# design 1

Design 1, port wiring:
(2 px per um)
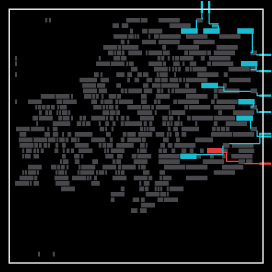

File: src/rtl/kc87_ps2_pkg.sv
// rtl/kc87_ps2_pkg.sv - shared types and constants for the KC87 PS/2 scancode receiver
package kc87_ps2_pkg;

    typedef enum logic [1:0] {
        IDLE,
        DATA,
        PARITY,
        STOP
    } ps2_state_e;

    localparam logic [7:0] PS2_PFX_EXT = 8'hE0;
    localparam logic [7:0] PS2_PFX_REL = 8'hF0;

    typedef struct packed {
        logic       ext;
        logic       rel;
        logic [7:0] code;
    } ps2_code_t;

endpackage

File: src/rtl/ps2_line_filter.sv
// rtl/ps2_line_filter.sv - 2-FF synchroniser plus stability filter for one PS/2 line
module ps2_line_filter #(
    parameter int FILTER_LEN = 8
) (
    input  logic clk_sys,
    input  logic reset,
    input  logic line,
    output logic filt
);

    localparam int CW = $clog2(FILTER_LEN + 1);

    logic          sync1;
    logic          sync2;
    logic [CW-1:0] cnt;

    // Any sample agreeing with the current output restarts the stability window.
    always_ff @(posedge clk_sys) begin
        if (reset) begin
            sync1 <= 1'b1;
            sync2 <= 1'b1;
            filt  <= 1'b1;
            cnt   <= '0;
        end else begin
            sync1 <= line;
            sync2 <= sync1;
            if (sync2 == filt) begin
                cnt <= '0;
            end else if (cnt == CW'(FILTER_LEN - 1)) begin
                filt <= sync2;
                cnt  <= '0;
            end else begin
                cnt <= cnt + CW'(1);
            end
        end
    end

endmodule

File: src/rtl/ps2_scancode_rx.sv
// rtl/ps2_scancode_rx.sv - PS/2 keyboard deframer with E0/F0 folding and code FIFO
// Optional saturating error counter enabled by macro PS2_RX_ERRCNT_EN.
module ps2_scancode_rx
    import kc87_ps2_pkg::*;
#(
    parameter int FILTER_LEN  = 8,
    parameter int TIMEOUT_CYC = 100000,
    parameter int FIFO_DEPTH  = 4
) (
    input  logic       clk_sys,
    input  logic       reset,
    input  logic       ps2_clk,
    input  logic       ps2_data,
    output logic [7:0] code,
    output logic       code_ext,
    output logic       code_rel,
    output logic       code_valid,
    input  logic       code_ready,
    output logic       frame_err,
    output logic       overflow,
    output logic [7:0] err_count
);

    localparam int AW = $clog2(FIFO_DEPTH);
    localparam int CW = AW + 1;
    localparam int TW = $clog2(TIMEOUT_CYC);

    logic          filt_clk;
    logic          filt_data;
    logic          prev_clk;
    logic          fall;
    ps2_state_e    state;
    logic [2:0]    bit_cnt;
    logic [7:0]    shreg;
    logic          perr;
    logic [TW-1:0] tmo;
    logic          ext_flag;
    logic          rel_flag;

    ps2_code_t     mem [FIFO_DEPTH];
    ps2_code_t     head;
    logic [AW-1:0] wr_ptr;
    logic [AW-1:0] rd_ptr;
    logic [CW-1:0] count;

    logic stop_done, frame_good, push, pop, full, do_write;
    logic start_err, timeout_hit, err_now;

    ps2_line_filter #(.FILTER_LEN(FILTER_LEN)) u_clk_filt (
        .clk_sys (clk_sys),
        .reset   (reset),
        .line    (ps2_clk),
        .filt    (filt_clk)
    );

    ps2_line_filter #(.FILTER_LEN(FILTER_LEN)) u_data_filt (
        .clk_sys (clk_sys),
        .reset   (reset),
        .line    (ps2_data),
        .filt    (filt_data)
    );

    assign fall        = prev_clk & ~filt_clk;
    assign stop_done   = (state == STOP) && fall;
    assign frame_good  = stop_done && filt_data && !perr;
    assign push        = frame_good && (shreg != PS2_PFX_EXT) && (shreg != PS2_PFX_REL);
    assign start_err   = (state == IDLE) && fall && filt_data;
    assign timeout_hit = (state != IDLE) && !fall && (tmo == TW'(TIMEOUT_CYC - 1));
    assign err_now     = start_err || (stop_done && !frame_good) || timeout_hit;

    assign code_valid  = (count != '0);
    assign full        = (count == CW'(FIFO_DEPTH));
    assign pop         = code_valid && code_ready;
    assign do_write    = push && (!full || pop);

    assign head        = mem[rd_ptr];
    assign code        = head.code;
    assign code_ext    = head.ext;
    assign code_rel    = head.rel;

    always_ff @(posedge clk_sys) begin
        if (reset) begin
            state     <= IDLE;
            bit_cnt   <= '0;
            shreg     <= '0;
            perr      <= 1'b0;
            tmo       <= '0;
            ext_flag  <= 1'b0;
            rel_flag  <= 1'b0;
            frame_err <= 1'b0;
            overflow  <= 1'b0;
            prev_clk  <= 1'b1;
        end else begin
            prev_clk  <= filt_clk;
            frame_err <= err_now;
            overflow  <= push && full && !pop;

            if (state == IDLE || fall) begin
                tmo <= '0;
            end else begin
                tmo <= tmo + TW'(1);
            end

            case (state)
                IDLE: begin
                    if (fall && !filt_data) begin
                        state   <= DATA;
                        bit_cnt <= '0;
                        perr    <= 1'b0;
                    end
                end
                DATA: begin
                    if (fall) begin
                        shreg   <= {filt_data, shreg[7:1]};
                        bit_cnt <= bit_cnt + 3'd1;
                        if (bit_cnt == 3'd7) begin
                            state <= PARITY;
                        end
                    end
                end
                PARITY: begin
                    if (fall) begin
                        perr  <= ~(^shreg ^ filt_data);
                        state <= STOP;
                    end
                end
                STOP: begin
                    if (fall) begin
                        state <= IDLE;
                    end
                end
                default: state <= IDLE;
            endcase

            if (timeout_hit) begin
                state <= IDLE;
            end

            // Flags apply to exactly one following code, dropped or not.
            if (err_now || push) begin
                ext_flag <= 1'b0;
                rel_flag <= 1'b0;
            end else if (frame_good) begin
                if (shreg == PS2_PFX_EXT) ext_flag <= 1'b1;
                if (shreg == PS2_PFX_REL) rel_flag <= 1'b1;
            end
        end
    end

    always_ff @(posedge clk_sys) begin
        if (reset) begin
            wr_ptr <= '0;
            rd_ptr <= '0;
            count  <= '0;
            for (int i = 0; i < FIFO_DEPTH; i++) begin
                mem[i] <= '0;
            end
        end else begin
            if (do_write) begin
                mem[wr_ptr] <= '{ext: ext_flag, rel: rel_flag, code: shreg};
                wr_ptr      <= wr_ptr + AW'(1);
            end
            if (pop) begin
                rd_ptr <= rd_ptr + AW'(1);
            end
            if (do_write && !pop) begin
                count <= count + CW'(1);
            end else if (!do_write && pop) begin
                count <= count - CW'(1);
            end
        end
    end

`ifdef PS2_RX_ERRCNT_EN
    always_ff @(posedge clk_sys) begin
        if (reset) begin
            err_count <= '0;
        end else if ((frame_err || overflow) && (err_count != 8'hFF)) begin
            err_count <= err_count + 8'd1;
        end
    end
`else
    assign err_count = '0;
`endif

endmodule

File: config.mk
export PLATFORM = sky130hd
export DESIGN_NAME = ps2_scancode_rx
export DESIGN_NICKNAME = d
export VERILOG_FILES = /design/src/rtl/kc87_ps2_pkg.sv /design/src/rtl/ps2_line_filter.sv /design/src/rtl/ps2_scancode_rx.sv
export SDC_FILE = /design/constraint.sdc
export NUM_CORES = 1
export LEC_CHECK = 0
export CORE_MARGIN = 2
export CORE_UTILIZATION = 30
export DETAILED_ROUTE_END_ITERATION = 8
export SYNTH_ARGS = -nofsm -noshare
export SYNTH_HDL_FRONTEND = slang
export SYNTH_SLANG_ARGS = --single-unit
File: constraint.sdc
create_clock -name clk_sys -period 2.7 [get_ports clk_sys]
set_input_delay 0.405 -clock clk_sys [delete_from_list [all_inputs] [get_ports clk_sys]]
set_output_delay 0.405 -clock clk_sys [all_outputs]
set_load 0.05 [all_outputs]
# design 2

**src/rtl/fas_pkg.sv**
```systemverilog
// Shared FFT-path package: default sample/frame geometry, bank identifiers
// and the helper that locates sample k inside a packed frame word.
package fas_pkg;

    // Default sample width (Q7.8 two's complement) and samples per frame
    localparam int FAS_DATA_W    = 16;
    localparam int FAS_FRAME_LEN = 16;

    // Ping-pong bank identifier
    typedef enum logic {
        BANK_0 = 1'b0,
        BANK_1 = 1'b1
    } bank_e;

    // LSB position of sample k in a packed frame of dw-bit samples
    function automatic int unsigned frame_lsb(input int unsigned k, input int unsigned dw);
        return k * dw;
    endfunction

endpackage

```
**src/rtl/frame_bank.sv**
```systemverilog
// One frame bank: FRAME_LEN x DATA_W register array with a single write
// port and the whole frame presented as a packed word (k=0 at the LSBs).
// Contents are cleared only by the asynchronous reset.
module frame_bank
    import fas_pkg::*;
#(
    parameter int DATA_W    = FAS_DATA_W,
    parameter int FRAME_LEN = FAS_FRAME_LEN,
    parameter int ADDR_W    = $clog2(FRAME_LEN)
) (
    input  logic                        CLK,
    input  logic                        RST_N,
    input  logic                        i_we,
    input  logic [ADDR_W-1:0]           i_addr,
    input  logic [DATA_W-1:0]           i_data,
    output logic [DATA_W*FRAME_LEN-1:0] o_data
);

    logic [DATA_W-1:0] r_mem [FRAME_LEN];

    // Sample storage: cleared by reset, written one sample per accepted beat
    always_ff @(posedge CLK or negedge RST_N) begin
        if (!RST_N) begin
            for (int k = 0; k < FRAME_LEN; k++) begin
                r_mem[k] <= '0;
            end
        end else begin
            if (i_we) begin
                r_mem[i_addr] <= i_data;
            end
        end
    end

    // Pack the register array into the frame word, oldest sample at the LSBs
    always_comb begin
        o_data = '0;
        for (int k = 0; k < FRAME_LEN; k++) begin
            o_data[frame_lsb(k, DATA_W) +: DATA_W] = r_mem[k];
        end
    end

endmodule

```
**src/rtl/fft_frame_buf.sv**
```systemverilog
// Ping-pong frame buffer between the FIR output and the FFT input.
// Samples fill one bank while the other is offered to the FFT; a sample that
// arrives while the write bank is still full is dropped and flagged on ovf.
// Optional feature: define FRAME_BUF_DROP_CNT_EN to add the 8-bit saturating
// drop_cnt output counting dropped samples.
module fft_frame_buf
    import fas_pkg::*;
#(
    parameter int DATA_W    = FAS_DATA_W,
    parameter int FRAME_LEN = FAS_FRAME_LEN
) (
    input  logic                        CLK,
    input  logic                        RST_N,
    input  logic                        clr,
    input  logic                        fir_valid_d,
    input  logic [DATA_W-1:0]           fir_d,
    output logic                        frame_valid,
    input  logic                        frame_ready,
    output logic [DATA_W*FRAME_LEN-1:0] frame_data,
    output logic                        ovf
`ifdef FRAME_BUF_DROP_CNT_EN
    ,
    output logic [7:0]                  drop_cnt
`endif
);

    localparam int CNT_W = $clog2(FRAME_LEN);

    // Frame state registers
    logic [1:0]       r_full;
    bank_e            r_wr_bank;
    bank_e            r_rd_bank;
    logic [CNT_W-1:0] r_wr_cnt;
    logic             r_ovf;

    // Decoded per-cycle events
    logic                        w_accept;
    logic                        w_drop;
    logic                        w_last;
    logic                        w_release;
    logic [1:0]                  w_we;
    logic [1:0]                  w_full_nxt;
    logic [DATA_W*FRAME_LEN-1:0] w_bank0_data;
    logic [DATA_W*FRAME_LEN-1:0] w_bank1_data;

    // Sample/handshake decode; clr suppresses both so the flush wins
    always_comb begin
        w_accept  = fir_valid_d & ~r_full[r_wr_bank] & ~clr;
        w_drop    = fir_valid_d &  r_full[r_wr_bank] & ~clr;
        w_last    = w_accept & (r_wr_cnt == CNT_W'(FRAME_LEN - 1));
        w_release = r_full[r_rd_bank] & frame_ready & ~clr;
        w_we[0]   = w_accept & (r_wr_bank == BANK_0);
        w_we[1]   = w_accept & (r_wr_bank == BANK_1);
    end

    // Full-flag update: a completed write and a release only ever touch
    // different banks (write needs full=0, release needs full=1)
    always_comb begin
        w_full_nxt = 2'b00;
        for (int b = 0; b < 2; b++) begin
            w_full_nxt[b] = (r_full[b] & ~(w_release & (r_rd_bank == bank_e'(b))))
                          | (w_last & (r_wr_bank == bank_e'(b)));
        end
    end

    // Frame control state: pointers, full flags and sticky overflow
    always_ff @(posedge CLK or negedge RST_N) begin
        if (!RST_N) begin
            r_full    <= 2'b00;
            r_wr_bank <= BANK_0;
            r_rd_bank <= BANK_0;
            r_wr_cnt  <= '0;
            r_ovf     <= 1'b0;
        end else if (clr) begin
            r_full    <= 2'b00;
            r_wr_bank <= BANK_0;
            r_rd_bank <= BANK_0;
            r_wr_cnt  <= '0;
            r_ovf     <= 1'b0;
        end else begin
            r_full <= w_full_nxt;
            if (w_accept) begin
                r_wr_cnt <= w_last ? '0 : r_wr_cnt + CNT_W'(1);
            end
            if (w_last) begin
                r_wr_bank <= bank_e'(~r_wr_bank);
            end
            if (w_release) begin
                r_rd_bank <= bank_e'(~r_rd_bank);
            end
            if (w_drop) begin
                r_ovf <= 1'b1;
            end
        end
    end

    frame_bank #(
        .DATA_W    (DATA_W),
        .FRAME_LEN (FRAME_LEN),
        .ADDR_W    (CNT_W)
    ) u_bank0 (
        .CLK    (CLK),
        .RST_N  (RST_N),
        .i_we   (w_we[0]),
        .i_addr (r_wr_cnt),
        .i_data (fir_d),
        .o_data (w_bank0_data)
    );

    frame_bank #(
        .DATA_W    (DATA_W),
        .FRAME_LEN (FRAME_LEN),
        .ADDR_W    (CNT_W)
    ) u_bank1 (
        .CLK    (CLK),
        .RST_N  (RST_N),
        .i_we   (w_we[1]),
        .i_addr (r_wr_cnt),
        .i_data (fir_d),
        .o_data (w_bank1_data)
    );

    // Present the read bank; both sources are registers only
    always_comb begin
        frame_valid = r_full[r_rd_bank];
        case (r_rd_bank)
            BANK_0:  frame_data = w_bank0_data;
            BANK_1:  frame_data = w_bank1_data;
            default: frame_data = w_bank0_data;
        endcase
    end

    assign ovf = r_ovf;

`ifdef FRAME_BUF_DROP_CNT_EN
    logic [7:0] r_drop_cnt;

    // Saturating count of dropped samples
    always_ff @(posedge CLK or negedge RST_N) begin
        if (!RST_N) begin
            r_drop_cnt <= 8'd0;
        end else if (clr) begin
            r_drop_cnt <= 8'd0;
        end else begin
            if (w_drop && (r_drop_cnt != 8'd255)) begin
                r_drop_cnt <= r_drop_cnt + 8'd1;
            end
        end
    end

    assign drop_cnt = r_drop_cnt;
`endif

endmodule

```
**config.mk**
```make
export PLATFORM = sky130hd
export DESIGN_NAME = fft_frame_buf
export DESIGN_NICKNAME = d
export VERILOG_FILES = /design/src/rtl/fas_pkg.sv /design/src/rtl/frame_bank.sv /design/src/rtl/fft_frame_buf.sv
export SDC_FILE = /design/constraint.sdc
export NUM_CORES = 1
export LEC_CHECK = 0
export CAP_MARGIN = 20
export CORE_MARGIN = 2
export CORE_UTILIZATION = 45
export DETAILED_ROUTE_END_ITERATION = 16
export GPL_ROUTABILITY_DRIVEN = 1
export GPL_TIMING_DRIVEN = 0
export PLACE_DENSITY = 0.66
export SETUP_SLACK_MARGIN = 0.4
export SYNTH_ARGS = -nofsm -noshare
export SYNTH_HDL_FRONTEND = slang
export SYNTH_SLANG_ARGS = --single-unit
```
**constraint.sdc**
```tcl
create_clock -name CLK -period 4.8 [get_ports CLK]
set_input_delay 0.48 -clock CLK [delete_from_list [all_inputs] [get_ports CLK]]
set_output_delay 0.48 -clock CLK [all_outputs]
set_load 0.05 [all_outputs]
```
# design 3

**src/rtl/ccu_pkg.sv**
```systemverilog
// ccu_pkg: shared field layout, opcodes and control-word constants for the command control unit.
// Latency: n/a (constants only).
// Backpressure: n/a.
// Optional build macro CCU_ILLEGAL_TRAP_EN selects the word produced for illegal commands.
// Fields a_sel, b_sel, sp_inc, sp_dec, irq_ack and reserved are never driven, so no
// positions are defined for them here.
package ccu_pkg;

    localparam int KBUS_W = 24;

    // field bit positions
    localparam int ALU_OP_LSB = 20;   // [23:20]
    localparam int ALU_OP_W   = 4;
    localparam int WB_SEL_LSB = 14;   // [15:14]
    localparam int WB_SEL_W   = 2;

    // single-bit strobes
    localparam logic [KBUS_W-1:0] BIT_REG_WE   = 24'(1) << 13;
    localparam logic [KBUS_W-1:0] BIT_MEM_RD   = 24'(1) << 12;
    localparam logic [KBUS_W-1:0] BIT_MEM_WR   = 24'(1) << 11;
    localparam logic [KBUS_W-1:0] BIT_PIX_WR   = 24'(1) << 10;
    localparam logic [KBUS_W-1:0] BIT_PIX_RD   = 24'(1) << 9;
    localparam logic [KBUS_W-1:0] BIT_PC_LOAD  = 24'(1) << 8;
    localparam logic [KBUS_W-1:0] BIT_PC_INC   = 24'(1) << 7;
    localparam logic [KBUS_W-1:0] BIT_FLAGS_WE = 24'(1) << 6;
    localparam logic [KBUS_W-1:0] BIT_HALT     = 24'(1) << 2;
    localparam logic [KBUS_W-1:0] BIT_ILLEGAL  = 24'(1) << 1;

    typedef enum logic [ALU_OP_W-1:0] {
        ALU_NONE = 4'd0,
        ALU_ADD  = 4'd1,
        ALU_SUB  = 4'd2,
        ALU_AND  = 4'd3,
        ALU_OR   = 4'd4,
        ALU_XOR  = 4'd5,
        ALU_SHL  = 4'd6
    } alu_op_t;

    typedef enum logic [WB_SEL_W-1:0] {
        WB_ALU   = 2'd0,
        WB_MEM   = 2'd1,
        WB_PIXEL = 2'd2
    } wb_sel_t;

    // opcodes
    localparam logic [7:0] CMD_NOP  = 8'h00;
    localparam logic [7:0] CMD_LD   = 8'h02;
    localparam logic [7:0] CMD_ST   = 8'h04;
    localparam logic [7:0] CMD_ADD  = 8'h06;
    localparam logic [7:0] CMD_SUB  = 8'h08;
    localparam logic [7:0] CMD_AND  = 8'h0A;
    localparam logic [7:0] CMD_OR   = 8'h0C;
    localparam logic [7:0] CMD_XOR  = 8'h0E;
    localparam logic [7:0] CMD_SHL  = 8'h10;
    localparam logic [7:0] CMD_CMP  = 8'h12;
    localparam logic [7:0] CMD_JMP  = 8'h14;
    localparam logic [7:0] CMD_PIXW = 8'h16;
    localparam logic [7:0] CMD_PIXR = 8'h18;
    localparam logic [7:0] CMD_HALT = 8'h4C;

    function automatic logic [KBUS_W-1:0] alu_f(input alu_op_t op);
        return KBUS_W'(op) << ALU_OP_LSB;
    endfunction

    function automatic logic [KBUS_W-1:0] wb_f(input wb_sel_t sel);
        return KBUS_W'(sel) << WB_SEL_LSB;
    endfunction

    // arithmetic ops share the same write-back/flags/advance pattern
    localparam logic [KBUS_W-1:0] ARITH = BIT_REG_WE | BIT_FLAGS_WE | BIT_PC_INC;

    localparam logic [KBUS_W-1:0] KBUS_NOP  = BIT_PC_INC;                                        // 0x000080
    localparam logic [KBUS_W-1:0] KBUS_LD   = wb_f(WB_MEM) | BIT_REG_WE | BIT_MEM_RD | BIT_PC_INC; // 0x007080
    localparam logic [KBUS_W-1:0] KBUS_ST   = BIT_MEM_WR | BIT_PC_INC;                           // 0x000880
    localparam logic [KBUS_W-1:0] KBUS_ADD  = alu_f(ALU_ADD) | ARITH;                            // 0x1020C0
    localparam logic [KBUS_W-1:0] KBUS_SUB  = alu_f(ALU_SUB) | ARITH;                            // 0x2020C0
    localparam logic [KBUS_W-1:0] KBUS_AND  = alu_f(ALU_AND) | ARITH;                            // 0x3020C0
    localparam logic [KBUS_W-1:0] KBUS_OR   = alu_f(ALU_OR)  | ARITH;                            // 0x4020C0
    localparam logic [KBUS_W-1:0] KBUS_XOR  = alu_f(ALU_XOR) | ARITH;                            // 0x5020C0
    localparam logic [KBUS_W-1:0] KBUS_SHL  = alu_f(ALU_SHL) | ARITH;                            // 0x6020C0
    // compare is a subtract that only updates flags
    localparam logic [KBUS_W-1:0] KBUS_CMP  = alu_f(ALU_SUB) | BIT_FLAGS_WE | BIT_PC_INC;        // 0x2000C0
    localparam logic [KBUS_W-1:0] KBUS_JMP  = alu_f(ALU_NONE) | BIT_PC_LOAD;                     // 0x000100
    localparam logic [KBUS_W-1:0] KBUS_PIXW = BIT_PIX_WR | BIT_PC_INC;                           // 0x000480
    localparam logic [KBUS_W-1:0] KBUS_PIXR = wb_f(WB_PIXEL) | BIT_REG_WE | BIT_PIX_RD | BIT_PC_INC; // 0x00A280
    localparam logic [KBUS_W-1:0] KBUS_HALT = wb_f(WB_ALU) | BIT_HALT;                           // 0x000004

    // all-zero word: no datapath action
    localparam logic [KBUS_W-1:0] KBUS_RESET = '0;

`ifdef CCU_ILLEGAL_TRAP_EN
    localparam logic [KBUS_W-1:0] KBUS_ILLEGAL = BIT_HALT | BIT_ILLEGAL;                         // 0x000006
`else
    // illegal commands quietly behave as NOP
    localparam logic [KBUS_W-1:0] KBUS_ILLEGAL = KBUS_NOP;
`endif

endpackage

```
**src/rtl/ccu_decode.sv**
```systemverilog
// ccu_decode: combinational ROM from command byte to 24-bit control word.
// Latency: 0 cycles (pure combinational).
// Backpressure: none; output follows cmd continuously.
// Ports: cmd [7:0] in, word [23:0] out. Illegal-command word set by CCU_ILLEGAL_TRAP_EN (see ccu_pkg).
module ccu_decode
    import ccu_pkg::*;
(
    input  logic [7:0]        cmd,
    output logic [KBUS_W-1:0] word
);

    always_comb begin
        word = KBUS_ILLEGAL;
        case (cmd)
            CMD_NOP:  word = KBUS_NOP;
            CMD_LD:   word = KBUS_LD;
            CMD_ST:   word = KBUS_ST;
            CMD_ADD:  word = KBUS_ADD;
            CMD_SUB:  word = KBUS_SUB;
            CMD_AND:  word = KBUS_AND;
            CMD_OR:   word = KBUS_OR;
            CMD_XOR:  word = KBUS_XOR;
            CMD_SHL:  word = KBUS_SHL;
            CMD_CMP:  word = KBUS_CMP;
            CMD_JMP:  word = KBUS_JMP;
            CMD_PIXW: word = KBUS_PIXW;
            CMD_PIXR: word = KBUS_PIXR;
            CMD_HALT: word = KBUS_HALT;
            default:  word = KBUS_ILLEGAL;
        endcase
    end

endmodule

```
**src/rtl/ccu.sv**
```systemverilog
// ccu: command control unit, registers the decoded control word onto Kbus.
// Latency: 1 cycle from the cmd sampling edge to Kbus.
// Backpressure: none; a new command is accepted every cycle.
// Ports: clk, rst (sync, active-high), cmd [7:0] in, Kbus [23:0] out.
// Build macro CCU_ILLEGAL_TRAP_EN: illegal commands trap (halt+illegal) instead of acting as NOP.
module ccu
    import ccu_pkg::*;
(
    input  logic        clk,
    input  logic        rst,
    input  logic [7:0]  cmd,
    output logic [23:0] Kbus
);

    logic [KBUS_W-1:0] dec_word;

    ccu_decode u_decode (
        .cmd  (cmd),
        .word (dec_word)
    );

    // reset wins over the command sampled at the same edge
    always_ff @(posedge clk) begin
        if (rst) begin
            Kbus <= KBUS_RESET;
        end else begin
            Kbus <= dec_word;
        end
    end

endmodule

```
**config.mk**
```make
export PLATFORM = sky130hd
export DESIGN_NAME = ccu
export DESIGN_NICKNAME = d
export VERILOG_FILES = /design/src/rtl/ccu_pkg.sv /design/src/rtl/ccu_decode.sv /design/src/rtl/ccu.sv
export SDC_FILE = /design/constraint.sdc
export NUM_CORES = 1
export LEC_CHECK = 0
export CORE_ASPECT_RATIO = 0.6
export CORE_MARGIN = 10
export CORE_UTILIZATION = 45
export CTS_CLUSTER_SIZE = 24
export DETAILED_ROUTE_END_ITERATION = 10
export PLACE_DENSITY = 0.86
export SYNTH_ARGS = -nofsm -noshare
export SYNTH_HDL_FRONTEND = slang
export SYNTH_HIERARCHICAL = 1
export SYNTH_SLANG_ARGS = --single-unit
```
**constraint.sdc**
```tcl
create_clock -name clk -period 2 [get_ports clk]
set_input_delay 0.2 -clock clk [delete_from_list [all_inputs] [get_ports clk]]
set_output_delay 0.2 -clock clk [all_outputs]
set_load 0.01 [all_outputs]
```
# design 4

### config.mk
export PLATFORM = sky130hd
export DESIGN_NAME = regfile_sequencer
export DESIGN_NICKNAME = d
export VERILOG_FILES = /design/src/rtl/regfile_sequencer.sv
export SDC_FILE = /design/constraint.sdc
export NUM_CORES = 1
export LEC_CHECK = 0
export CAP_MARGIN = 10
export CORE_AREA = 2 2 108 110
export CTS_CLUSTER_DIAMETER = 40
export DETAILED_ROUTE_END_ITERATION = 8
export DIE_AREA = 0 0 110 112
export SYNTH_ARGS = -nofsm -noshare
export SYNTH_HDL_FRONTEND = slang
export SYNTH_SLANG_ARGS = --single-unit
### constraint.sdc
create_clock -name clk -period 2.4 [get_ports clk]
set_clock_uncertainty 0.2 [all_clocks]
set_input_delay 0.48 -clock clk [delete_from_list [all_inputs] [get_ports clk]]
set_output_delay 0.48 -clock clk [all_outputs]
set_load 0.03 [all_outputs]
### src/rtl/regfile_sequencer.sv
// Command sequencer and sole master of the 32 x 16 register file: expands one
// control-unit command into single-cycle read/write strobes and latches operands.
module regfile_sequencer (
  input  logic        clk,
  input  logic        rst_n,
  input  logic        start,
  input  logic [2:0]  cmd,
  input  logic [5:0]  rs,
  input  logic [5:0]  rt,
  input  logic [5:0]  rd,
  input  logic [15:0] wdata,
  input  logic [15:0] rf_dout,
  output logic        rf_read,
  output logic        rf_write,
  output logic        rf_writeu,
  output logic        rf_inc,
  output logic        rf_dec,
  output logic [5:0]  rf_id,
  output logic [15:0] rf_din,
  output logic [15:0] opa,
  output logic [15:0] opb,
  output logic        busy,
  output logic        done,
  output logic        err
);

  localparam logic [2:0] S_IDLE = 3'd0;
  localparam logic [2:0] S_RD_A = 3'd1;
  localparam logic [2:0] S_RD_B = 3'd2;
  localparam logic [2:0] S_WR   = 3'd3;
  localparam logic [2:0] S_FIN  = 3'd4;

  localparam logic [2:0] C_FETCH1 = 3'b000;
  localparam logic [2:0] C_FETCH2 = 3'b001;
  localparam logic [2:0] C_WRITE  = 3'b010;
  localparam logic [2:0] C_WRITEU = 3'b011;
  localparam logic [2:0] C_INC    = 3'b100;
  localparam logic [2:0] C_DEC    = 3'b101;

  typedef struct packed {
    logic [2:0]  cmd;
    logic [5:0]  rs;
    logic [5:0]  rt;
    logic [5:0]  rd;
    logic [15:0] wdata;
  } req_t;

  logic [2:0] state, state_nx;
  req_t       req_q;
  logic       err_q;
  logic       accept;

  function automatic logic is_illegal(input logic [2:0] c);
    return c[2] & c[1];
  endfunction

  function automatic logic [2:0] first_state(input logic [2:0] c);
    logic [2:0] s;
    s = S_FIN;
    case (c)
      C_FETCH1, C_FETCH2:             s = S_RD_A;
      C_WRITE, C_WRITEU, C_INC, C_DEC: s = S_WR;
      default:                        s = S_FIN;
    endcase
    return s;
  endfunction

  // FIN doubles as an idle slot so commands can run back-to-back.
  assign accept = start && ((state == S_IDLE) || (state == S_FIN));

  always_comb begin
    state_nx = state;
    case (state)
      S_IDLE:  state_nx = start ? first_state(cmd) : S_IDLE;
      S_RD_A:  state_nx = (req_q.cmd == C_FETCH2) ? S_RD_B : S_FIN;
      S_RD_B:  state_nx = S_FIN;
      S_WR:    state_nx = S_FIN;
      S_FIN:   state_nx = start ? first_state(cmd) : S_IDLE;
      default: state_nx = S_IDLE;
    endcase
  end

  always_ff @(posedge clk) begin
    if (!rst_n) begin
      state <= S_IDLE;
      req_q <= '0;
      err_q <= 1'b0;
      opa   <= '0;
      opb   <= '0;
    end else begin
      state <= state_nx;
      if (accept) begin
        req_q <= '{cmd: cmd, rs: rs, rt: rt, rd: rd, wdata: wdata};
        err_q <= is_illegal(cmd);
      end
      if (state == S_RD_A) opa <= rf_dout;
      if (state == S_RD_B) opb <= rf_dout;
    end
  end

  // Strobes are gated by rst_n combinationally so a reset cycle can never
  // modify the register file, even in the middle of a command.
  always_comb begin
    rf_read   = 1'b0;
    rf_write  = 1'b0;
    rf_writeu = 1'b0;
    rf_inc    = 1'b0;
    rf_dec    = 1'b0;
    rf_id     = '0;
    rf_din    = '0;
    if (rst_n) begin
      case (state)
        S_RD_A: begin
          rf_read = 1'b1;
          rf_id   = req_q.rs;
        end
        S_RD_B: begin
          rf_read = 1'b1;
          rf_id   = req_q.rt;
        end
        S_WR: begin
          case (req_q.cmd)
            C_WRITE: begin
              rf_write = 1'b1;
              rf_id    = req_q.rd;
              rf_din   = req_q.wdata;
            end
            C_WRITEU: begin
              rf_writeu = 1'b1;
              rf_id     = req_q.rd;
              rf_din    = req_q.wdata;
            end
            C_INC: begin
              rf_inc = 1'b1;
              rf_id  = req_q.rd;
            end
            C_DEC: begin
              rf_dec = 1'b1;
              rf_id  = req_q.rd;
            end
            default: ;
          endcase
        end
        default: ;
      endcase
    end
  end

  assign busy = (state == S_RD_A) || (state == S_RD_B) || (state == S_WR);
  assign done = (state == S_FIN);
  assign err  = done && err_q;

  a_strobe_onehot: assert property (@(posedge clk)
    $onehot0({rf_read, rf_write, rf_writeu, rf_inc, rf_dec}));
  a_wr_single: assert property (@(posedge clk) disable iff (!rst_n)
    (rf_write | rf_writeu | rf_inc | rf_dec) |=> !(rf_write | rf_writeu | rf_inc | rf_dec));

endmodule


==> notes/layouts.md <==
Pictures saved along the way, in no particular order.

Clock distribution.
picture 1
(4 px per um)
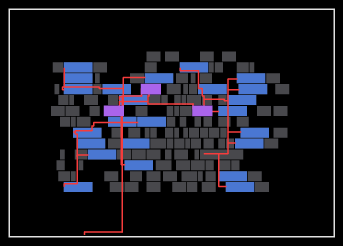
picture 2
(3 px per um)
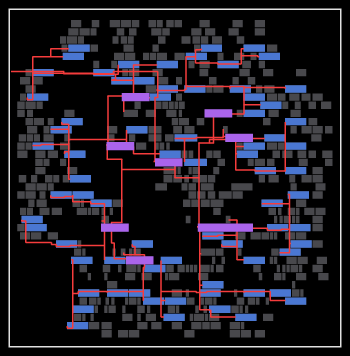
picture 3
(1.5 px per um)
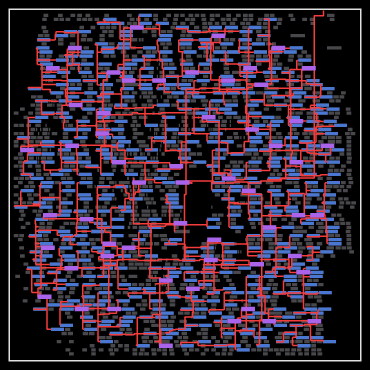
picture 4
(3 px per um)
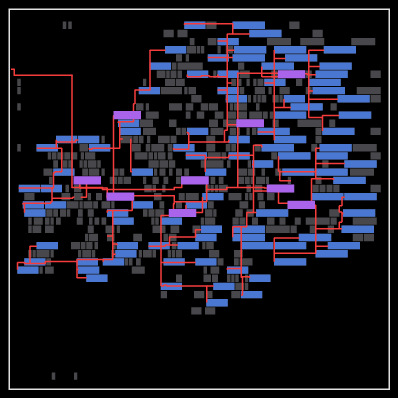
Of these, most sequential cells: picture 3
Of these, fewest sequential cells: picture 1
design 2: picture 3
design 3: picture 1
design 4: picture 2
design 1: picture 4

Key to picture 3:
Red is clock wires, length 6730 um. Blue is flip-flops, count 521. Purple is clock-net drivers, count 56.
Position of the flops: all over the die.

Design 3, port wiring:
(3 px per um)
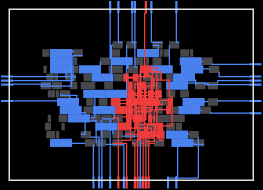
Red is cmd, bits 8, direction input, end cells 30, buffers 12, wire 561 um. Blue is Kbus, bits 24, direction output, end cells 24, buffers 24, wire 540 um.

==> out/metrics.csv, design 3 <==
metric,value,unit
status,completed,
internal-power,0.818,mW
ys_seq_elements,24,
instances_no_fill,165,
wl,2010,um
synth-compound-area-share,4.26,%
seq_cell_count,24,
top_layer_used,met4,
start_kind,input port,
core_util_floorplan,46.6,%
hold_viol,0,
period_used_share,90.9,%
placed_area,1330,um^2
wl_met1,720,um
fill_cells,188,
dr_wl_met2,1060,um
grt_max_degree,17,
avgSynthCellArea,10.2,um^2
netlist_instances,98,
ys_area,1000,um^2
cts_root_buf,clkbuf_8,
seqPwrFrac,48.8,%
clock_buffers,3,
whs_endpoint,Kbus[10],
design 3: worst max path at each step:
| stage | start | to | slack, ns |
|---|---|---|---|
| 2_1_floorplan | cmd[5] | Kbus[22] | 0.48 |
| 3_3_place_gp | cmd[5] | Kbus[21] | 0.0008 |
| 3_5_place_dp | cmd[5] | Kbus[21] | -0.04 |
| 4_1_cts | cmd[5] | Kbus[22] | 0.18 |
| 5_1_grt | cmd[5] | Kbus[22] | 0.09 |
| 6_report | cmd[5] | Kbus[22] | 0.18 |
design 3: cell families after synthesis:
kind of cell,count (synthesis)
compound gates,6
flops,24
mux,1
other cells,1
buf+inv,17
simple gates,49
Design 4, placement density heat map:
(3 px per um) 11 x 11 tiles, from dark blue (low) to red (high), 0 to 100% covered.
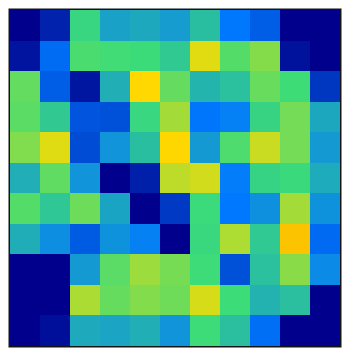
The fullest tile reaches 78%. 2.5% of the tiles are over 75% full. The emptiest ninth of the die: lower left. 12% of the tiles are nearly empty. The mean over all tiles is 37%.

==> out/metrics.csv, design 4 <==
metric,value,unit
status,completed,
synth_nets,391,
power,3.03,mW
whs_endpoint,opa[3],
seq_power,1.33,mW
end_kind,primary output,
overflow,0,
p_clk_share,41.2,%
synth_top_cell_by_area,dfxtp_1,
layout_top_cell,clkdlybuf4s50_1,
io_buffer_count,117,
antenna_found_initial,0,
top_layer_used,met4,
timing.hold.ws,0.259,ns
route.vias.total,2618,
num-multi-input-gates,235,
swShare,25.0,%
top_cell,dfxtp_1,
warning_count,27,
ys_seq_share,46.6,%
via_per_inst,4.39,
wl_met3,511,um
max-vdd-ir-drop,0.394,mV
clk_latency,0.32,ns
critPathKind,reg -> out,
comb-power,0.456,mW
design 4: logic make-up (layout without fill, tap and decap cells):
kind of cell,after synthesis,after routing,share of synthesized area [%]
adder cells (fa/ha/maj),2,2,0.797
flip-flops,73,73,46.6
AND-OR/OR-AND,49,49,11.9
AND/OR/NAND/NOR,145,145,24.2
multiplexers,38,38,12.1
buffers and inverters,25,146,4.11
XOR/XNOR,1,1,0.279
design 4: worst max-delay path: cells and delay by family, from the launching register on:
family | cells | cell delay (ns)
buffers and inverters | 1 | 0.67
AND/OR/NAND/NOR | 2 | 0.28
flip-flops | 1 | 0.35
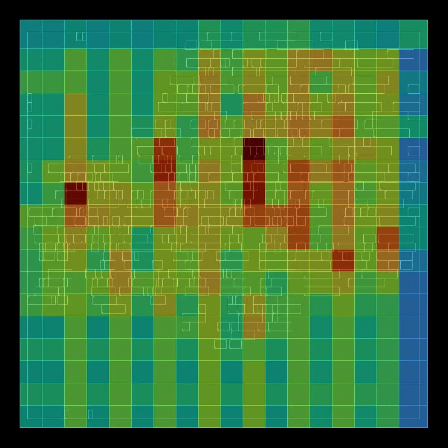
Design 1: track usage over the die
GR Util met2: 19.2%
drt wl/cell: 13.7 um

Notes on 'port wiring' of design 1 above:
Cyan is code, bits 8, direction output, end cells 8, buffers 8, wire 127 um. Red is code_ext, bits 1, direction output, end cells 1, buffers 1, wire 20.9 um.

==> out/metrics.csv, design 1 <==
metric,value,unit
final_util,35.6,%
ys_area,4480,um^2
ys_seq_elements,99,
hold_viol,0,
timing.rr.start,shreg[4],
internal-power,2.25,mW
fin_tns_setup,0,ns
swShare,22.4,%
overflow,0,
final_layout_top_logic_cells,"dfxtp_1 (59), nor2_1 (42), edfxtp_1 (40)",
max-vdd-ir-drop,0.274,mV
r2r_setup_slack,0.18,ns
grt_pass1_vias,2880,
power,2.89,mW
status,completed,
cts.sinks,99,
synthDistinctLibCells,56,
p_clk,1.19,mW
layout_top_cell,dfxtp_1,
setup_viol,0,
-- design 1: metal layers --
metal / part of all wire [%] / track usage (%) / vias to the layer above
met3: 2.6 / 2.72 / 9
met4: 1.3 / 3.81 / 0
met1: 46 / 13.5 / 1438
li1: - / - / 1484
met2: 50 / 19.2 / 36
met5: 0 / 0 / -
-- design 1: area by class of cell --
type / instances / area, um^2 / area share [%]
clock buffer: 10 / 229 / 4.42
multi-input combinational: 273 / 1940 / 37.4
sequential: 99 / 2380 / 46.0
inverter: 18 / 67.6 / 1.31
tap: 184 / 230 / 4.45
timing repair buffer: 32 / 283 / 5.46
clock inverter: 6 / 47.5 / 0.919
Design 2, M4 wires:
(1.5 px per um) Supply wires on this layer in gray.
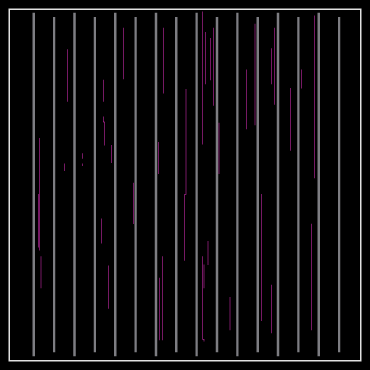
The longest straight run is 108 um. The layer carries 1480 um of wire. 22 nets have wire on it.

==> out/metrics.csv, design 2 <==
metric,value,unit
status,completed,
clk_share,6.49,%
netlist_instances,1489,
period_used_share,81.6,%
via_per_inst,5.36,
cp_data_arrival_time,3.43,ns
num_antenna_cells,0,
power,10.6,mW
antenna_found_initial,2,
synth_top_cell_by_area,dfrtp_1,
swShare,26.7,%
synth_warnings,0,
seqCellArea,13000,um^2
p_clk_share,42.3,%
synth-adder-area-share,0.211,%
crit_path_frequent_cell,clkbuf_1,
-- design 2: metal layers --
metal | vias to the layer above | part of all wire [%] | GRT usage (%)
li1 | 6028 | - | -
met1 | 7277 | 45 | 33.7
met2 | 310 | 49 | 40.6
met3 | 90 | 4.2 | 3.83
met4 | 4 | 2.2 | 6.15
met5 | - | 0.038 | 0
-- design 2: sequential cells by signal (all words and copies together), names as in the netlist --
signal / count
u_bank0.o_data: 256
u_bank1.o_data: 256
r_wr_cnt: 4
r_full: 2
ovf: 1
r_rd_bank: 1
r_wr_bank: 1

# design 5

Design 5, placement density heat map:
(2 px per um) 15 x 15 tiles, from dark blue (low) to red (high), 0 to 100% covered.
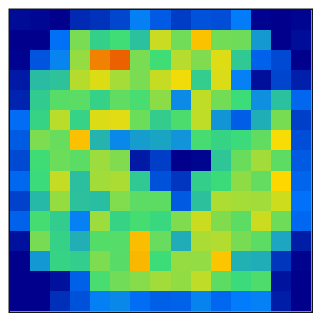

**src/rtl/bch_axil_pkg.sv**
```systemverilog
// Shared constants for the BCH core AXI4-Lite register block: register map,
// response codes and the read/write channel state encodings.
package bch_axil_pkg;

    localparam logic [4:0] OFF_CTRL     = 5'h00;
    localparam logic [4:0] OFF_STATUS   = 5'h04;
    localparam logic [4:0] OFF_DATA_IN  = 5'h08;
    localparam logic [4:0] OFF_DATA_OUT = 5'h0C;
    localparam logic [4:0] OFF_LED      = 5'h10;
    localparam logic [4:0] OFF_ID       = 5'h14;

    localparam logic [31:0] ID_VALUE = 32'hBC40_0001;

    localparam logic [1:0] RESP_OKAY   = 2'b00;
    localparam logic [1:0] RESP_SLVERR = 2'b10;

    typedef enum logic {W_IDLE, W_RESP} wr_state_t;
    typedef enum logic {R_IDLE, R_DATA} rd_state_t;

    // Byte-lane merge of a write into an existing 32-bit register value.
    function automatic logic [31:0] apply_strb(input logic [31:0] old_val,
                                               input logic [31:0] new_val,
                                               input logic [3:0]  strb);
        logic [31:0] res;
        res = old_val;
        for (int i = 0; i < 4; i++) begin
            if (strb[i]) res[8*i +: 8] = new_val[8*i +: 8];
        end
        return res;
    endfunction

endpackage

```
**src/rtl/axil_bch_regs.sv**
```systemverilog
// AXI4-Lite control/status register block sitting in front of an external BCH core;
// independent write (AW/W/B) and read (AR/R) engines sharing one register set.
module axil_bch_regs
    import bch_axil_pkg::*;
#(
    parameter int ADDR_W = 21,
    parameter int DATA_W = 32
) (
    input  logic              clk,
    input  logic              rst,
    input  logic              s_axil_awvalid,
    output logic              s_axil_awready,
    input  logic [ADDR_W-1:0] s_axil_awaddr,
    input  logic [2:0]        s_axil_awprot,
    input  logic              s_axil_wvalid,
    output logic              s_axil_wready,
    input  logic [DATA_W-1:0] s_axil_wdata,
    input  logic [3:0]        s_axil_wstrb,
    output logic              s_axil_bvalid,
    input  logic              s_axil_bready,
    output logic [1:0]        s_axil_bresp,
    input  logic              s_axil_arvalid,
    output logic              s_axil_arready,
    input  logic [ADDR_W-1:0] s_axil_araddr,
    input  logic [2:0]        s_axil_arprot,
    output logic              s_axil_rvalid,
    input  logic              s_axil_rready,
    output logic [DATA_W-1:0] s_axil_rdata,
    output logic [1:0]        s_axil_rresp,
    output logic              core_start,
    output logic [DATA_W-1:0] core_data,
    input  logic              core_busy,
    input  logic              core_done,
    input  logic              core_err,
    input  logic [DATA_W-1:0] core_result,
    output logic [7:0]        LED
);

    logic              active;
    wr_state_t         w_state;
    rd_state_t         r_state;
    logic              aw_done, w_done;
    logic [4:0]        aw_off_q;
    logic [DATA_W-1:0] wdata_q;
    logic [3:0]        wstrb_q;
    logic [1:0]        bresp_q;
    logic [DATA_W-1:0] data_in_q, data_out_q, rdata_q;
    logic [7:0]        led_q;
    logic              done_q, err_q, ign_q, start_q;
    logic [1:0]        rresp_q;

    logic              aw_hs, w_hs, ar_hs, wr_fire, wr_ok;
    logic [4:0]        wr_off, rd_off;
    logic [DATA_W-1:0] wr_data, rd_data;
    logic [3:0]        wr_strb;
    logic [1:0]        rd_resp;
    logic              ctrl_wr, start_go, start_skip, clear_req;

    logic unused_bits;
    assign unused_bits = ^{s_axil_awprot, s_axil_arprot,
                           s_axil_awaddr[ADDR_W-1:5], s_axil_awaddr[1:0],
                           s_axil_araddr[ADDR_W-1:5], s_axil_araddr[1:0]};

    // Readies stay low through reset and rise on the first edge after release.
    assign s_axil_awready = active && (w_state == W_IDLE) && !aw_done;
    assign s_axil_wready  = active && (w_state == W_IDLE) && !w_done;
    assign s_axil_arready = active && (r_state == R_IDLE);
    assign s_axil_bvalid  = (w_state == W_RESP);
    assign s_axil_bresp   = bresp_q;
    assign s_axil_rvalid  = (r_state == R_DATA);
    assign s_axil_rdata   = rdata_q;
    assign s_axil_rresp   = rresp_q;
    assign core_start     = start_q;
    assign core_data      = data_in_q;
    assign LED            = led_q;

    assign aw_hs   = s_axil_awvalid && s_axil_awready;
    assign w_hs    = s_axil_wvalid && s_axil_wready;
    assign ar_hs   = s_axil_arvalid && s_axil_arready;
    assign wr_fire = (aw_done || aw_hs) && (w_done || w_hs);
    assign rd_off  = {s_axil_araddr[4:2], 2'b00};

    // NOTE: every combinational output gets a default first so no path can infer a latch.
    always_comb begin
        wr_off  = aw_done ? aw_off_q : {s_axil_awaddr[4:2], 2'b00};
        wr_data = w_done ? wdata_q : s_axil_wdata;
        wr_strb = w_done ? wstrb_q : s_axil_wstrb;
        wr_ok   = (wr_off == OFF_CTRL) || (wr_off == OFF_DATA_IN) || (wr_off == OFF_LED);
    end

    assign ctrl_wr    = wr_fire && (wr_off == OFF_CTRL) && wr_strb[0];
    assign start_go   = ctrl_wr && wr_data[0] && !core_busy;
    assign start_skip = ctrl_wr && wr_data[0] && core_busy;
    assign clear_req  = ctrl_wr && wr_data[1];

    always_comb begin
        rd_data = '0;
        rd_resp = RESP_OKAY;
        case (rd_off)
            OFF_STATUS:   rd_data = {28'b0, ign_q, err_q, done_q, core_busy};
            OFF_DATA_IN:  rd_data = data_in_q;
            OFF_DATA_OUT: rd_data = data_out_q;
            OFF_LED:      rd_data = {24'b0, led_q};
            OFF_ID:       rd_data = ID_VALUE;
            default:      rd_resp = RESP_SLVERR;
        endcase
    end

    // NOTE: all sequential state uses non-blocking assignments so every flop samples pre-edge values.
    always_ff @(posedge clk or posedge rst) begin
        if (rst) begin
            active   <= 1'b0;
            w_state  <= W_IDLE;
            aw_done  <= 1'b0;
            w_done   <= 1'b0;
            aw_off_q <= '0;
            wdata_q  <= '0;
            wstrb_q  <= '0;
            bresp_q  <= RESP_OKAY;
        end else begin
            active <= 1'b1;
            case (w_state)
                W_IDLE: begin
                    if (aw_hs) begin
                        aw_done  <= 1'b1;
                        aw_off_q <= {s_axil_awaddr[4:2], 2'b00};
                    end
                    if (w_hs) begin
                        w_done  <= 1'b1;
                        wdata_q <= s_axil_wdata;
                        wstrb_q <= s_axil_wstrb;
                    end
                    if (wr_fire) begin
                        aw_done <= 1'b0;
                        w_done  <= 1'b0;
                        bresp_q <= wr_ok ? RESP_OKAY : RESP_SLVERR;
                        w_state <= W_RESP;
                    end
                end
                W_RESP: if (s_axil_bready) w_state <= W_IDLE;
                default: w_state <= W_IDLE;
            endcase
        end
    end

    // Core handshake and sticky status; a done arriving with a clear wins.
    always_ff @(posedge clk or posedge rst) begin
        if (rst) begin
            data_in_q  <= '0;
            data_out_q <= '0;
            led_q      <= '0;
            done_q     <= 1'b0;
            err_q      <= 1'b0;
            ign_q      <= 1'b0;
            start_q    <= 1'b0;
        end else begin
            start_q <= start_go;
            if (wr_fire && (wr_off == OFF_DATA_IN))
                data_in_q <= apply_strb(data_in_q, wr_data, wr_strb);
            if (wr_fire && (wr_off == OFF_LED) && wr_strb[0])
                led_q <= wr_data[7:0];
            if (core_done) begin
                data_out_q <= core_result;
                done_q     <= 1'b1;
                err_q      <= core_err;
            end else if (start_go || clear_req) begin
                done_q <= 1'b0;
                err_q  <= 1'b0;
            end
            if (start_skip)
                ign_q <= 1'b1;
            else if (clear_req)
                ign_q <= 1'b0;
        end
    end

    always_ff @(posedge clk or posedge rst) begin
        if (rst) begin
            r_state <= R_IDLE;
            rdata_q <= '0;
            rresp_q <= RESP_OKAY;
        end else begin
            case (r_state)
                R_IDLE: if (ar_hs) begin
                    rdata_q <= rd_data;
                    rresp_q <= rd_resp;
                    r_state <= R_DATA;
                end
                R_DATA: if (s_axil_rready) r_state <= R_IDLE;
                default: r_state <= R_IDLE;
            endcase
        end
    end

endmodule
```
**config.mk**
```make
export PLATFORM = sky130hd
export DESIGN_NAME = axil_bch_regs
export DESIGN_NICKNAME = d
export VERILOG_FILES = /design/src/rtl/bch_axil_pkg.sv /design/src/rtl/axil_bch_regs.sv
export SDC_FILE = /design/constraint.sdc
export NUM_CORES = 1
export LEC_CHECK = 0
export ABC_AREA = 1
export ABC_CLOCK_PERIOD_IN_PS = 4750
export CAP_MARGIN = 30
export CORE_MARGIN = 5
export CORE_UTILIZATION = 35
export DETAILED_ROUTE_END_ITERATION = 10
export SYNTH_ARGS = -nofsm -noshare
export SYNTH_HDL_FRONTEND = slang
export SYNTH_SLANG_ARGS = --single-unit
```
**constraint.sdc**
```tcl
create_clock -name clk -period 4.75 [get_ports clk]
set_input_delay 0.7125 -clock clk [delete_from_list [all_inputs] [get_ports clk]]
set_output_delay 0.7125 -clock clk [all_outputs]
set_load 0.005 [all_outputs]
```
# design 6

## src/rtl/adc_timing_pkg.sv

```systemverilog
// Shared types and default constants for the ADC timing chain.
package adc_timing_pkg;

   localparam int unsigned ClkFreqHz          = 3_276_800;
   localparam int unsigned DefSamplesPerCycle = 64;
   localparam int unsigned DefSamplePeriod    = 1024;
   localparam int unsigned DefConvstWidth     = 4;
   localparam int unsigned DefBusyTimeout     = 512;

   typedef enum logic [1:0] {
      StIdle,
      StConv,
      StWaitBusy,
      StDone
   } sched_state_e;

endpackage

```

## src/rtl/adc_sample_scheduler_if.sv

```systemverilog
// Control, ADC handshake and readout signals of the sample scheduler.
interface adc_sample_scheduler_if
   import adc_timing_pkg::*;
#(
   parameter int unsigned IDX_WIDTH = $clog2(DefSamplesPerCycle)
);

   logic                 PULSE_50_HZ;
   logic                 ENABLE;
   logic                 ADC_BUSY;
   logic                 ERR_CLEAR;
   logic                 CONVST;
   logic                 SAMPLE_VALID;
   logic [IDX_WIDTH-1:0] SAMPLE_IDX;
   logic                 CYCLE_FIRST;
   logic                 ERR_OVERRUN;
   logic                 ERR_TIMEOUT;

   modport master (
      output PULSE_50_HZ, ENABLE, ADC_BUSY, ERR_CLEAR,
      input  CONVST, SAMPLE_VALID, SAMPLE_IDX, CYCLE_FIRST, ERR_OVERRUN, ERR_TIMEOUT
   );

   modport slave (
      input  PULSE_50_HZ, ENABLE, ADC_BUSY, ERR_CLEAR,
      output CONVST, SAMPLE_VALID, SAMPLE_IDX, CYCLE_FIRST, ERR_OVERRUN, ERR_TIMEOUT
   );

endinterface

```

## src/rtl/sync2.sv

```systemverilog
// Two-flop synchronizer for a single asynchronous level; resets to 0.
module sync2 (
   input  logic CLK,
   input  logic RST,
   input  logic D,
   output logic Q
);

   logic meta_q;
   logic sync_q;

   always_ff @(posedge CLK or posedge RST) begin
      if (RST) begin
         meta_q <= 1'b0;
         sync_q <= 1'b0;
      end else begin
         meta_q <= D;
         sync_q <= meta_q;
      end
   end

   assign Q = sync_q;

endmodule

```

## src/rtl/adc_sample_scheduler.sv

```systemverilog
// Splits each 50 Hz cycle into evenly spaced ADC conversions and reports every
// completed sample with its in-cycle index.
module adc_sample_scheduler
   import adc_timing_pkg::*;
#(
   parameter int unsigned SAMPLES_PER_CYCLE = DefSamplesPerCycle,
   parameter int unsigned SAMPLE_PERIOD     = DefSamplePeriod,
   parameter int unsigned CONVST_WIDTH      = DefConvstWidth,
   parameter int unsigned BUSY_TIMEOUT      = DefBusyTimeout,
   parameter int unsigned IDX_WIDTH         = $clog2(SAMPLES_PER_CYCLE)
) (
   input  logic                  CLK,
   input  logic                  RST,
   adc_sample_scheduler_if.slave bus
);

   localparam int unsigned PCntW     = (SAMPLE_PERIOD > 1) ? $clog2(SAMPLE_PERIOD) : 1;
   localparam int unsigned FsmCntMax = (CONVST_WIDTH > BUSY_TIMEOUT) ? CONVST_WIDTH : BUSY_TIMEOUT;
   localparam int unsigned FsmCntW   = $clog2(FsmCntMax + 1);

   logic                 busy_sync;

   logic                 gen_active_q, gen_active_d;
   logic [PCntW-1:0]     period_cnt_q, period_cnt_d;
   logic [IDX_WIDTH-1:0] tick_idx_q, tick_idx_d;
   logic                 tick;

   sched_state_e         state_q, state_d;
   logic [FsmCntW-1:0]   cnt_q, cnt_d;
   logic [IDX_WIDTH-1:0] lat_idx_q, lat_idx_d;

   logic                 convst_q, convst_d;
   logic                 valid_q, valid_d;
   logic                 first_q, first_d;
   logic [IDX_WIDTH-1:0] sample_idx_q, sample_idx_d;
   logic                 err_overrun_q, err_overrun_d;
   logic                 err_timeout_q, err_timeout_d;
   logic                 overrun_evt;
   logic                 timeout_evt;

   sync2 u_busy_sync (
      .CLK (CLK),
      .RST (RST),
      .D   (bus.ADC_BUSY),
      .Q   (busy_sync)
   );

   // Tick generator: a pulse always restarts the sequence at index 0, even mid-cycle.
   always_comb begin
      gen_active_d = gen_active_q;
      period_cnt_d = period_cnt_q;
      tick_idx_d   = tick_idx_q;
      tick         = 1'b0;
      if (!bus.ENABLE) begin
         gen_active_d = 1'b0;
      end else if (bus.PULSE_50_HZ) begin
         tick         = 1'b1;
         tick_idx_d   = '0;
         period_cnt_d = '0;
         gen_active_d = (SAMPLES_PER_CYCLE > 1);
      end else if (gen_active_q) begin
         if (period_cnt_q == PCntW'(SAMPLE_PERIOD - 1)) begin
            tick         = 1'b1;
            period_cnt_d = '0;
            tick_idx_d   = tick_idx_q + IDX_WIDTH'(1);
            if (tick_idx_q == IDX_WIDTH'(SAMPLES_PER_CYCLE - 2)) begin
               gen_active_d = 1'b0;
            end
         end else begin
            period_cnt_d = period_cnt_q + PCntW'(1);
         end
      end
   end

   always_ff @(posedge CLK or posedge RST) begin
      if (RST) begin
         gen_active_q  <= 1'b0;
         period_cnt_q  <= '0;
         tick_idx_q    <= '0;
         state_q       <= StIdle;
         cnt_q         <= '0;
         lat_idx_q     <= '0;
         convst_q      <= 1'b0;
         valid_q       <= 1'b0;
         first_q       <= 1'b0;
         sample_idx_q  <= '0;
         err_overrun_q <= 1'b0;
         err_timeout_q <= 1'b0;
      end else begin
         gen_active_q  <= gen_active_d;
         period_cnt_q  <= period_cnt_d;
         tick_idx_q    <= tick_idx_d;
         state_q       <= state_d;
         cnt_q         <= cnt_d;
         lat_idx_q     <= lat_idx_d;
         convst_q      <= convst_d;
         valid_q       <= valid_d;
         first_q       <= first_d;
         sample_idx_q  <= sample_idx_d;
         err_overrun_q <= err_overrun_d;
         err_timeout_q <= err_timeout_d;
      end
   end

   // cnt_q times the CONVST pulse in StConv and the busy timeout in StWaitBusy.
   always_comb begin
      state_d   = state_q;
      cnt_d     = cnt_q + FsmCntW'(1);
      lat_idx_d = lat_idx_q;
      unique case (state_q)
         StIdle: begin
            cnt_d = '0;
            if (tick) begin
               state_d   = StConv;
               lat_idx_d = tick_idx_d;
            end
         end
         StConv: begin
            if (cnt_q == FsmCntW'(CONVST_WIDTH - 1)) begin
               state_d = StWaitBusy;
               cnt_d   = '0;
            end
         end
         StWaitBusy: begin
            if (!busy_sync) begin
               state_d = StDone;
            end else if (cnt_q == FsmCntW'(BUSY_TIMEOUT - 1)) begin
               state_d = StIdle;
            end
         end
         StDone: begin
            state_d = StIdle;
         end
         default: begin
            state_d = StIdle;
         end
      endcase
   end

   // Outputs are registered from the next state so CONVST is glitch-free at the pin.
   always_comb begin
      convst_d      = (state_d == StConv);
      valid_d       = (state_d == StDone);
      first_d       = valid_d && (lat_idx_d == '0);
      sample_idx_d  = valid_d ? lat_idx_d : sample_idx_q;
      overrun_evt   = tick && (state_q != StIdle);
      timeout_evt   = (state_q == StWaitBusy) && busy_sync &&
                      (cnt_q == FsmCntW'(BUSY_TIMEOUT - 1));
      err_overrun_d = overrun_evt | (err_overrun_q & ~bus.ERR_CLEAR);
      err_timeout_d = timeout_evt | (err_timeout_q & ~bus.ERR_CLEAR);
   end

   assign bus.CONVST       = convst_q;
   assign bus.SAMPLE_VALID = valid_q;
   assign bus.SAMPLE_IDX   = sample_idx_q;
   assign bus.CYCLE_FIRST  = first_q;
   assign bus.ERR_OVERRUN  = err_overrun_q;
   assign bus.ERR_TIMEOUT  = err_timeout_q;

endmodule

```

## src/flat_wrapper.sv

```systemverilog
// flat-port wrapper written by rule: the top's interface ports become plain ports
module adc_sample_scheduler_flat import adc_timing_pkg::*;
#(
   parameter int unsigned SAMPLES_PER_CYCLE = DefSamplesPerCycle,
   parameter int unsigned SAMPLE_PERIOD     = DefSamplePeriod,
   parameter int unsigned CONVST_WIDTH      = DefConvstWidth,
   parameter int unsigned BUSY_TIMEOUT      = DefBusyTimeout,
   parameter int unsigned IDX_WIDTH         = $clog2(SAMPLES_PER_CYCLE)
)
  (CLK, RST, bus_PULSE_50_HZ, bus_ENABLE, bus_ADC_BUSY, bus_ERR_CLEAR, bus_CONVST, bus_SAMPLE_VALID, bus_SAMPLE_IDX, bus_CYCLE_FIRST, bus_ERR_OVERRUN, bus_ERR_TIMEOUT);
  adc_sample_scheduler_if #(.IDX_WIDTH(IDX_WIDTH)) bus_i ();
  input  logic CLK;
  input  logic RST;
  input wire logic [$bits(bus_i.PULSE_50_HZ)-1:0] bus_PULSE_50_HZ;
  input wire logic [$bits(bus_i.ENABLE)-1:0] bus_ENABLE;
  input wire logic [$bits(bus_i.ADC_BUSY)-1:0] bus_ADC_BUSY;
  input wire logic [$bits(bus_i.ERR_CLEAR)-1:0] bus_ERR_CLEAR;
  output wire logic [$bits(bus_i.CONVST)-1:0] bus_CONVST;
  output wire logic [$bits(bus_i.SAMPLE_VALID)-1:0] bus_SAMPLE_VALID;
  output wire logic [$bits(bus_i.SAMPLE_IDX)-1:0] bus_SAMPLE_IDX;
  output wire logic [$bits(bus_i.CYCLE_FIRST)-1:0] bus_CYCLE_FIRST;
  output wire logic [$bits(bus_i.ERR_OVERRUN)-1:0] bus_ERR_OVERRUN;
  output wire logic [$bits(bus_i.ERR_TIMEOUT)-1:0] bus_ERR_TIMEOUT;
  assign bus_i.PULSE_50_HZ = bus_PULSE_50_HZ;
  assign bus_i.ENABLE = bus_ENABLE;
  assign bus_i.ADC_BUSY = bus_ADC_BUSY;
  assign bus_i.ERR_CLEAR = bus_ERR_CLEAR;
  assign bus_CONVST = bus_i.CONVST;
  assign bus_SAMPLE_VALID = bus_i.SAMPLE_VALID;
  assign bus_SAMPLE_IDX = bus_i.SAMPLE_IDX;
  assign bus_CYCLE_FIRST = bus_i.CYCLE_FIRST;
  assign bus_ERR_OVERRUN = bus_i.ERR_OVERRUN;
  assign bus_ERR_TIMEOUT = bus_i.ERR_TIMEOUT;
  adc_sample_scheduler #(.SAMPLES_PER_CYCLE(SAMPLES_PER_CYCLE), .SAMPLE_PERIOD(SAMPLE_PERIOD), .CONVST_WIDTH(CONVST_WIDTH), .BUSY_TIMEOUT(BUSY_TIMEOUT), .IDX_WIDTH(IDX_WIDTH)) u_core (.CLK(CLK), .RST(RST), .bus(bus_i));
endmodule
```

## config.mk

```make
export PLATFORM = sky130hd
export DESIGN_NAME = adc_sample_scheduler_flat
export DESIGN_NICKNAME = d
export VERILOG_FILES = /design/src/rtl/adc_timing_pkg.sv /design/src/rtl/adc_sample_scheduler_if.sv /design/src/rtl/sync2.sv /design/src/rtl/adc_sample_scheduler.sv /design/src/flat_wrapper.sv
export SDC_FILE = /design/constraint.sdc
export NUM_CORES = 1
export LEC_CHECK = 0
export CAP_MARGIN = 20
export CORE_MARGIN = 5
export CORE_UTILIZATION = 57
export DETAILED_ROUTE_END_ITERATION = 16
export PLACE_DENSITY = 0.87
export SLEW_MARGIN = 15
export SYNTH_ARGS = -nofsm -noshare
export SYNTH_HDL_FRONTEND = slang
export SYNTH_SLANG_ARGS = --single-unit
```

## constraint.sdc

```tcl
create_clock -name CLK -period 2.4 [get_ports CLK]
set_clock_uncertainty 0.1 [all_clocks]
set_input_delay 0.36 -clock CLK [delete_from_list [all_inputs] [get_ports CLK]]
set_output_delay 0.36 -clock CLK [all_outputs]
set_load 0.005 [all_outputs]
```

# design 7

File: config.mk
export PLATFORM = sky130hd
export DESIGN_NAME = sprite_blitter
export DESIGN_NICKNAME = d
export VERILOG_FILES = /design/src/rtl/sprite_blitter.sv
export SDC_FILE = /design/constraint.sdc
export NUM_CORES = 1
export LEC_CHECK = 0
export ABC_AREA = 1
export CAP_MARGIN = 20
export CORE_MARGIN = 2
export CORE_UTILIZATION = 50
export DETAILED_ROUTE_END_ITERATION = 12
export MAX_ROUTING_LAYER = met4
export PLACE_DENSITY_LB_ADDON = 0.3
export SYNTH_ARGS = -nofsm -noshare
export SYNTH_HDL_FRONTEND = slang
export SYNTH_SLANG_ARGS = --single-unit
File: constraint.sdc
create_clock -name clk -period 8.9 [get_ports clk]
set_input_delay 2.67 -clock clk [delete_from_list [all_inputs] [get_ports clk]]
set_output_delay 2.67 -clock clk [all_outputs]
set_load 0.005 [all_outputs]
File: src/rtl/sprite_blitter.sv
// Purpose: copies or fills a rectangle from ROM into VGA plot commands, with screen-edge clipping and transparent-colour skipping.
// Latency: first plot ROM_LAT cycles after the first romAddr; done follows the last plot by one cycle.
// Backpressure: none; one pixel per cycle, and the VGA adapter must accept every plot.
module sprite_blitter #(
    parameter int X_W      = 8,
    parameter int Y_W      = 7,
    parameter int COLOR_W  = 3,
    parameter int ADDR_W   = 15,
    parameter int ROM_LAT  = 1,
    parameter int SCREEN_W = 160,
    parameter int SCREEN_H = 120
) (
    input  logic               clk,
    input  logic               reset,
    input  logic               start,
    input  logic [X_W-1:0]     xOrigin,
    input  logic [Y_W-1:0]     yOrigin,
    input  logic [X_W-1:0]     rectW,
    input  logic [Y_W-1:0]     rectH,
    input  logic [ADDR_W-1:0]  romBase,
    input  logic               fillMode,
    input  logic [COLOR_W-1:0] fillColor,
    input  logic               transpEn,
    input  logic [COLOR_W-1:0] transpColor,
    output logic [ADDR_W-1:0]  romAddr,
    input  logic [COLOR_W-1:0] romData,
    output logic [X_W-1:0]     x,
    output logic [Y_W-1:0]     y,
    output logic [COLOR_W-1:0] color,
    output logic               plot,
    output logic               busy,
    output logic               done
);

    typedef enum logic [1:0] {IDLE, SCAN, DRAIN, DONE} state_t;

    localparam int LAST = ROM_LAT - 1;
    localparam logic [1:0] DRAIN_INIT = 2'(ROM_LAT - 1);

    state_t             state;
    logic [X_W-1:0]     xOrgReg, wReg, col;
    logic [Y_W-1:0]     yOrgReg, hReg, row;
    logic [ADDR_W-1:0]  addr;
    logic               fillReg, transpReg;
    logic [COLOR_W-1:0] fillColorReg, transpColorReg;
    logic [1:0]         drainCnt;

    // Pixel-tracking pipeline, ROM_LAT deep so each entry lines up with its romData.
    logic               pipeValid [ROM_LAT];
    logic               pipeClip  [ROM_LAT];
    logic [X_W-1:0]     pipeX     [ROM_LAT];
    logic [Y_W-1:0]     pipeY     [ROM_LAT];

    logic [X_W-1:0]     xHold;
    logic [Y_W-1:0]     yHold;
    logic [COLOR_W-1:0] colorHold;

    logic [X_W:0]       sumX;
    logic [Y_W:0]       sumY;
    logic               issueClip, lastCol, lastRow;
    logic [COLOR_W-1:0] srcColor;
    logic               skipPix, plotNow;

    // Screen coordinates of the pixel being issued; the extra bit catches wrap-around.
    always_comb begin
        sumX      = {1'b0, xOrgReg} + {1'b0, col};
        sumY      = {1'b0, yOrgReg} + {1'b0, row};
        issueClip = sumX[X_W] | sumY[Y_W]
                  | (sumX >= (X_W+1)'(SCREEN_W))
                  | (sumY >= (Y_W+1)'(SCREEN_H));
        lastCol   = (col == wReg - X_W'(1));
        lastRow   = (row == hReg - Y_W'(1));
    end

    // Rectangle scan controller: latch the request, walk col/row/address, drain, pulse done.
    always_ff @(posedge clk or posedge reset) begin
        if (reset) begin
            state          <= IDLE;
            busy           <= 1'b0;
            done           <= 1'b0;
            addr           <= '0;
            col            <= '0;
            row            <= '0;
            xOrgReg        <= '0;
            yOrgReg        <= '0;
            wReg           <= '0;
            hReg           <= '0;
            fillReg        <= 1'b0;
            fillColorReg   <= '0;
            transpReg      <= 1'b0;
            transpColorReg <= '0;
            drainCnt       <= '0;
        end else begin
            case (state)
                IDLE: begin
                    done <= 1'b0;
                    if (start) begin
                        xOrgReg        <= xOrigin;
                        yOrgReg        <= yOrigin;
                        wReg           <= rectW;
                        hReg           <= rectH;
                        addr           <= romBase;
                        fillReg        <= fillMode;
                        fillColorReg   <= fillColor;
                        transpReg      <= transpEn;
                        transpColorReg <= transpColor;
                        col            <= '0;
                        row            <= '0;
                        busy           <= 1'b1;
                        if (rectW == '0 || rectH == '0) begin
                            state <= DONE;
                            done  <= 1'b1;
                        end else begin
                            state <= SCAN;
                        end
                    end
                end
                SCAN: begin
                    addr <= addr + ADDR_W'(1);
                    if (lastCol) begin
                        col <= '0;
                        row <= row + Y_W'(1);
                    end else begin
                        col <= col + X_W'(1);
                    end
                    if (lastCol && lastRow) begin
                        state    <= DRAIN;
                        drainCnt <= DRAIN_INIT;
                    end
                end
                DRAIN: begin
                    if (drainCnt == '0) begin
                        state <= DONE;
                        done  <= 1'b1;
                    end else begin
                        drainCnt <= drainCnt - 2'd1;
                    end
                end
                DONE: begin
                    done  <= 1'b0;
                    busy  <= 1'b0;
                    state <= IDLE;
                end
                default: state <= IDLE;
            endcase
        end
    end

    // Shift issued pixels down the pipeline; reset flushes every stage.
    always_ff @(posedge clk or posedge reset) begin
        if (reset) begin
            for (int i = 0; i < ROM_LAT; i++) begin
                pipeValid[i] <= 1'b0;
                pipeClip[i]  <= 1'b0;
                pipeX[i]     <= '0;
                pipeY[i]     <= '0;
            end
        end else begin
            pipeValid[0] <= (state == SCAN);
            pipeClip[0]  <= issueClip;
            pipeX[0]     <= sumX[X_W-1:0];
            pipeY[0]     <= sumY[Y_W-1:0];
            for (int i = 1; i < ROM_LAT; i++) begin
                pipeValid[i] <= pipeValid[i-1];
                pipeClip[i]  <= pipeClip[i-1];
                pipeX[i]     <= pipeX[i-1];
                pipeY[i]     <= pipeY[i-1];
            end
        end
    end

    // Final plot decision at the point where romData belongs to the last pipeline entry.
    always_comb begin
        srcColor = fillReg ? fillColorReg : romData;
        skipPix  = transpReg & ~fillReg & (romData == transpColorReg);
        plotNow  = pipeValid[LAST] & ~pipeClip[LAST] & ~skipPix;
    end

    // Remember the last plotted pixel so x/y/color stay put between plots.
    always_ff @(posedge clk or posedge reset) begin
        if (reset) begin
            xHold     <= '0;
            yHold     <= '0;
            colorHold <= '0;
        end else if (plotNow) begin
            xHold     <= pipeX[LAST];
            yHold     <= pipeY[LAST];
            colorHold <= srcColor;
        end
    end

    assign romAddr = addr;
    assign plot    = plotNow;
    assign x       = plotNow ? pipeX[LAST] : xHold;
    assign y       = plotNow ? pipeY[LAST] : yHold;
    assign color   = plotNow ? srcColor    : colorHold;

endmodule

# design 8

===== config.mk =====
export PLATFORM = sky130hd
export DESIGN_NAME = hazard_stall_controller
export DESIGN_NICKNAME = d
export VERILOG_FILES = /design/src/rtl/hazard_pkg.sv /design/src/rtl/hazard_detect.sv /design/src/rtl/hazard_stall_controller.sv
export SDC_FILE = /design/constraint.sdc
export NUM_CORES = 1
export LEC_CHECK = 0
export ABC_AREA = 1
export CORE_MARGIN = 4
export CORE_UTILIZATION = 40
export CTS_CLUSTER_SIZE = 10
export DETAILED_ROUTE_END_ITERATION = 6
export PLACE_DENSITY = 0.75
export SYNTH_ARGS = -nofsm -noshare
export SYNTH_HDL_FRONTEND = slang
export SYNTH_SLANG_ARGS = --single-unit

===== constraint.sdc =====
create_clock -name clk -period 1.7 [get_ports clk]
set_input_delay 0.425 -clock clk [delete_from_list [all_inputs] [get_ports clk]]
set_output_delay 0.425 -clock clk [all_outputs]
set_load 0.05 [all_outputs]

===== src/rtl/hazard_pkg.sv =====
// Shared types and constants for the pipeline hazard/stall controller.
package hazard_pkg;

  localparam int REG_W = 5;
  localparam logic [REG_W-1:0] ZERO_REG = '0;

  typedef enum logic {IDLE, WAIT} mem_state_t;

  // Register $zero is never a real producer, so it can never create a dependency.
  function automatic logic reg_match(input logic [REG_W-1:0] src,
                                     input logic [REG_W-1:0] dest);
    return (dest != ZERO_REG) && (src == dest);
  endfunction

endpackage


===== src/rtl/hazard_detect.sv =====
// Combinational detection of RAW hazards that forwarding cannot resolve.
module hazard_detect
  import hazard_pkg::*;
(
  input  logic [REG_W-1:0] src1,
  input  logic [REG_W-1:0] src2,
  input  logic [REG_W-1:0] src3,
  input  logic             two_src,
  input  logic             if_store_bne,
  input  logic [REG_W-1:0] EXE_Dest,
  input  logic             EXE_WB_EN,
  input  logic             EXE_MEM_R_EN,
  input  logic [REG_W-1:0] MEM_Dest,
  input  logic             MEM_WB_EN,
  input  logic             forwarding_enable,
  output logic             hazard
);

  logic reads_src2;
  logic reads_src3;
  logic exe_hit;
  logic mem_hit;

  // STORE/BNE read src3 in place of src2.
  assign reads_src2 = two_src & ~if_store_bne;
  assign reads_src3 = if_store_bne;

  assign exe_hit = reg_match(src1, EXE_Dest)
                 | (reads_src2 & reg_match(src2, EXE_Dest))
                 | (reads_src3 & reg_match(src3, EXE_Dest));

  assign mem_hit = reg_match(src1, MEM_Dest)
                 | (reads_src2 & reg_match(src2, MEM_Dest))
                 | (reads_src3 & reg_match(src3, MEM_Dest));

  // With forwarding only a load in EXE is too late; without it any pending write stalls.
  always_comb begin
    if (forwarding_enable)
      hazard = EXE_MEM_R_EN & EXE_WB_EN & exe_hit;
    else
      hazard = (EXE_WB_EN & exe_hit) | (MEM_WB_EN & mem_hit);
  end

endmodule


===== src/rtl/hazard_stall_controller.sv =====
// Pipeline sequencing: hazard stalls, branch flush and SRAM freeze with timeout.
module hazard_stall_controller
  import hazard_pkg::*;
#(
  parameter int MEM_TIMEOUT = 63,
  parameter int CNT_W       = 16
) (
  input  logic             clk,
  input  logic             rst,
  input  logic [REG_W-1:0] src1,
  input  logic [REG_W-1:0] src2,
  input  logic [REG_W-1:0] src3,
  input  logic             two_src,
  input  logic             if_store_bne,
  input  logic [REG_W-1:0] EXE_Dest,
  input  logic             EXE_WB_EN,
  input  logic             EXE_MEM_R_EN,
  input  logic [REG_W-1:0] MEM_Dest,
  input  logic             MEM_WB_EN,
  input  logic             forwarding_enable,
  input  logic             branch_taken,
  input  logic             mem_req,
  input  logic             sram_ready,
  output logic             sram_start,
  output logic             freeze_all,
  output logic             freeze_front,
  output logic             bubble_ID_EX,
  output logic             flush_IF_ID,
  output logic             mem_timeout_err,
  output logic [CNT_W-1:0] stall_count
);

  localparam int WCW = $clog2(MEM_TIMEOUT + 1);
  localparam logic [WCW-1:0] WAIT_LAST = WCW'(MEM_TIMEOUT - 1);

  mem_state_t     state, state_next;
  logic [WCW-1:0] wait_cnt, wait_cnt_next;
  logic           start_raw;
  logic           freeze_raw;
  logic           timeout_hit;
  logic           hazard;
  logic           front_raw;
  logic           bubble_raw;
  logic           flush_raw;

  hazard_detect u_detect (
    .src1              (src1),
    .src2              (src2),
    .src3              (src3),
    .two_src           (two_src),
    .if_store_bne      (if_store_bne),
    .EXE_Dest          (EXE_Dest),
    .EXE_WB_EN         (EXE_WB_EN),
    .EXE_MEM_R_EN      (EXE_MEM_R_EN),
    .MEM_Dest          (MEM_Dest),
    .MEM_WB_EN         (MEM_WB_EN),
    .forwarding_enable (forwarding_enable),
    .hazard            (hazard)
  );

  always_ff @(posedge clk or posedge rst) begin
    if (rst) begin
      state    <= IDLE;
      wait_cnt <= '0;
    end else begin
      state    <= state_next;
      wait_cnt <= wait_cnt_next;
    end
  end

  // The final wait cycle still freezes; release happens the cycle after timeout.
  always_comb begin
    state_next    = state;
    wait_cnt_next = wait_cnt;
    start_raw     = 1'b0;
    freeze_raw    = 1'b0;
    timeout_hit   = 1'b0;
    case (state)
      IDLE: begin
        if (mem_req) begin
          start_raw     = 1'b1;
          freeze_raw    = 1'b1;
          state_next    = WAIT;
          wait_cnt_next = '0;
        end
      end
      WAIT: begin
        if (sram_ready) begin
          state_next = IDLE;
        end else begin
          freeze_raw = 1'b1;
          if (wait_cnt == WAIT_LAST) begin
            timeout_hit   = 1'b1;
            state_next    = IDLE;
            wait_cnt_next = '0;
          end else begin
            wait_cnt_next = wait_cnt + 1'b1;
          end
        end
      end
      default: state_next = IDLE;
    endcase
  end

  // A taken branch outranks a hazard: the stalled instruction is wrong-path anyway.
  assign front_raw  = ~freeze_raw & ~branch_taken & hazard;
  assign bubble_raw = ~freeze_raw & (branch_taken | hazard);
  assign flush_raw  = ~freeze_raw & branch_taken;

  assign sram_start   = start_raw  & ~rst;
  assign freeze_all   = freeze_raw & ~rst;
  assign freeze_front = front_raw  & ~rst;
  assign bubble_ID_EX = bubble_raw & ~rst;
  assign flush_IF_ID  = flush_raw  & ~rst;

  always_ff @(posedge clk or posedge rst) begin
    if (rst)
      stall_count <= '0;
    else if (front_raw && (stall_count != {CNT_W{1'b1}}))
      stall_count <= stall_count + 1'b1;
  end

  always_ff @(posedge clk or posedge rst) begin
    if (rst)
      mem_timeout_err <= 1'b0;
    else if (timeout_hit)
      mem_timeout_err <= 1'b1;
  end

endmodule

Design 6, track usage over the die:
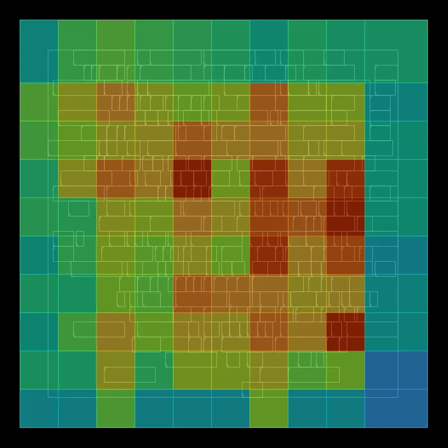
Util after Layout: 67.3%
drt wl/cell: 14.8 um
GR Util met2: 29.9%
GRT Max-Usage Layer: met2

==> out/metrics.csv, design 6 <==
metric,value,unit
power.density,754,nW/um^2
worst-path-buf-inv,0,
num_antenna_cells,0,
hold_class,in -> async,
synth_nets,233,
tapCellCount,50,
path_clk_slew,0.09,ns
cap_violations,0,
required,2.50,ns
ys_cells,223,
r2r_setup_slack,0.31,ns
cts_root_buf,clkbuf_8,
status,completed,
ys_async_sr_fraction,100,%
cts_buffer_depth,2,
[design 6: flip-flops by register name, summed over array words and instances (netlist names)]
name and flops:
u_core.tick_idx_q 6, u_core.lat_idx_q 6, u_core.bus.CYCLE_FIRST 1, u_core.gen_active_q 1
u_core.bus.CONVST 1, u_core.bus.ERR_TIMEOUT 1, u_core.bus.SAMPLE_VALID 1, u_core.state_q 2
u_core.u_busy_sync.meta_q 1, u_core.cnt_q 10, u_core.u_busy_sync.Q 1, u_core.period_cnt_q 10
u_core.bus.SAMPLE_IDX 6, u_core.bus.ERR_OVERRUN 1
Design 7, placement density heat map:
(3 px per um) 11 x 11 tiles, from dark blue (low) to red (high), 0 to 100% covered.
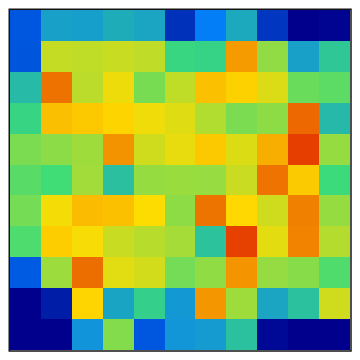
6.6% of the tiles are nearly empty. The mean over all tiles is 56%. 22% of the tiles are over 75% full. The fullest tile reaches 93%.

Design 7, port wiring:
(2 px per um)
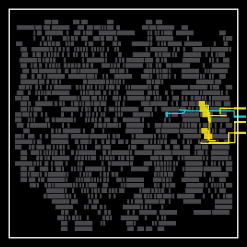
Yellow is romData, bits 3, direction input, end cells 7, buffers 3, wire 104 um. Cyan is fillMode, bits 1, direction input, end cells 1, buffers 1, wire 43.2 um.

==> out/metrics.csv, design 7 <==
metric,value,unit
antenna_found_initial,0,
p_comb_share,47.1,%
status,completed,
wl,13900,um
placed_area,7060,um^2
ys_area,5990,um^2
ys_seq_share,45.5,%
syn-cell-area,5990,um^2
hold_buffers,0,
clk_latency,0.36,ns
switchingPower,1.00,mW
cts_buffer_depth,2,
cp_data_arrival_time,5.05,ns
synth_top_cell_by_area,dfrtp_1,
use_met3,5.47,%
synthTopCellsByCount,"nand2_1 (269), dfrtp_1 (109), inv_1 (90), nand3_1 (50)",
setup_slack,1.18,ns
required,6.23,ns
comb_area_share,38.3,%
crit_path_frequent_cell,nand2_1,
seqCellArea,2730,um^2
yosys.area.top_type_share,45.5,%
[design 7: worst paths after layout]
path / from / to / slack (ns) / cells after the start
max in group asynchronous: reset / yOrgReg[0] / 4.95 / 3
min in group asynchronous: reset / yHold[1] / 2.72 / 2
worst min-delay path: yHold[1] / yHold[1] / 0.47 / 2
worst max register to register: state[1] / row[4] / 5.97 / 10
worst max-delay path: romData[1] / color[2] / 1.18 / 12
worst min register to register: yHold[1] / yHold[1] / 0.47 / 2
[design 7: flip-flops by register name, indices dropped and copies added (netlist names), 8 cells and up]
register,flops
col,8
pipeX,8
romAddr,15
wReg,8
xHold,8
xOrgReg,8
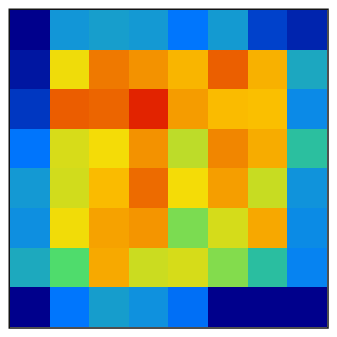
Design 8: placement density heat map
(4 px per um) 8 x 8 tiles, from dark blue (low) to red (high), 0 to 100% covered.
The mean over all tiles is 53%. 7.8% of the tiles are nearly empty. The emptiest ninth of the die: lower right. The fullest tile reaches 96%. The densest ninth of the die: center.

==> out/metrics.csv, design 8 <==
metric,value,unit
setup_slack,-0.274,ns
clk_latency,0.27,ns
synth-adder-area-share,1.85,%
synth_warnings,0,
die_h,79.3,um
use_met1,25.1,%
hold_class,in -> async,
violations,setup timing,
layout_top_cell,nand2_1,
first_pass_iters,5,
comb-power,0.855,mW
drive_above_1_share,39.6,%
path_clk_slew,0.08,ns
p_clk_share,25.1,%
wl,6260,um
setup_viol,4,
rr_endpoint,stall_count[6],
grt_max_degree,20,
warning_count,30,
dr_wl_met2,3180,um
cts.sinks,24,
start_kind,input port,
status,"complete, but fails checks",
via_per_inst,5.04,
edf_count,0,
synth-compound-area-share,5.10,%
hold_buffers,0,
ant_nets,0,
cts_buffer_depth,2,
layout.nets,464,
design 8: how the worst min path moves through the flow:
stage / from / end / slack, ns
floorplan: rst / mem_timeout_err / 0.32
global placement: mem_timeout_err / mem_timeout_err / 0.48
detailed placement: mem_timeout_err / mem_timeout_err / 0.49
CTS: rst / state / 0.47
global route: rst / state / 0.50
finish: rst / state / 0.47
design 8: sequential cells by signal, indices dropped and copies added, names as in the netlist:
register / flops
mem_timeout_err: 1
wait_cnt: 6
stall_count: 16
state: 1
Design 5, met3 routing:
(3 px per um)
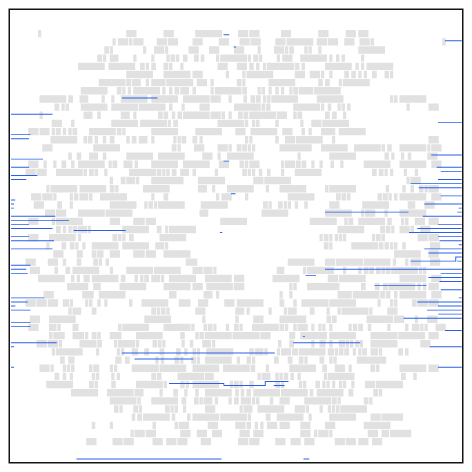
The longest straight run is 50.6 um. 79 nets have wire on it. The wires run mostly horizontal. The layer carries 847 um of wire. The layer holds 4.5% of the routed length.

About 'placement density heat map' of design 5:
The fullest tile reaches 89%. The mean over all tiles is 40%. 8.9% of the tiles are nearly empty. 3.6% of the tiles are over 75% full.

==> out/metrics.csv, design 5 <==
metric,value,unit
status,completed,
p_clk_share,29.0,%
rows,51,
instances_no_fill,1244,
yosys.area.top_type_share,55.6,%
rr_endpoint,core_data[7],
logic_family,simple AND/OR/NAND/NOR gates,
cts_setup_buffers,0,
clock_skew,0.0116,ns
route.vias.total,5499,
final_util,48.2,%
dr.first_iter.drc_count,306,
timing.rr.start,w_done,
syn-cell-area,6930,um^2
die_area,22700,um^2
synth-adder-area-share,0,%
setup_slack,1.97,ns
grt_max_degree,88,
ff_type,dfrtp_1,
netlist_instances,815,
design 5: power by group through the flow:
stage          Clock [mW]  Sequential [mW]  Combinational (mW)
2_1_floorplan           0             1.94               0.798
3_3_place_gp            0             2.02                1.40
3_5_place_dp            0             2.04                1.43
4_1_cts              1.44             2.02                1.43
5_1_grt              1.49             2.07                1.59
6_report             1.39             2.01                1.40
design 5: layout make-up:
type | instances | area (um^2)
Clock inverter | 7 | 113
Fill cell | 1918 | 10100
Tap cell | 265 | 332
Inverter | 101 | 383
Timing Repair Buffer | 172 | 1750
Clock buffer | 25 | 495
Multi-Input combinational cell | 520 | 2460
Sequential cell | 154 | 3850

==> notes/layouts.md <==
Pictures saved along the way, in no particular order.

Clock distribution.
Plate I
(3 px per um)
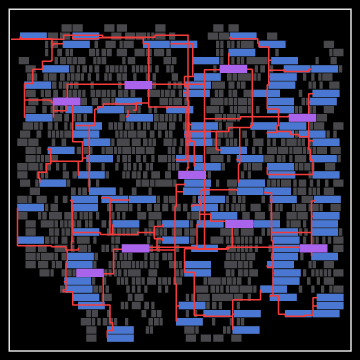
Plate II
(4 px per um)
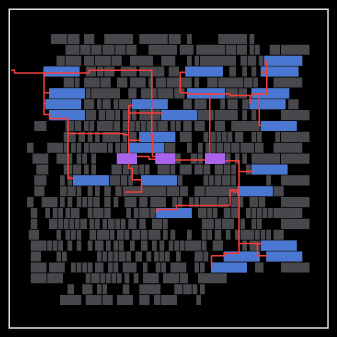
Plate III
(2 px per um)
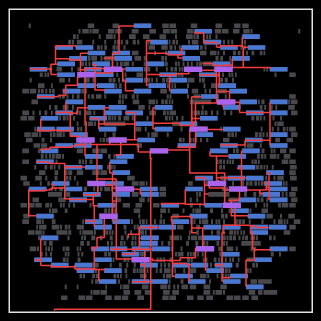
Plate IV
(4 px per um)
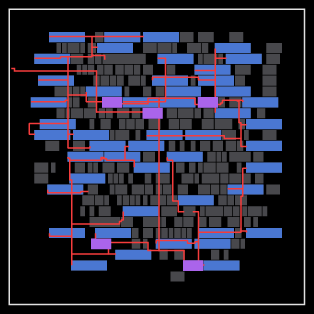
The one with the fewest sequential cells is Plate II.
For design 6, see Plate IV.
For design 8, see Plate II.
For design 7, see Plate I.
For design 5, see Plate III.



## Gallery

Track usage over the die.
shot_01.png
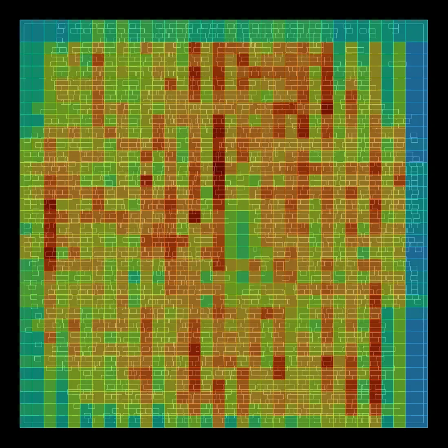
shot_02.png
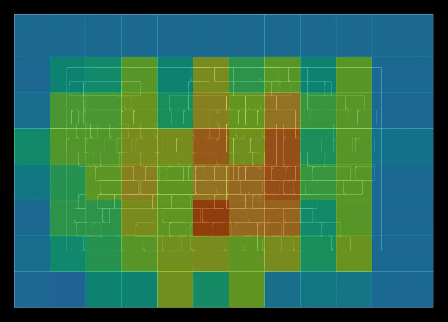
shot_03.png
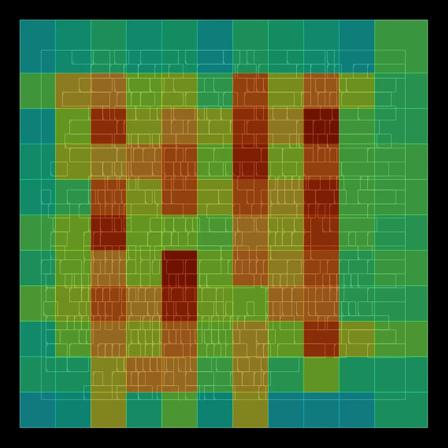
shot_04.png
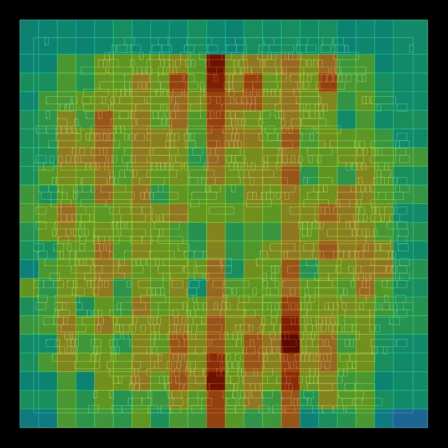
shot_05.png
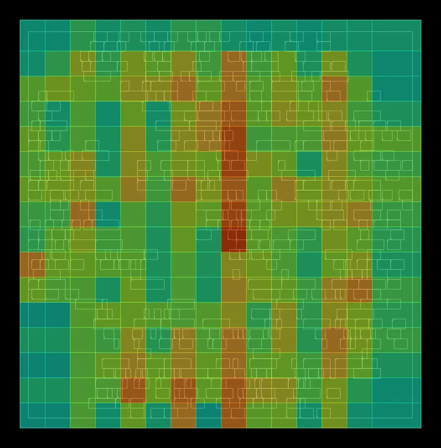
shot_06.png
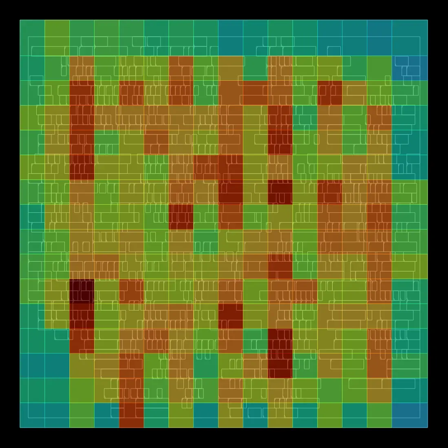
| picture | from |
|---|---|
| shot_02.png | design 3 |
| shot_03.png | design 8 |
| shot_05.png | design 4 |
| shot_06.png | design 7 |
| shot_01.png | design 2 |
| shot_04.png | design 5 |
Of these, lowest track usage: shot_02.png
Of these, most wire per cell: shot_01.png


==> screenshots <==
Placement density heat map.
(a)
(1.5 px per um) 23 x 23 tiles, from dark blue (low) to red (high), 0 to 100% covered.
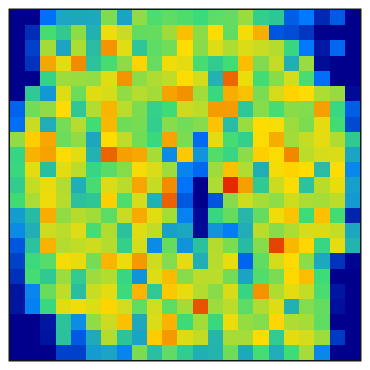
(b)
(4 px per um) 7 x 7 tiles, from dark blue (low) to red (high), 0 to 100% covered.
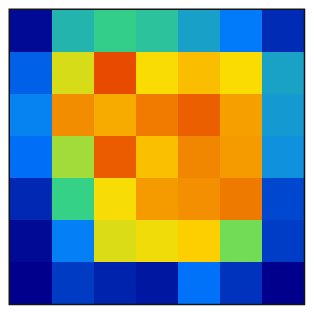
(c)
(3 px per um) 13 x 13 tiles, from dark blue (low) to red (high), 0 to 100% covered.
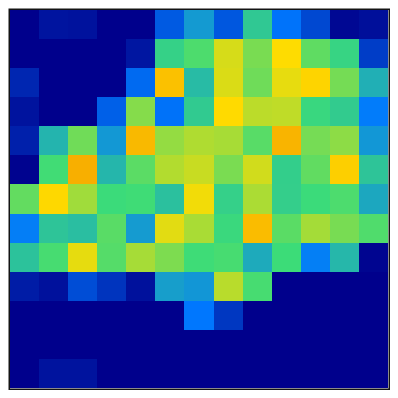
(d)
(4 px per um) 8 x 6 tiles, from dark blue (low) to red (high), 0 to 100% covered.
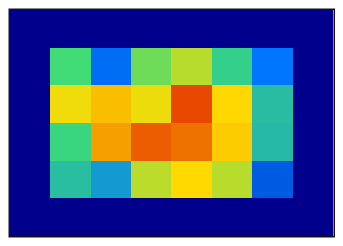
(d) is design 3.
(a) is design 2.
(b) is design 6.
(c) is design 1.
The one with the smallest die is (d).
The one with the largest die is (a).

Power is estimated from default activity; no workload was simulated.
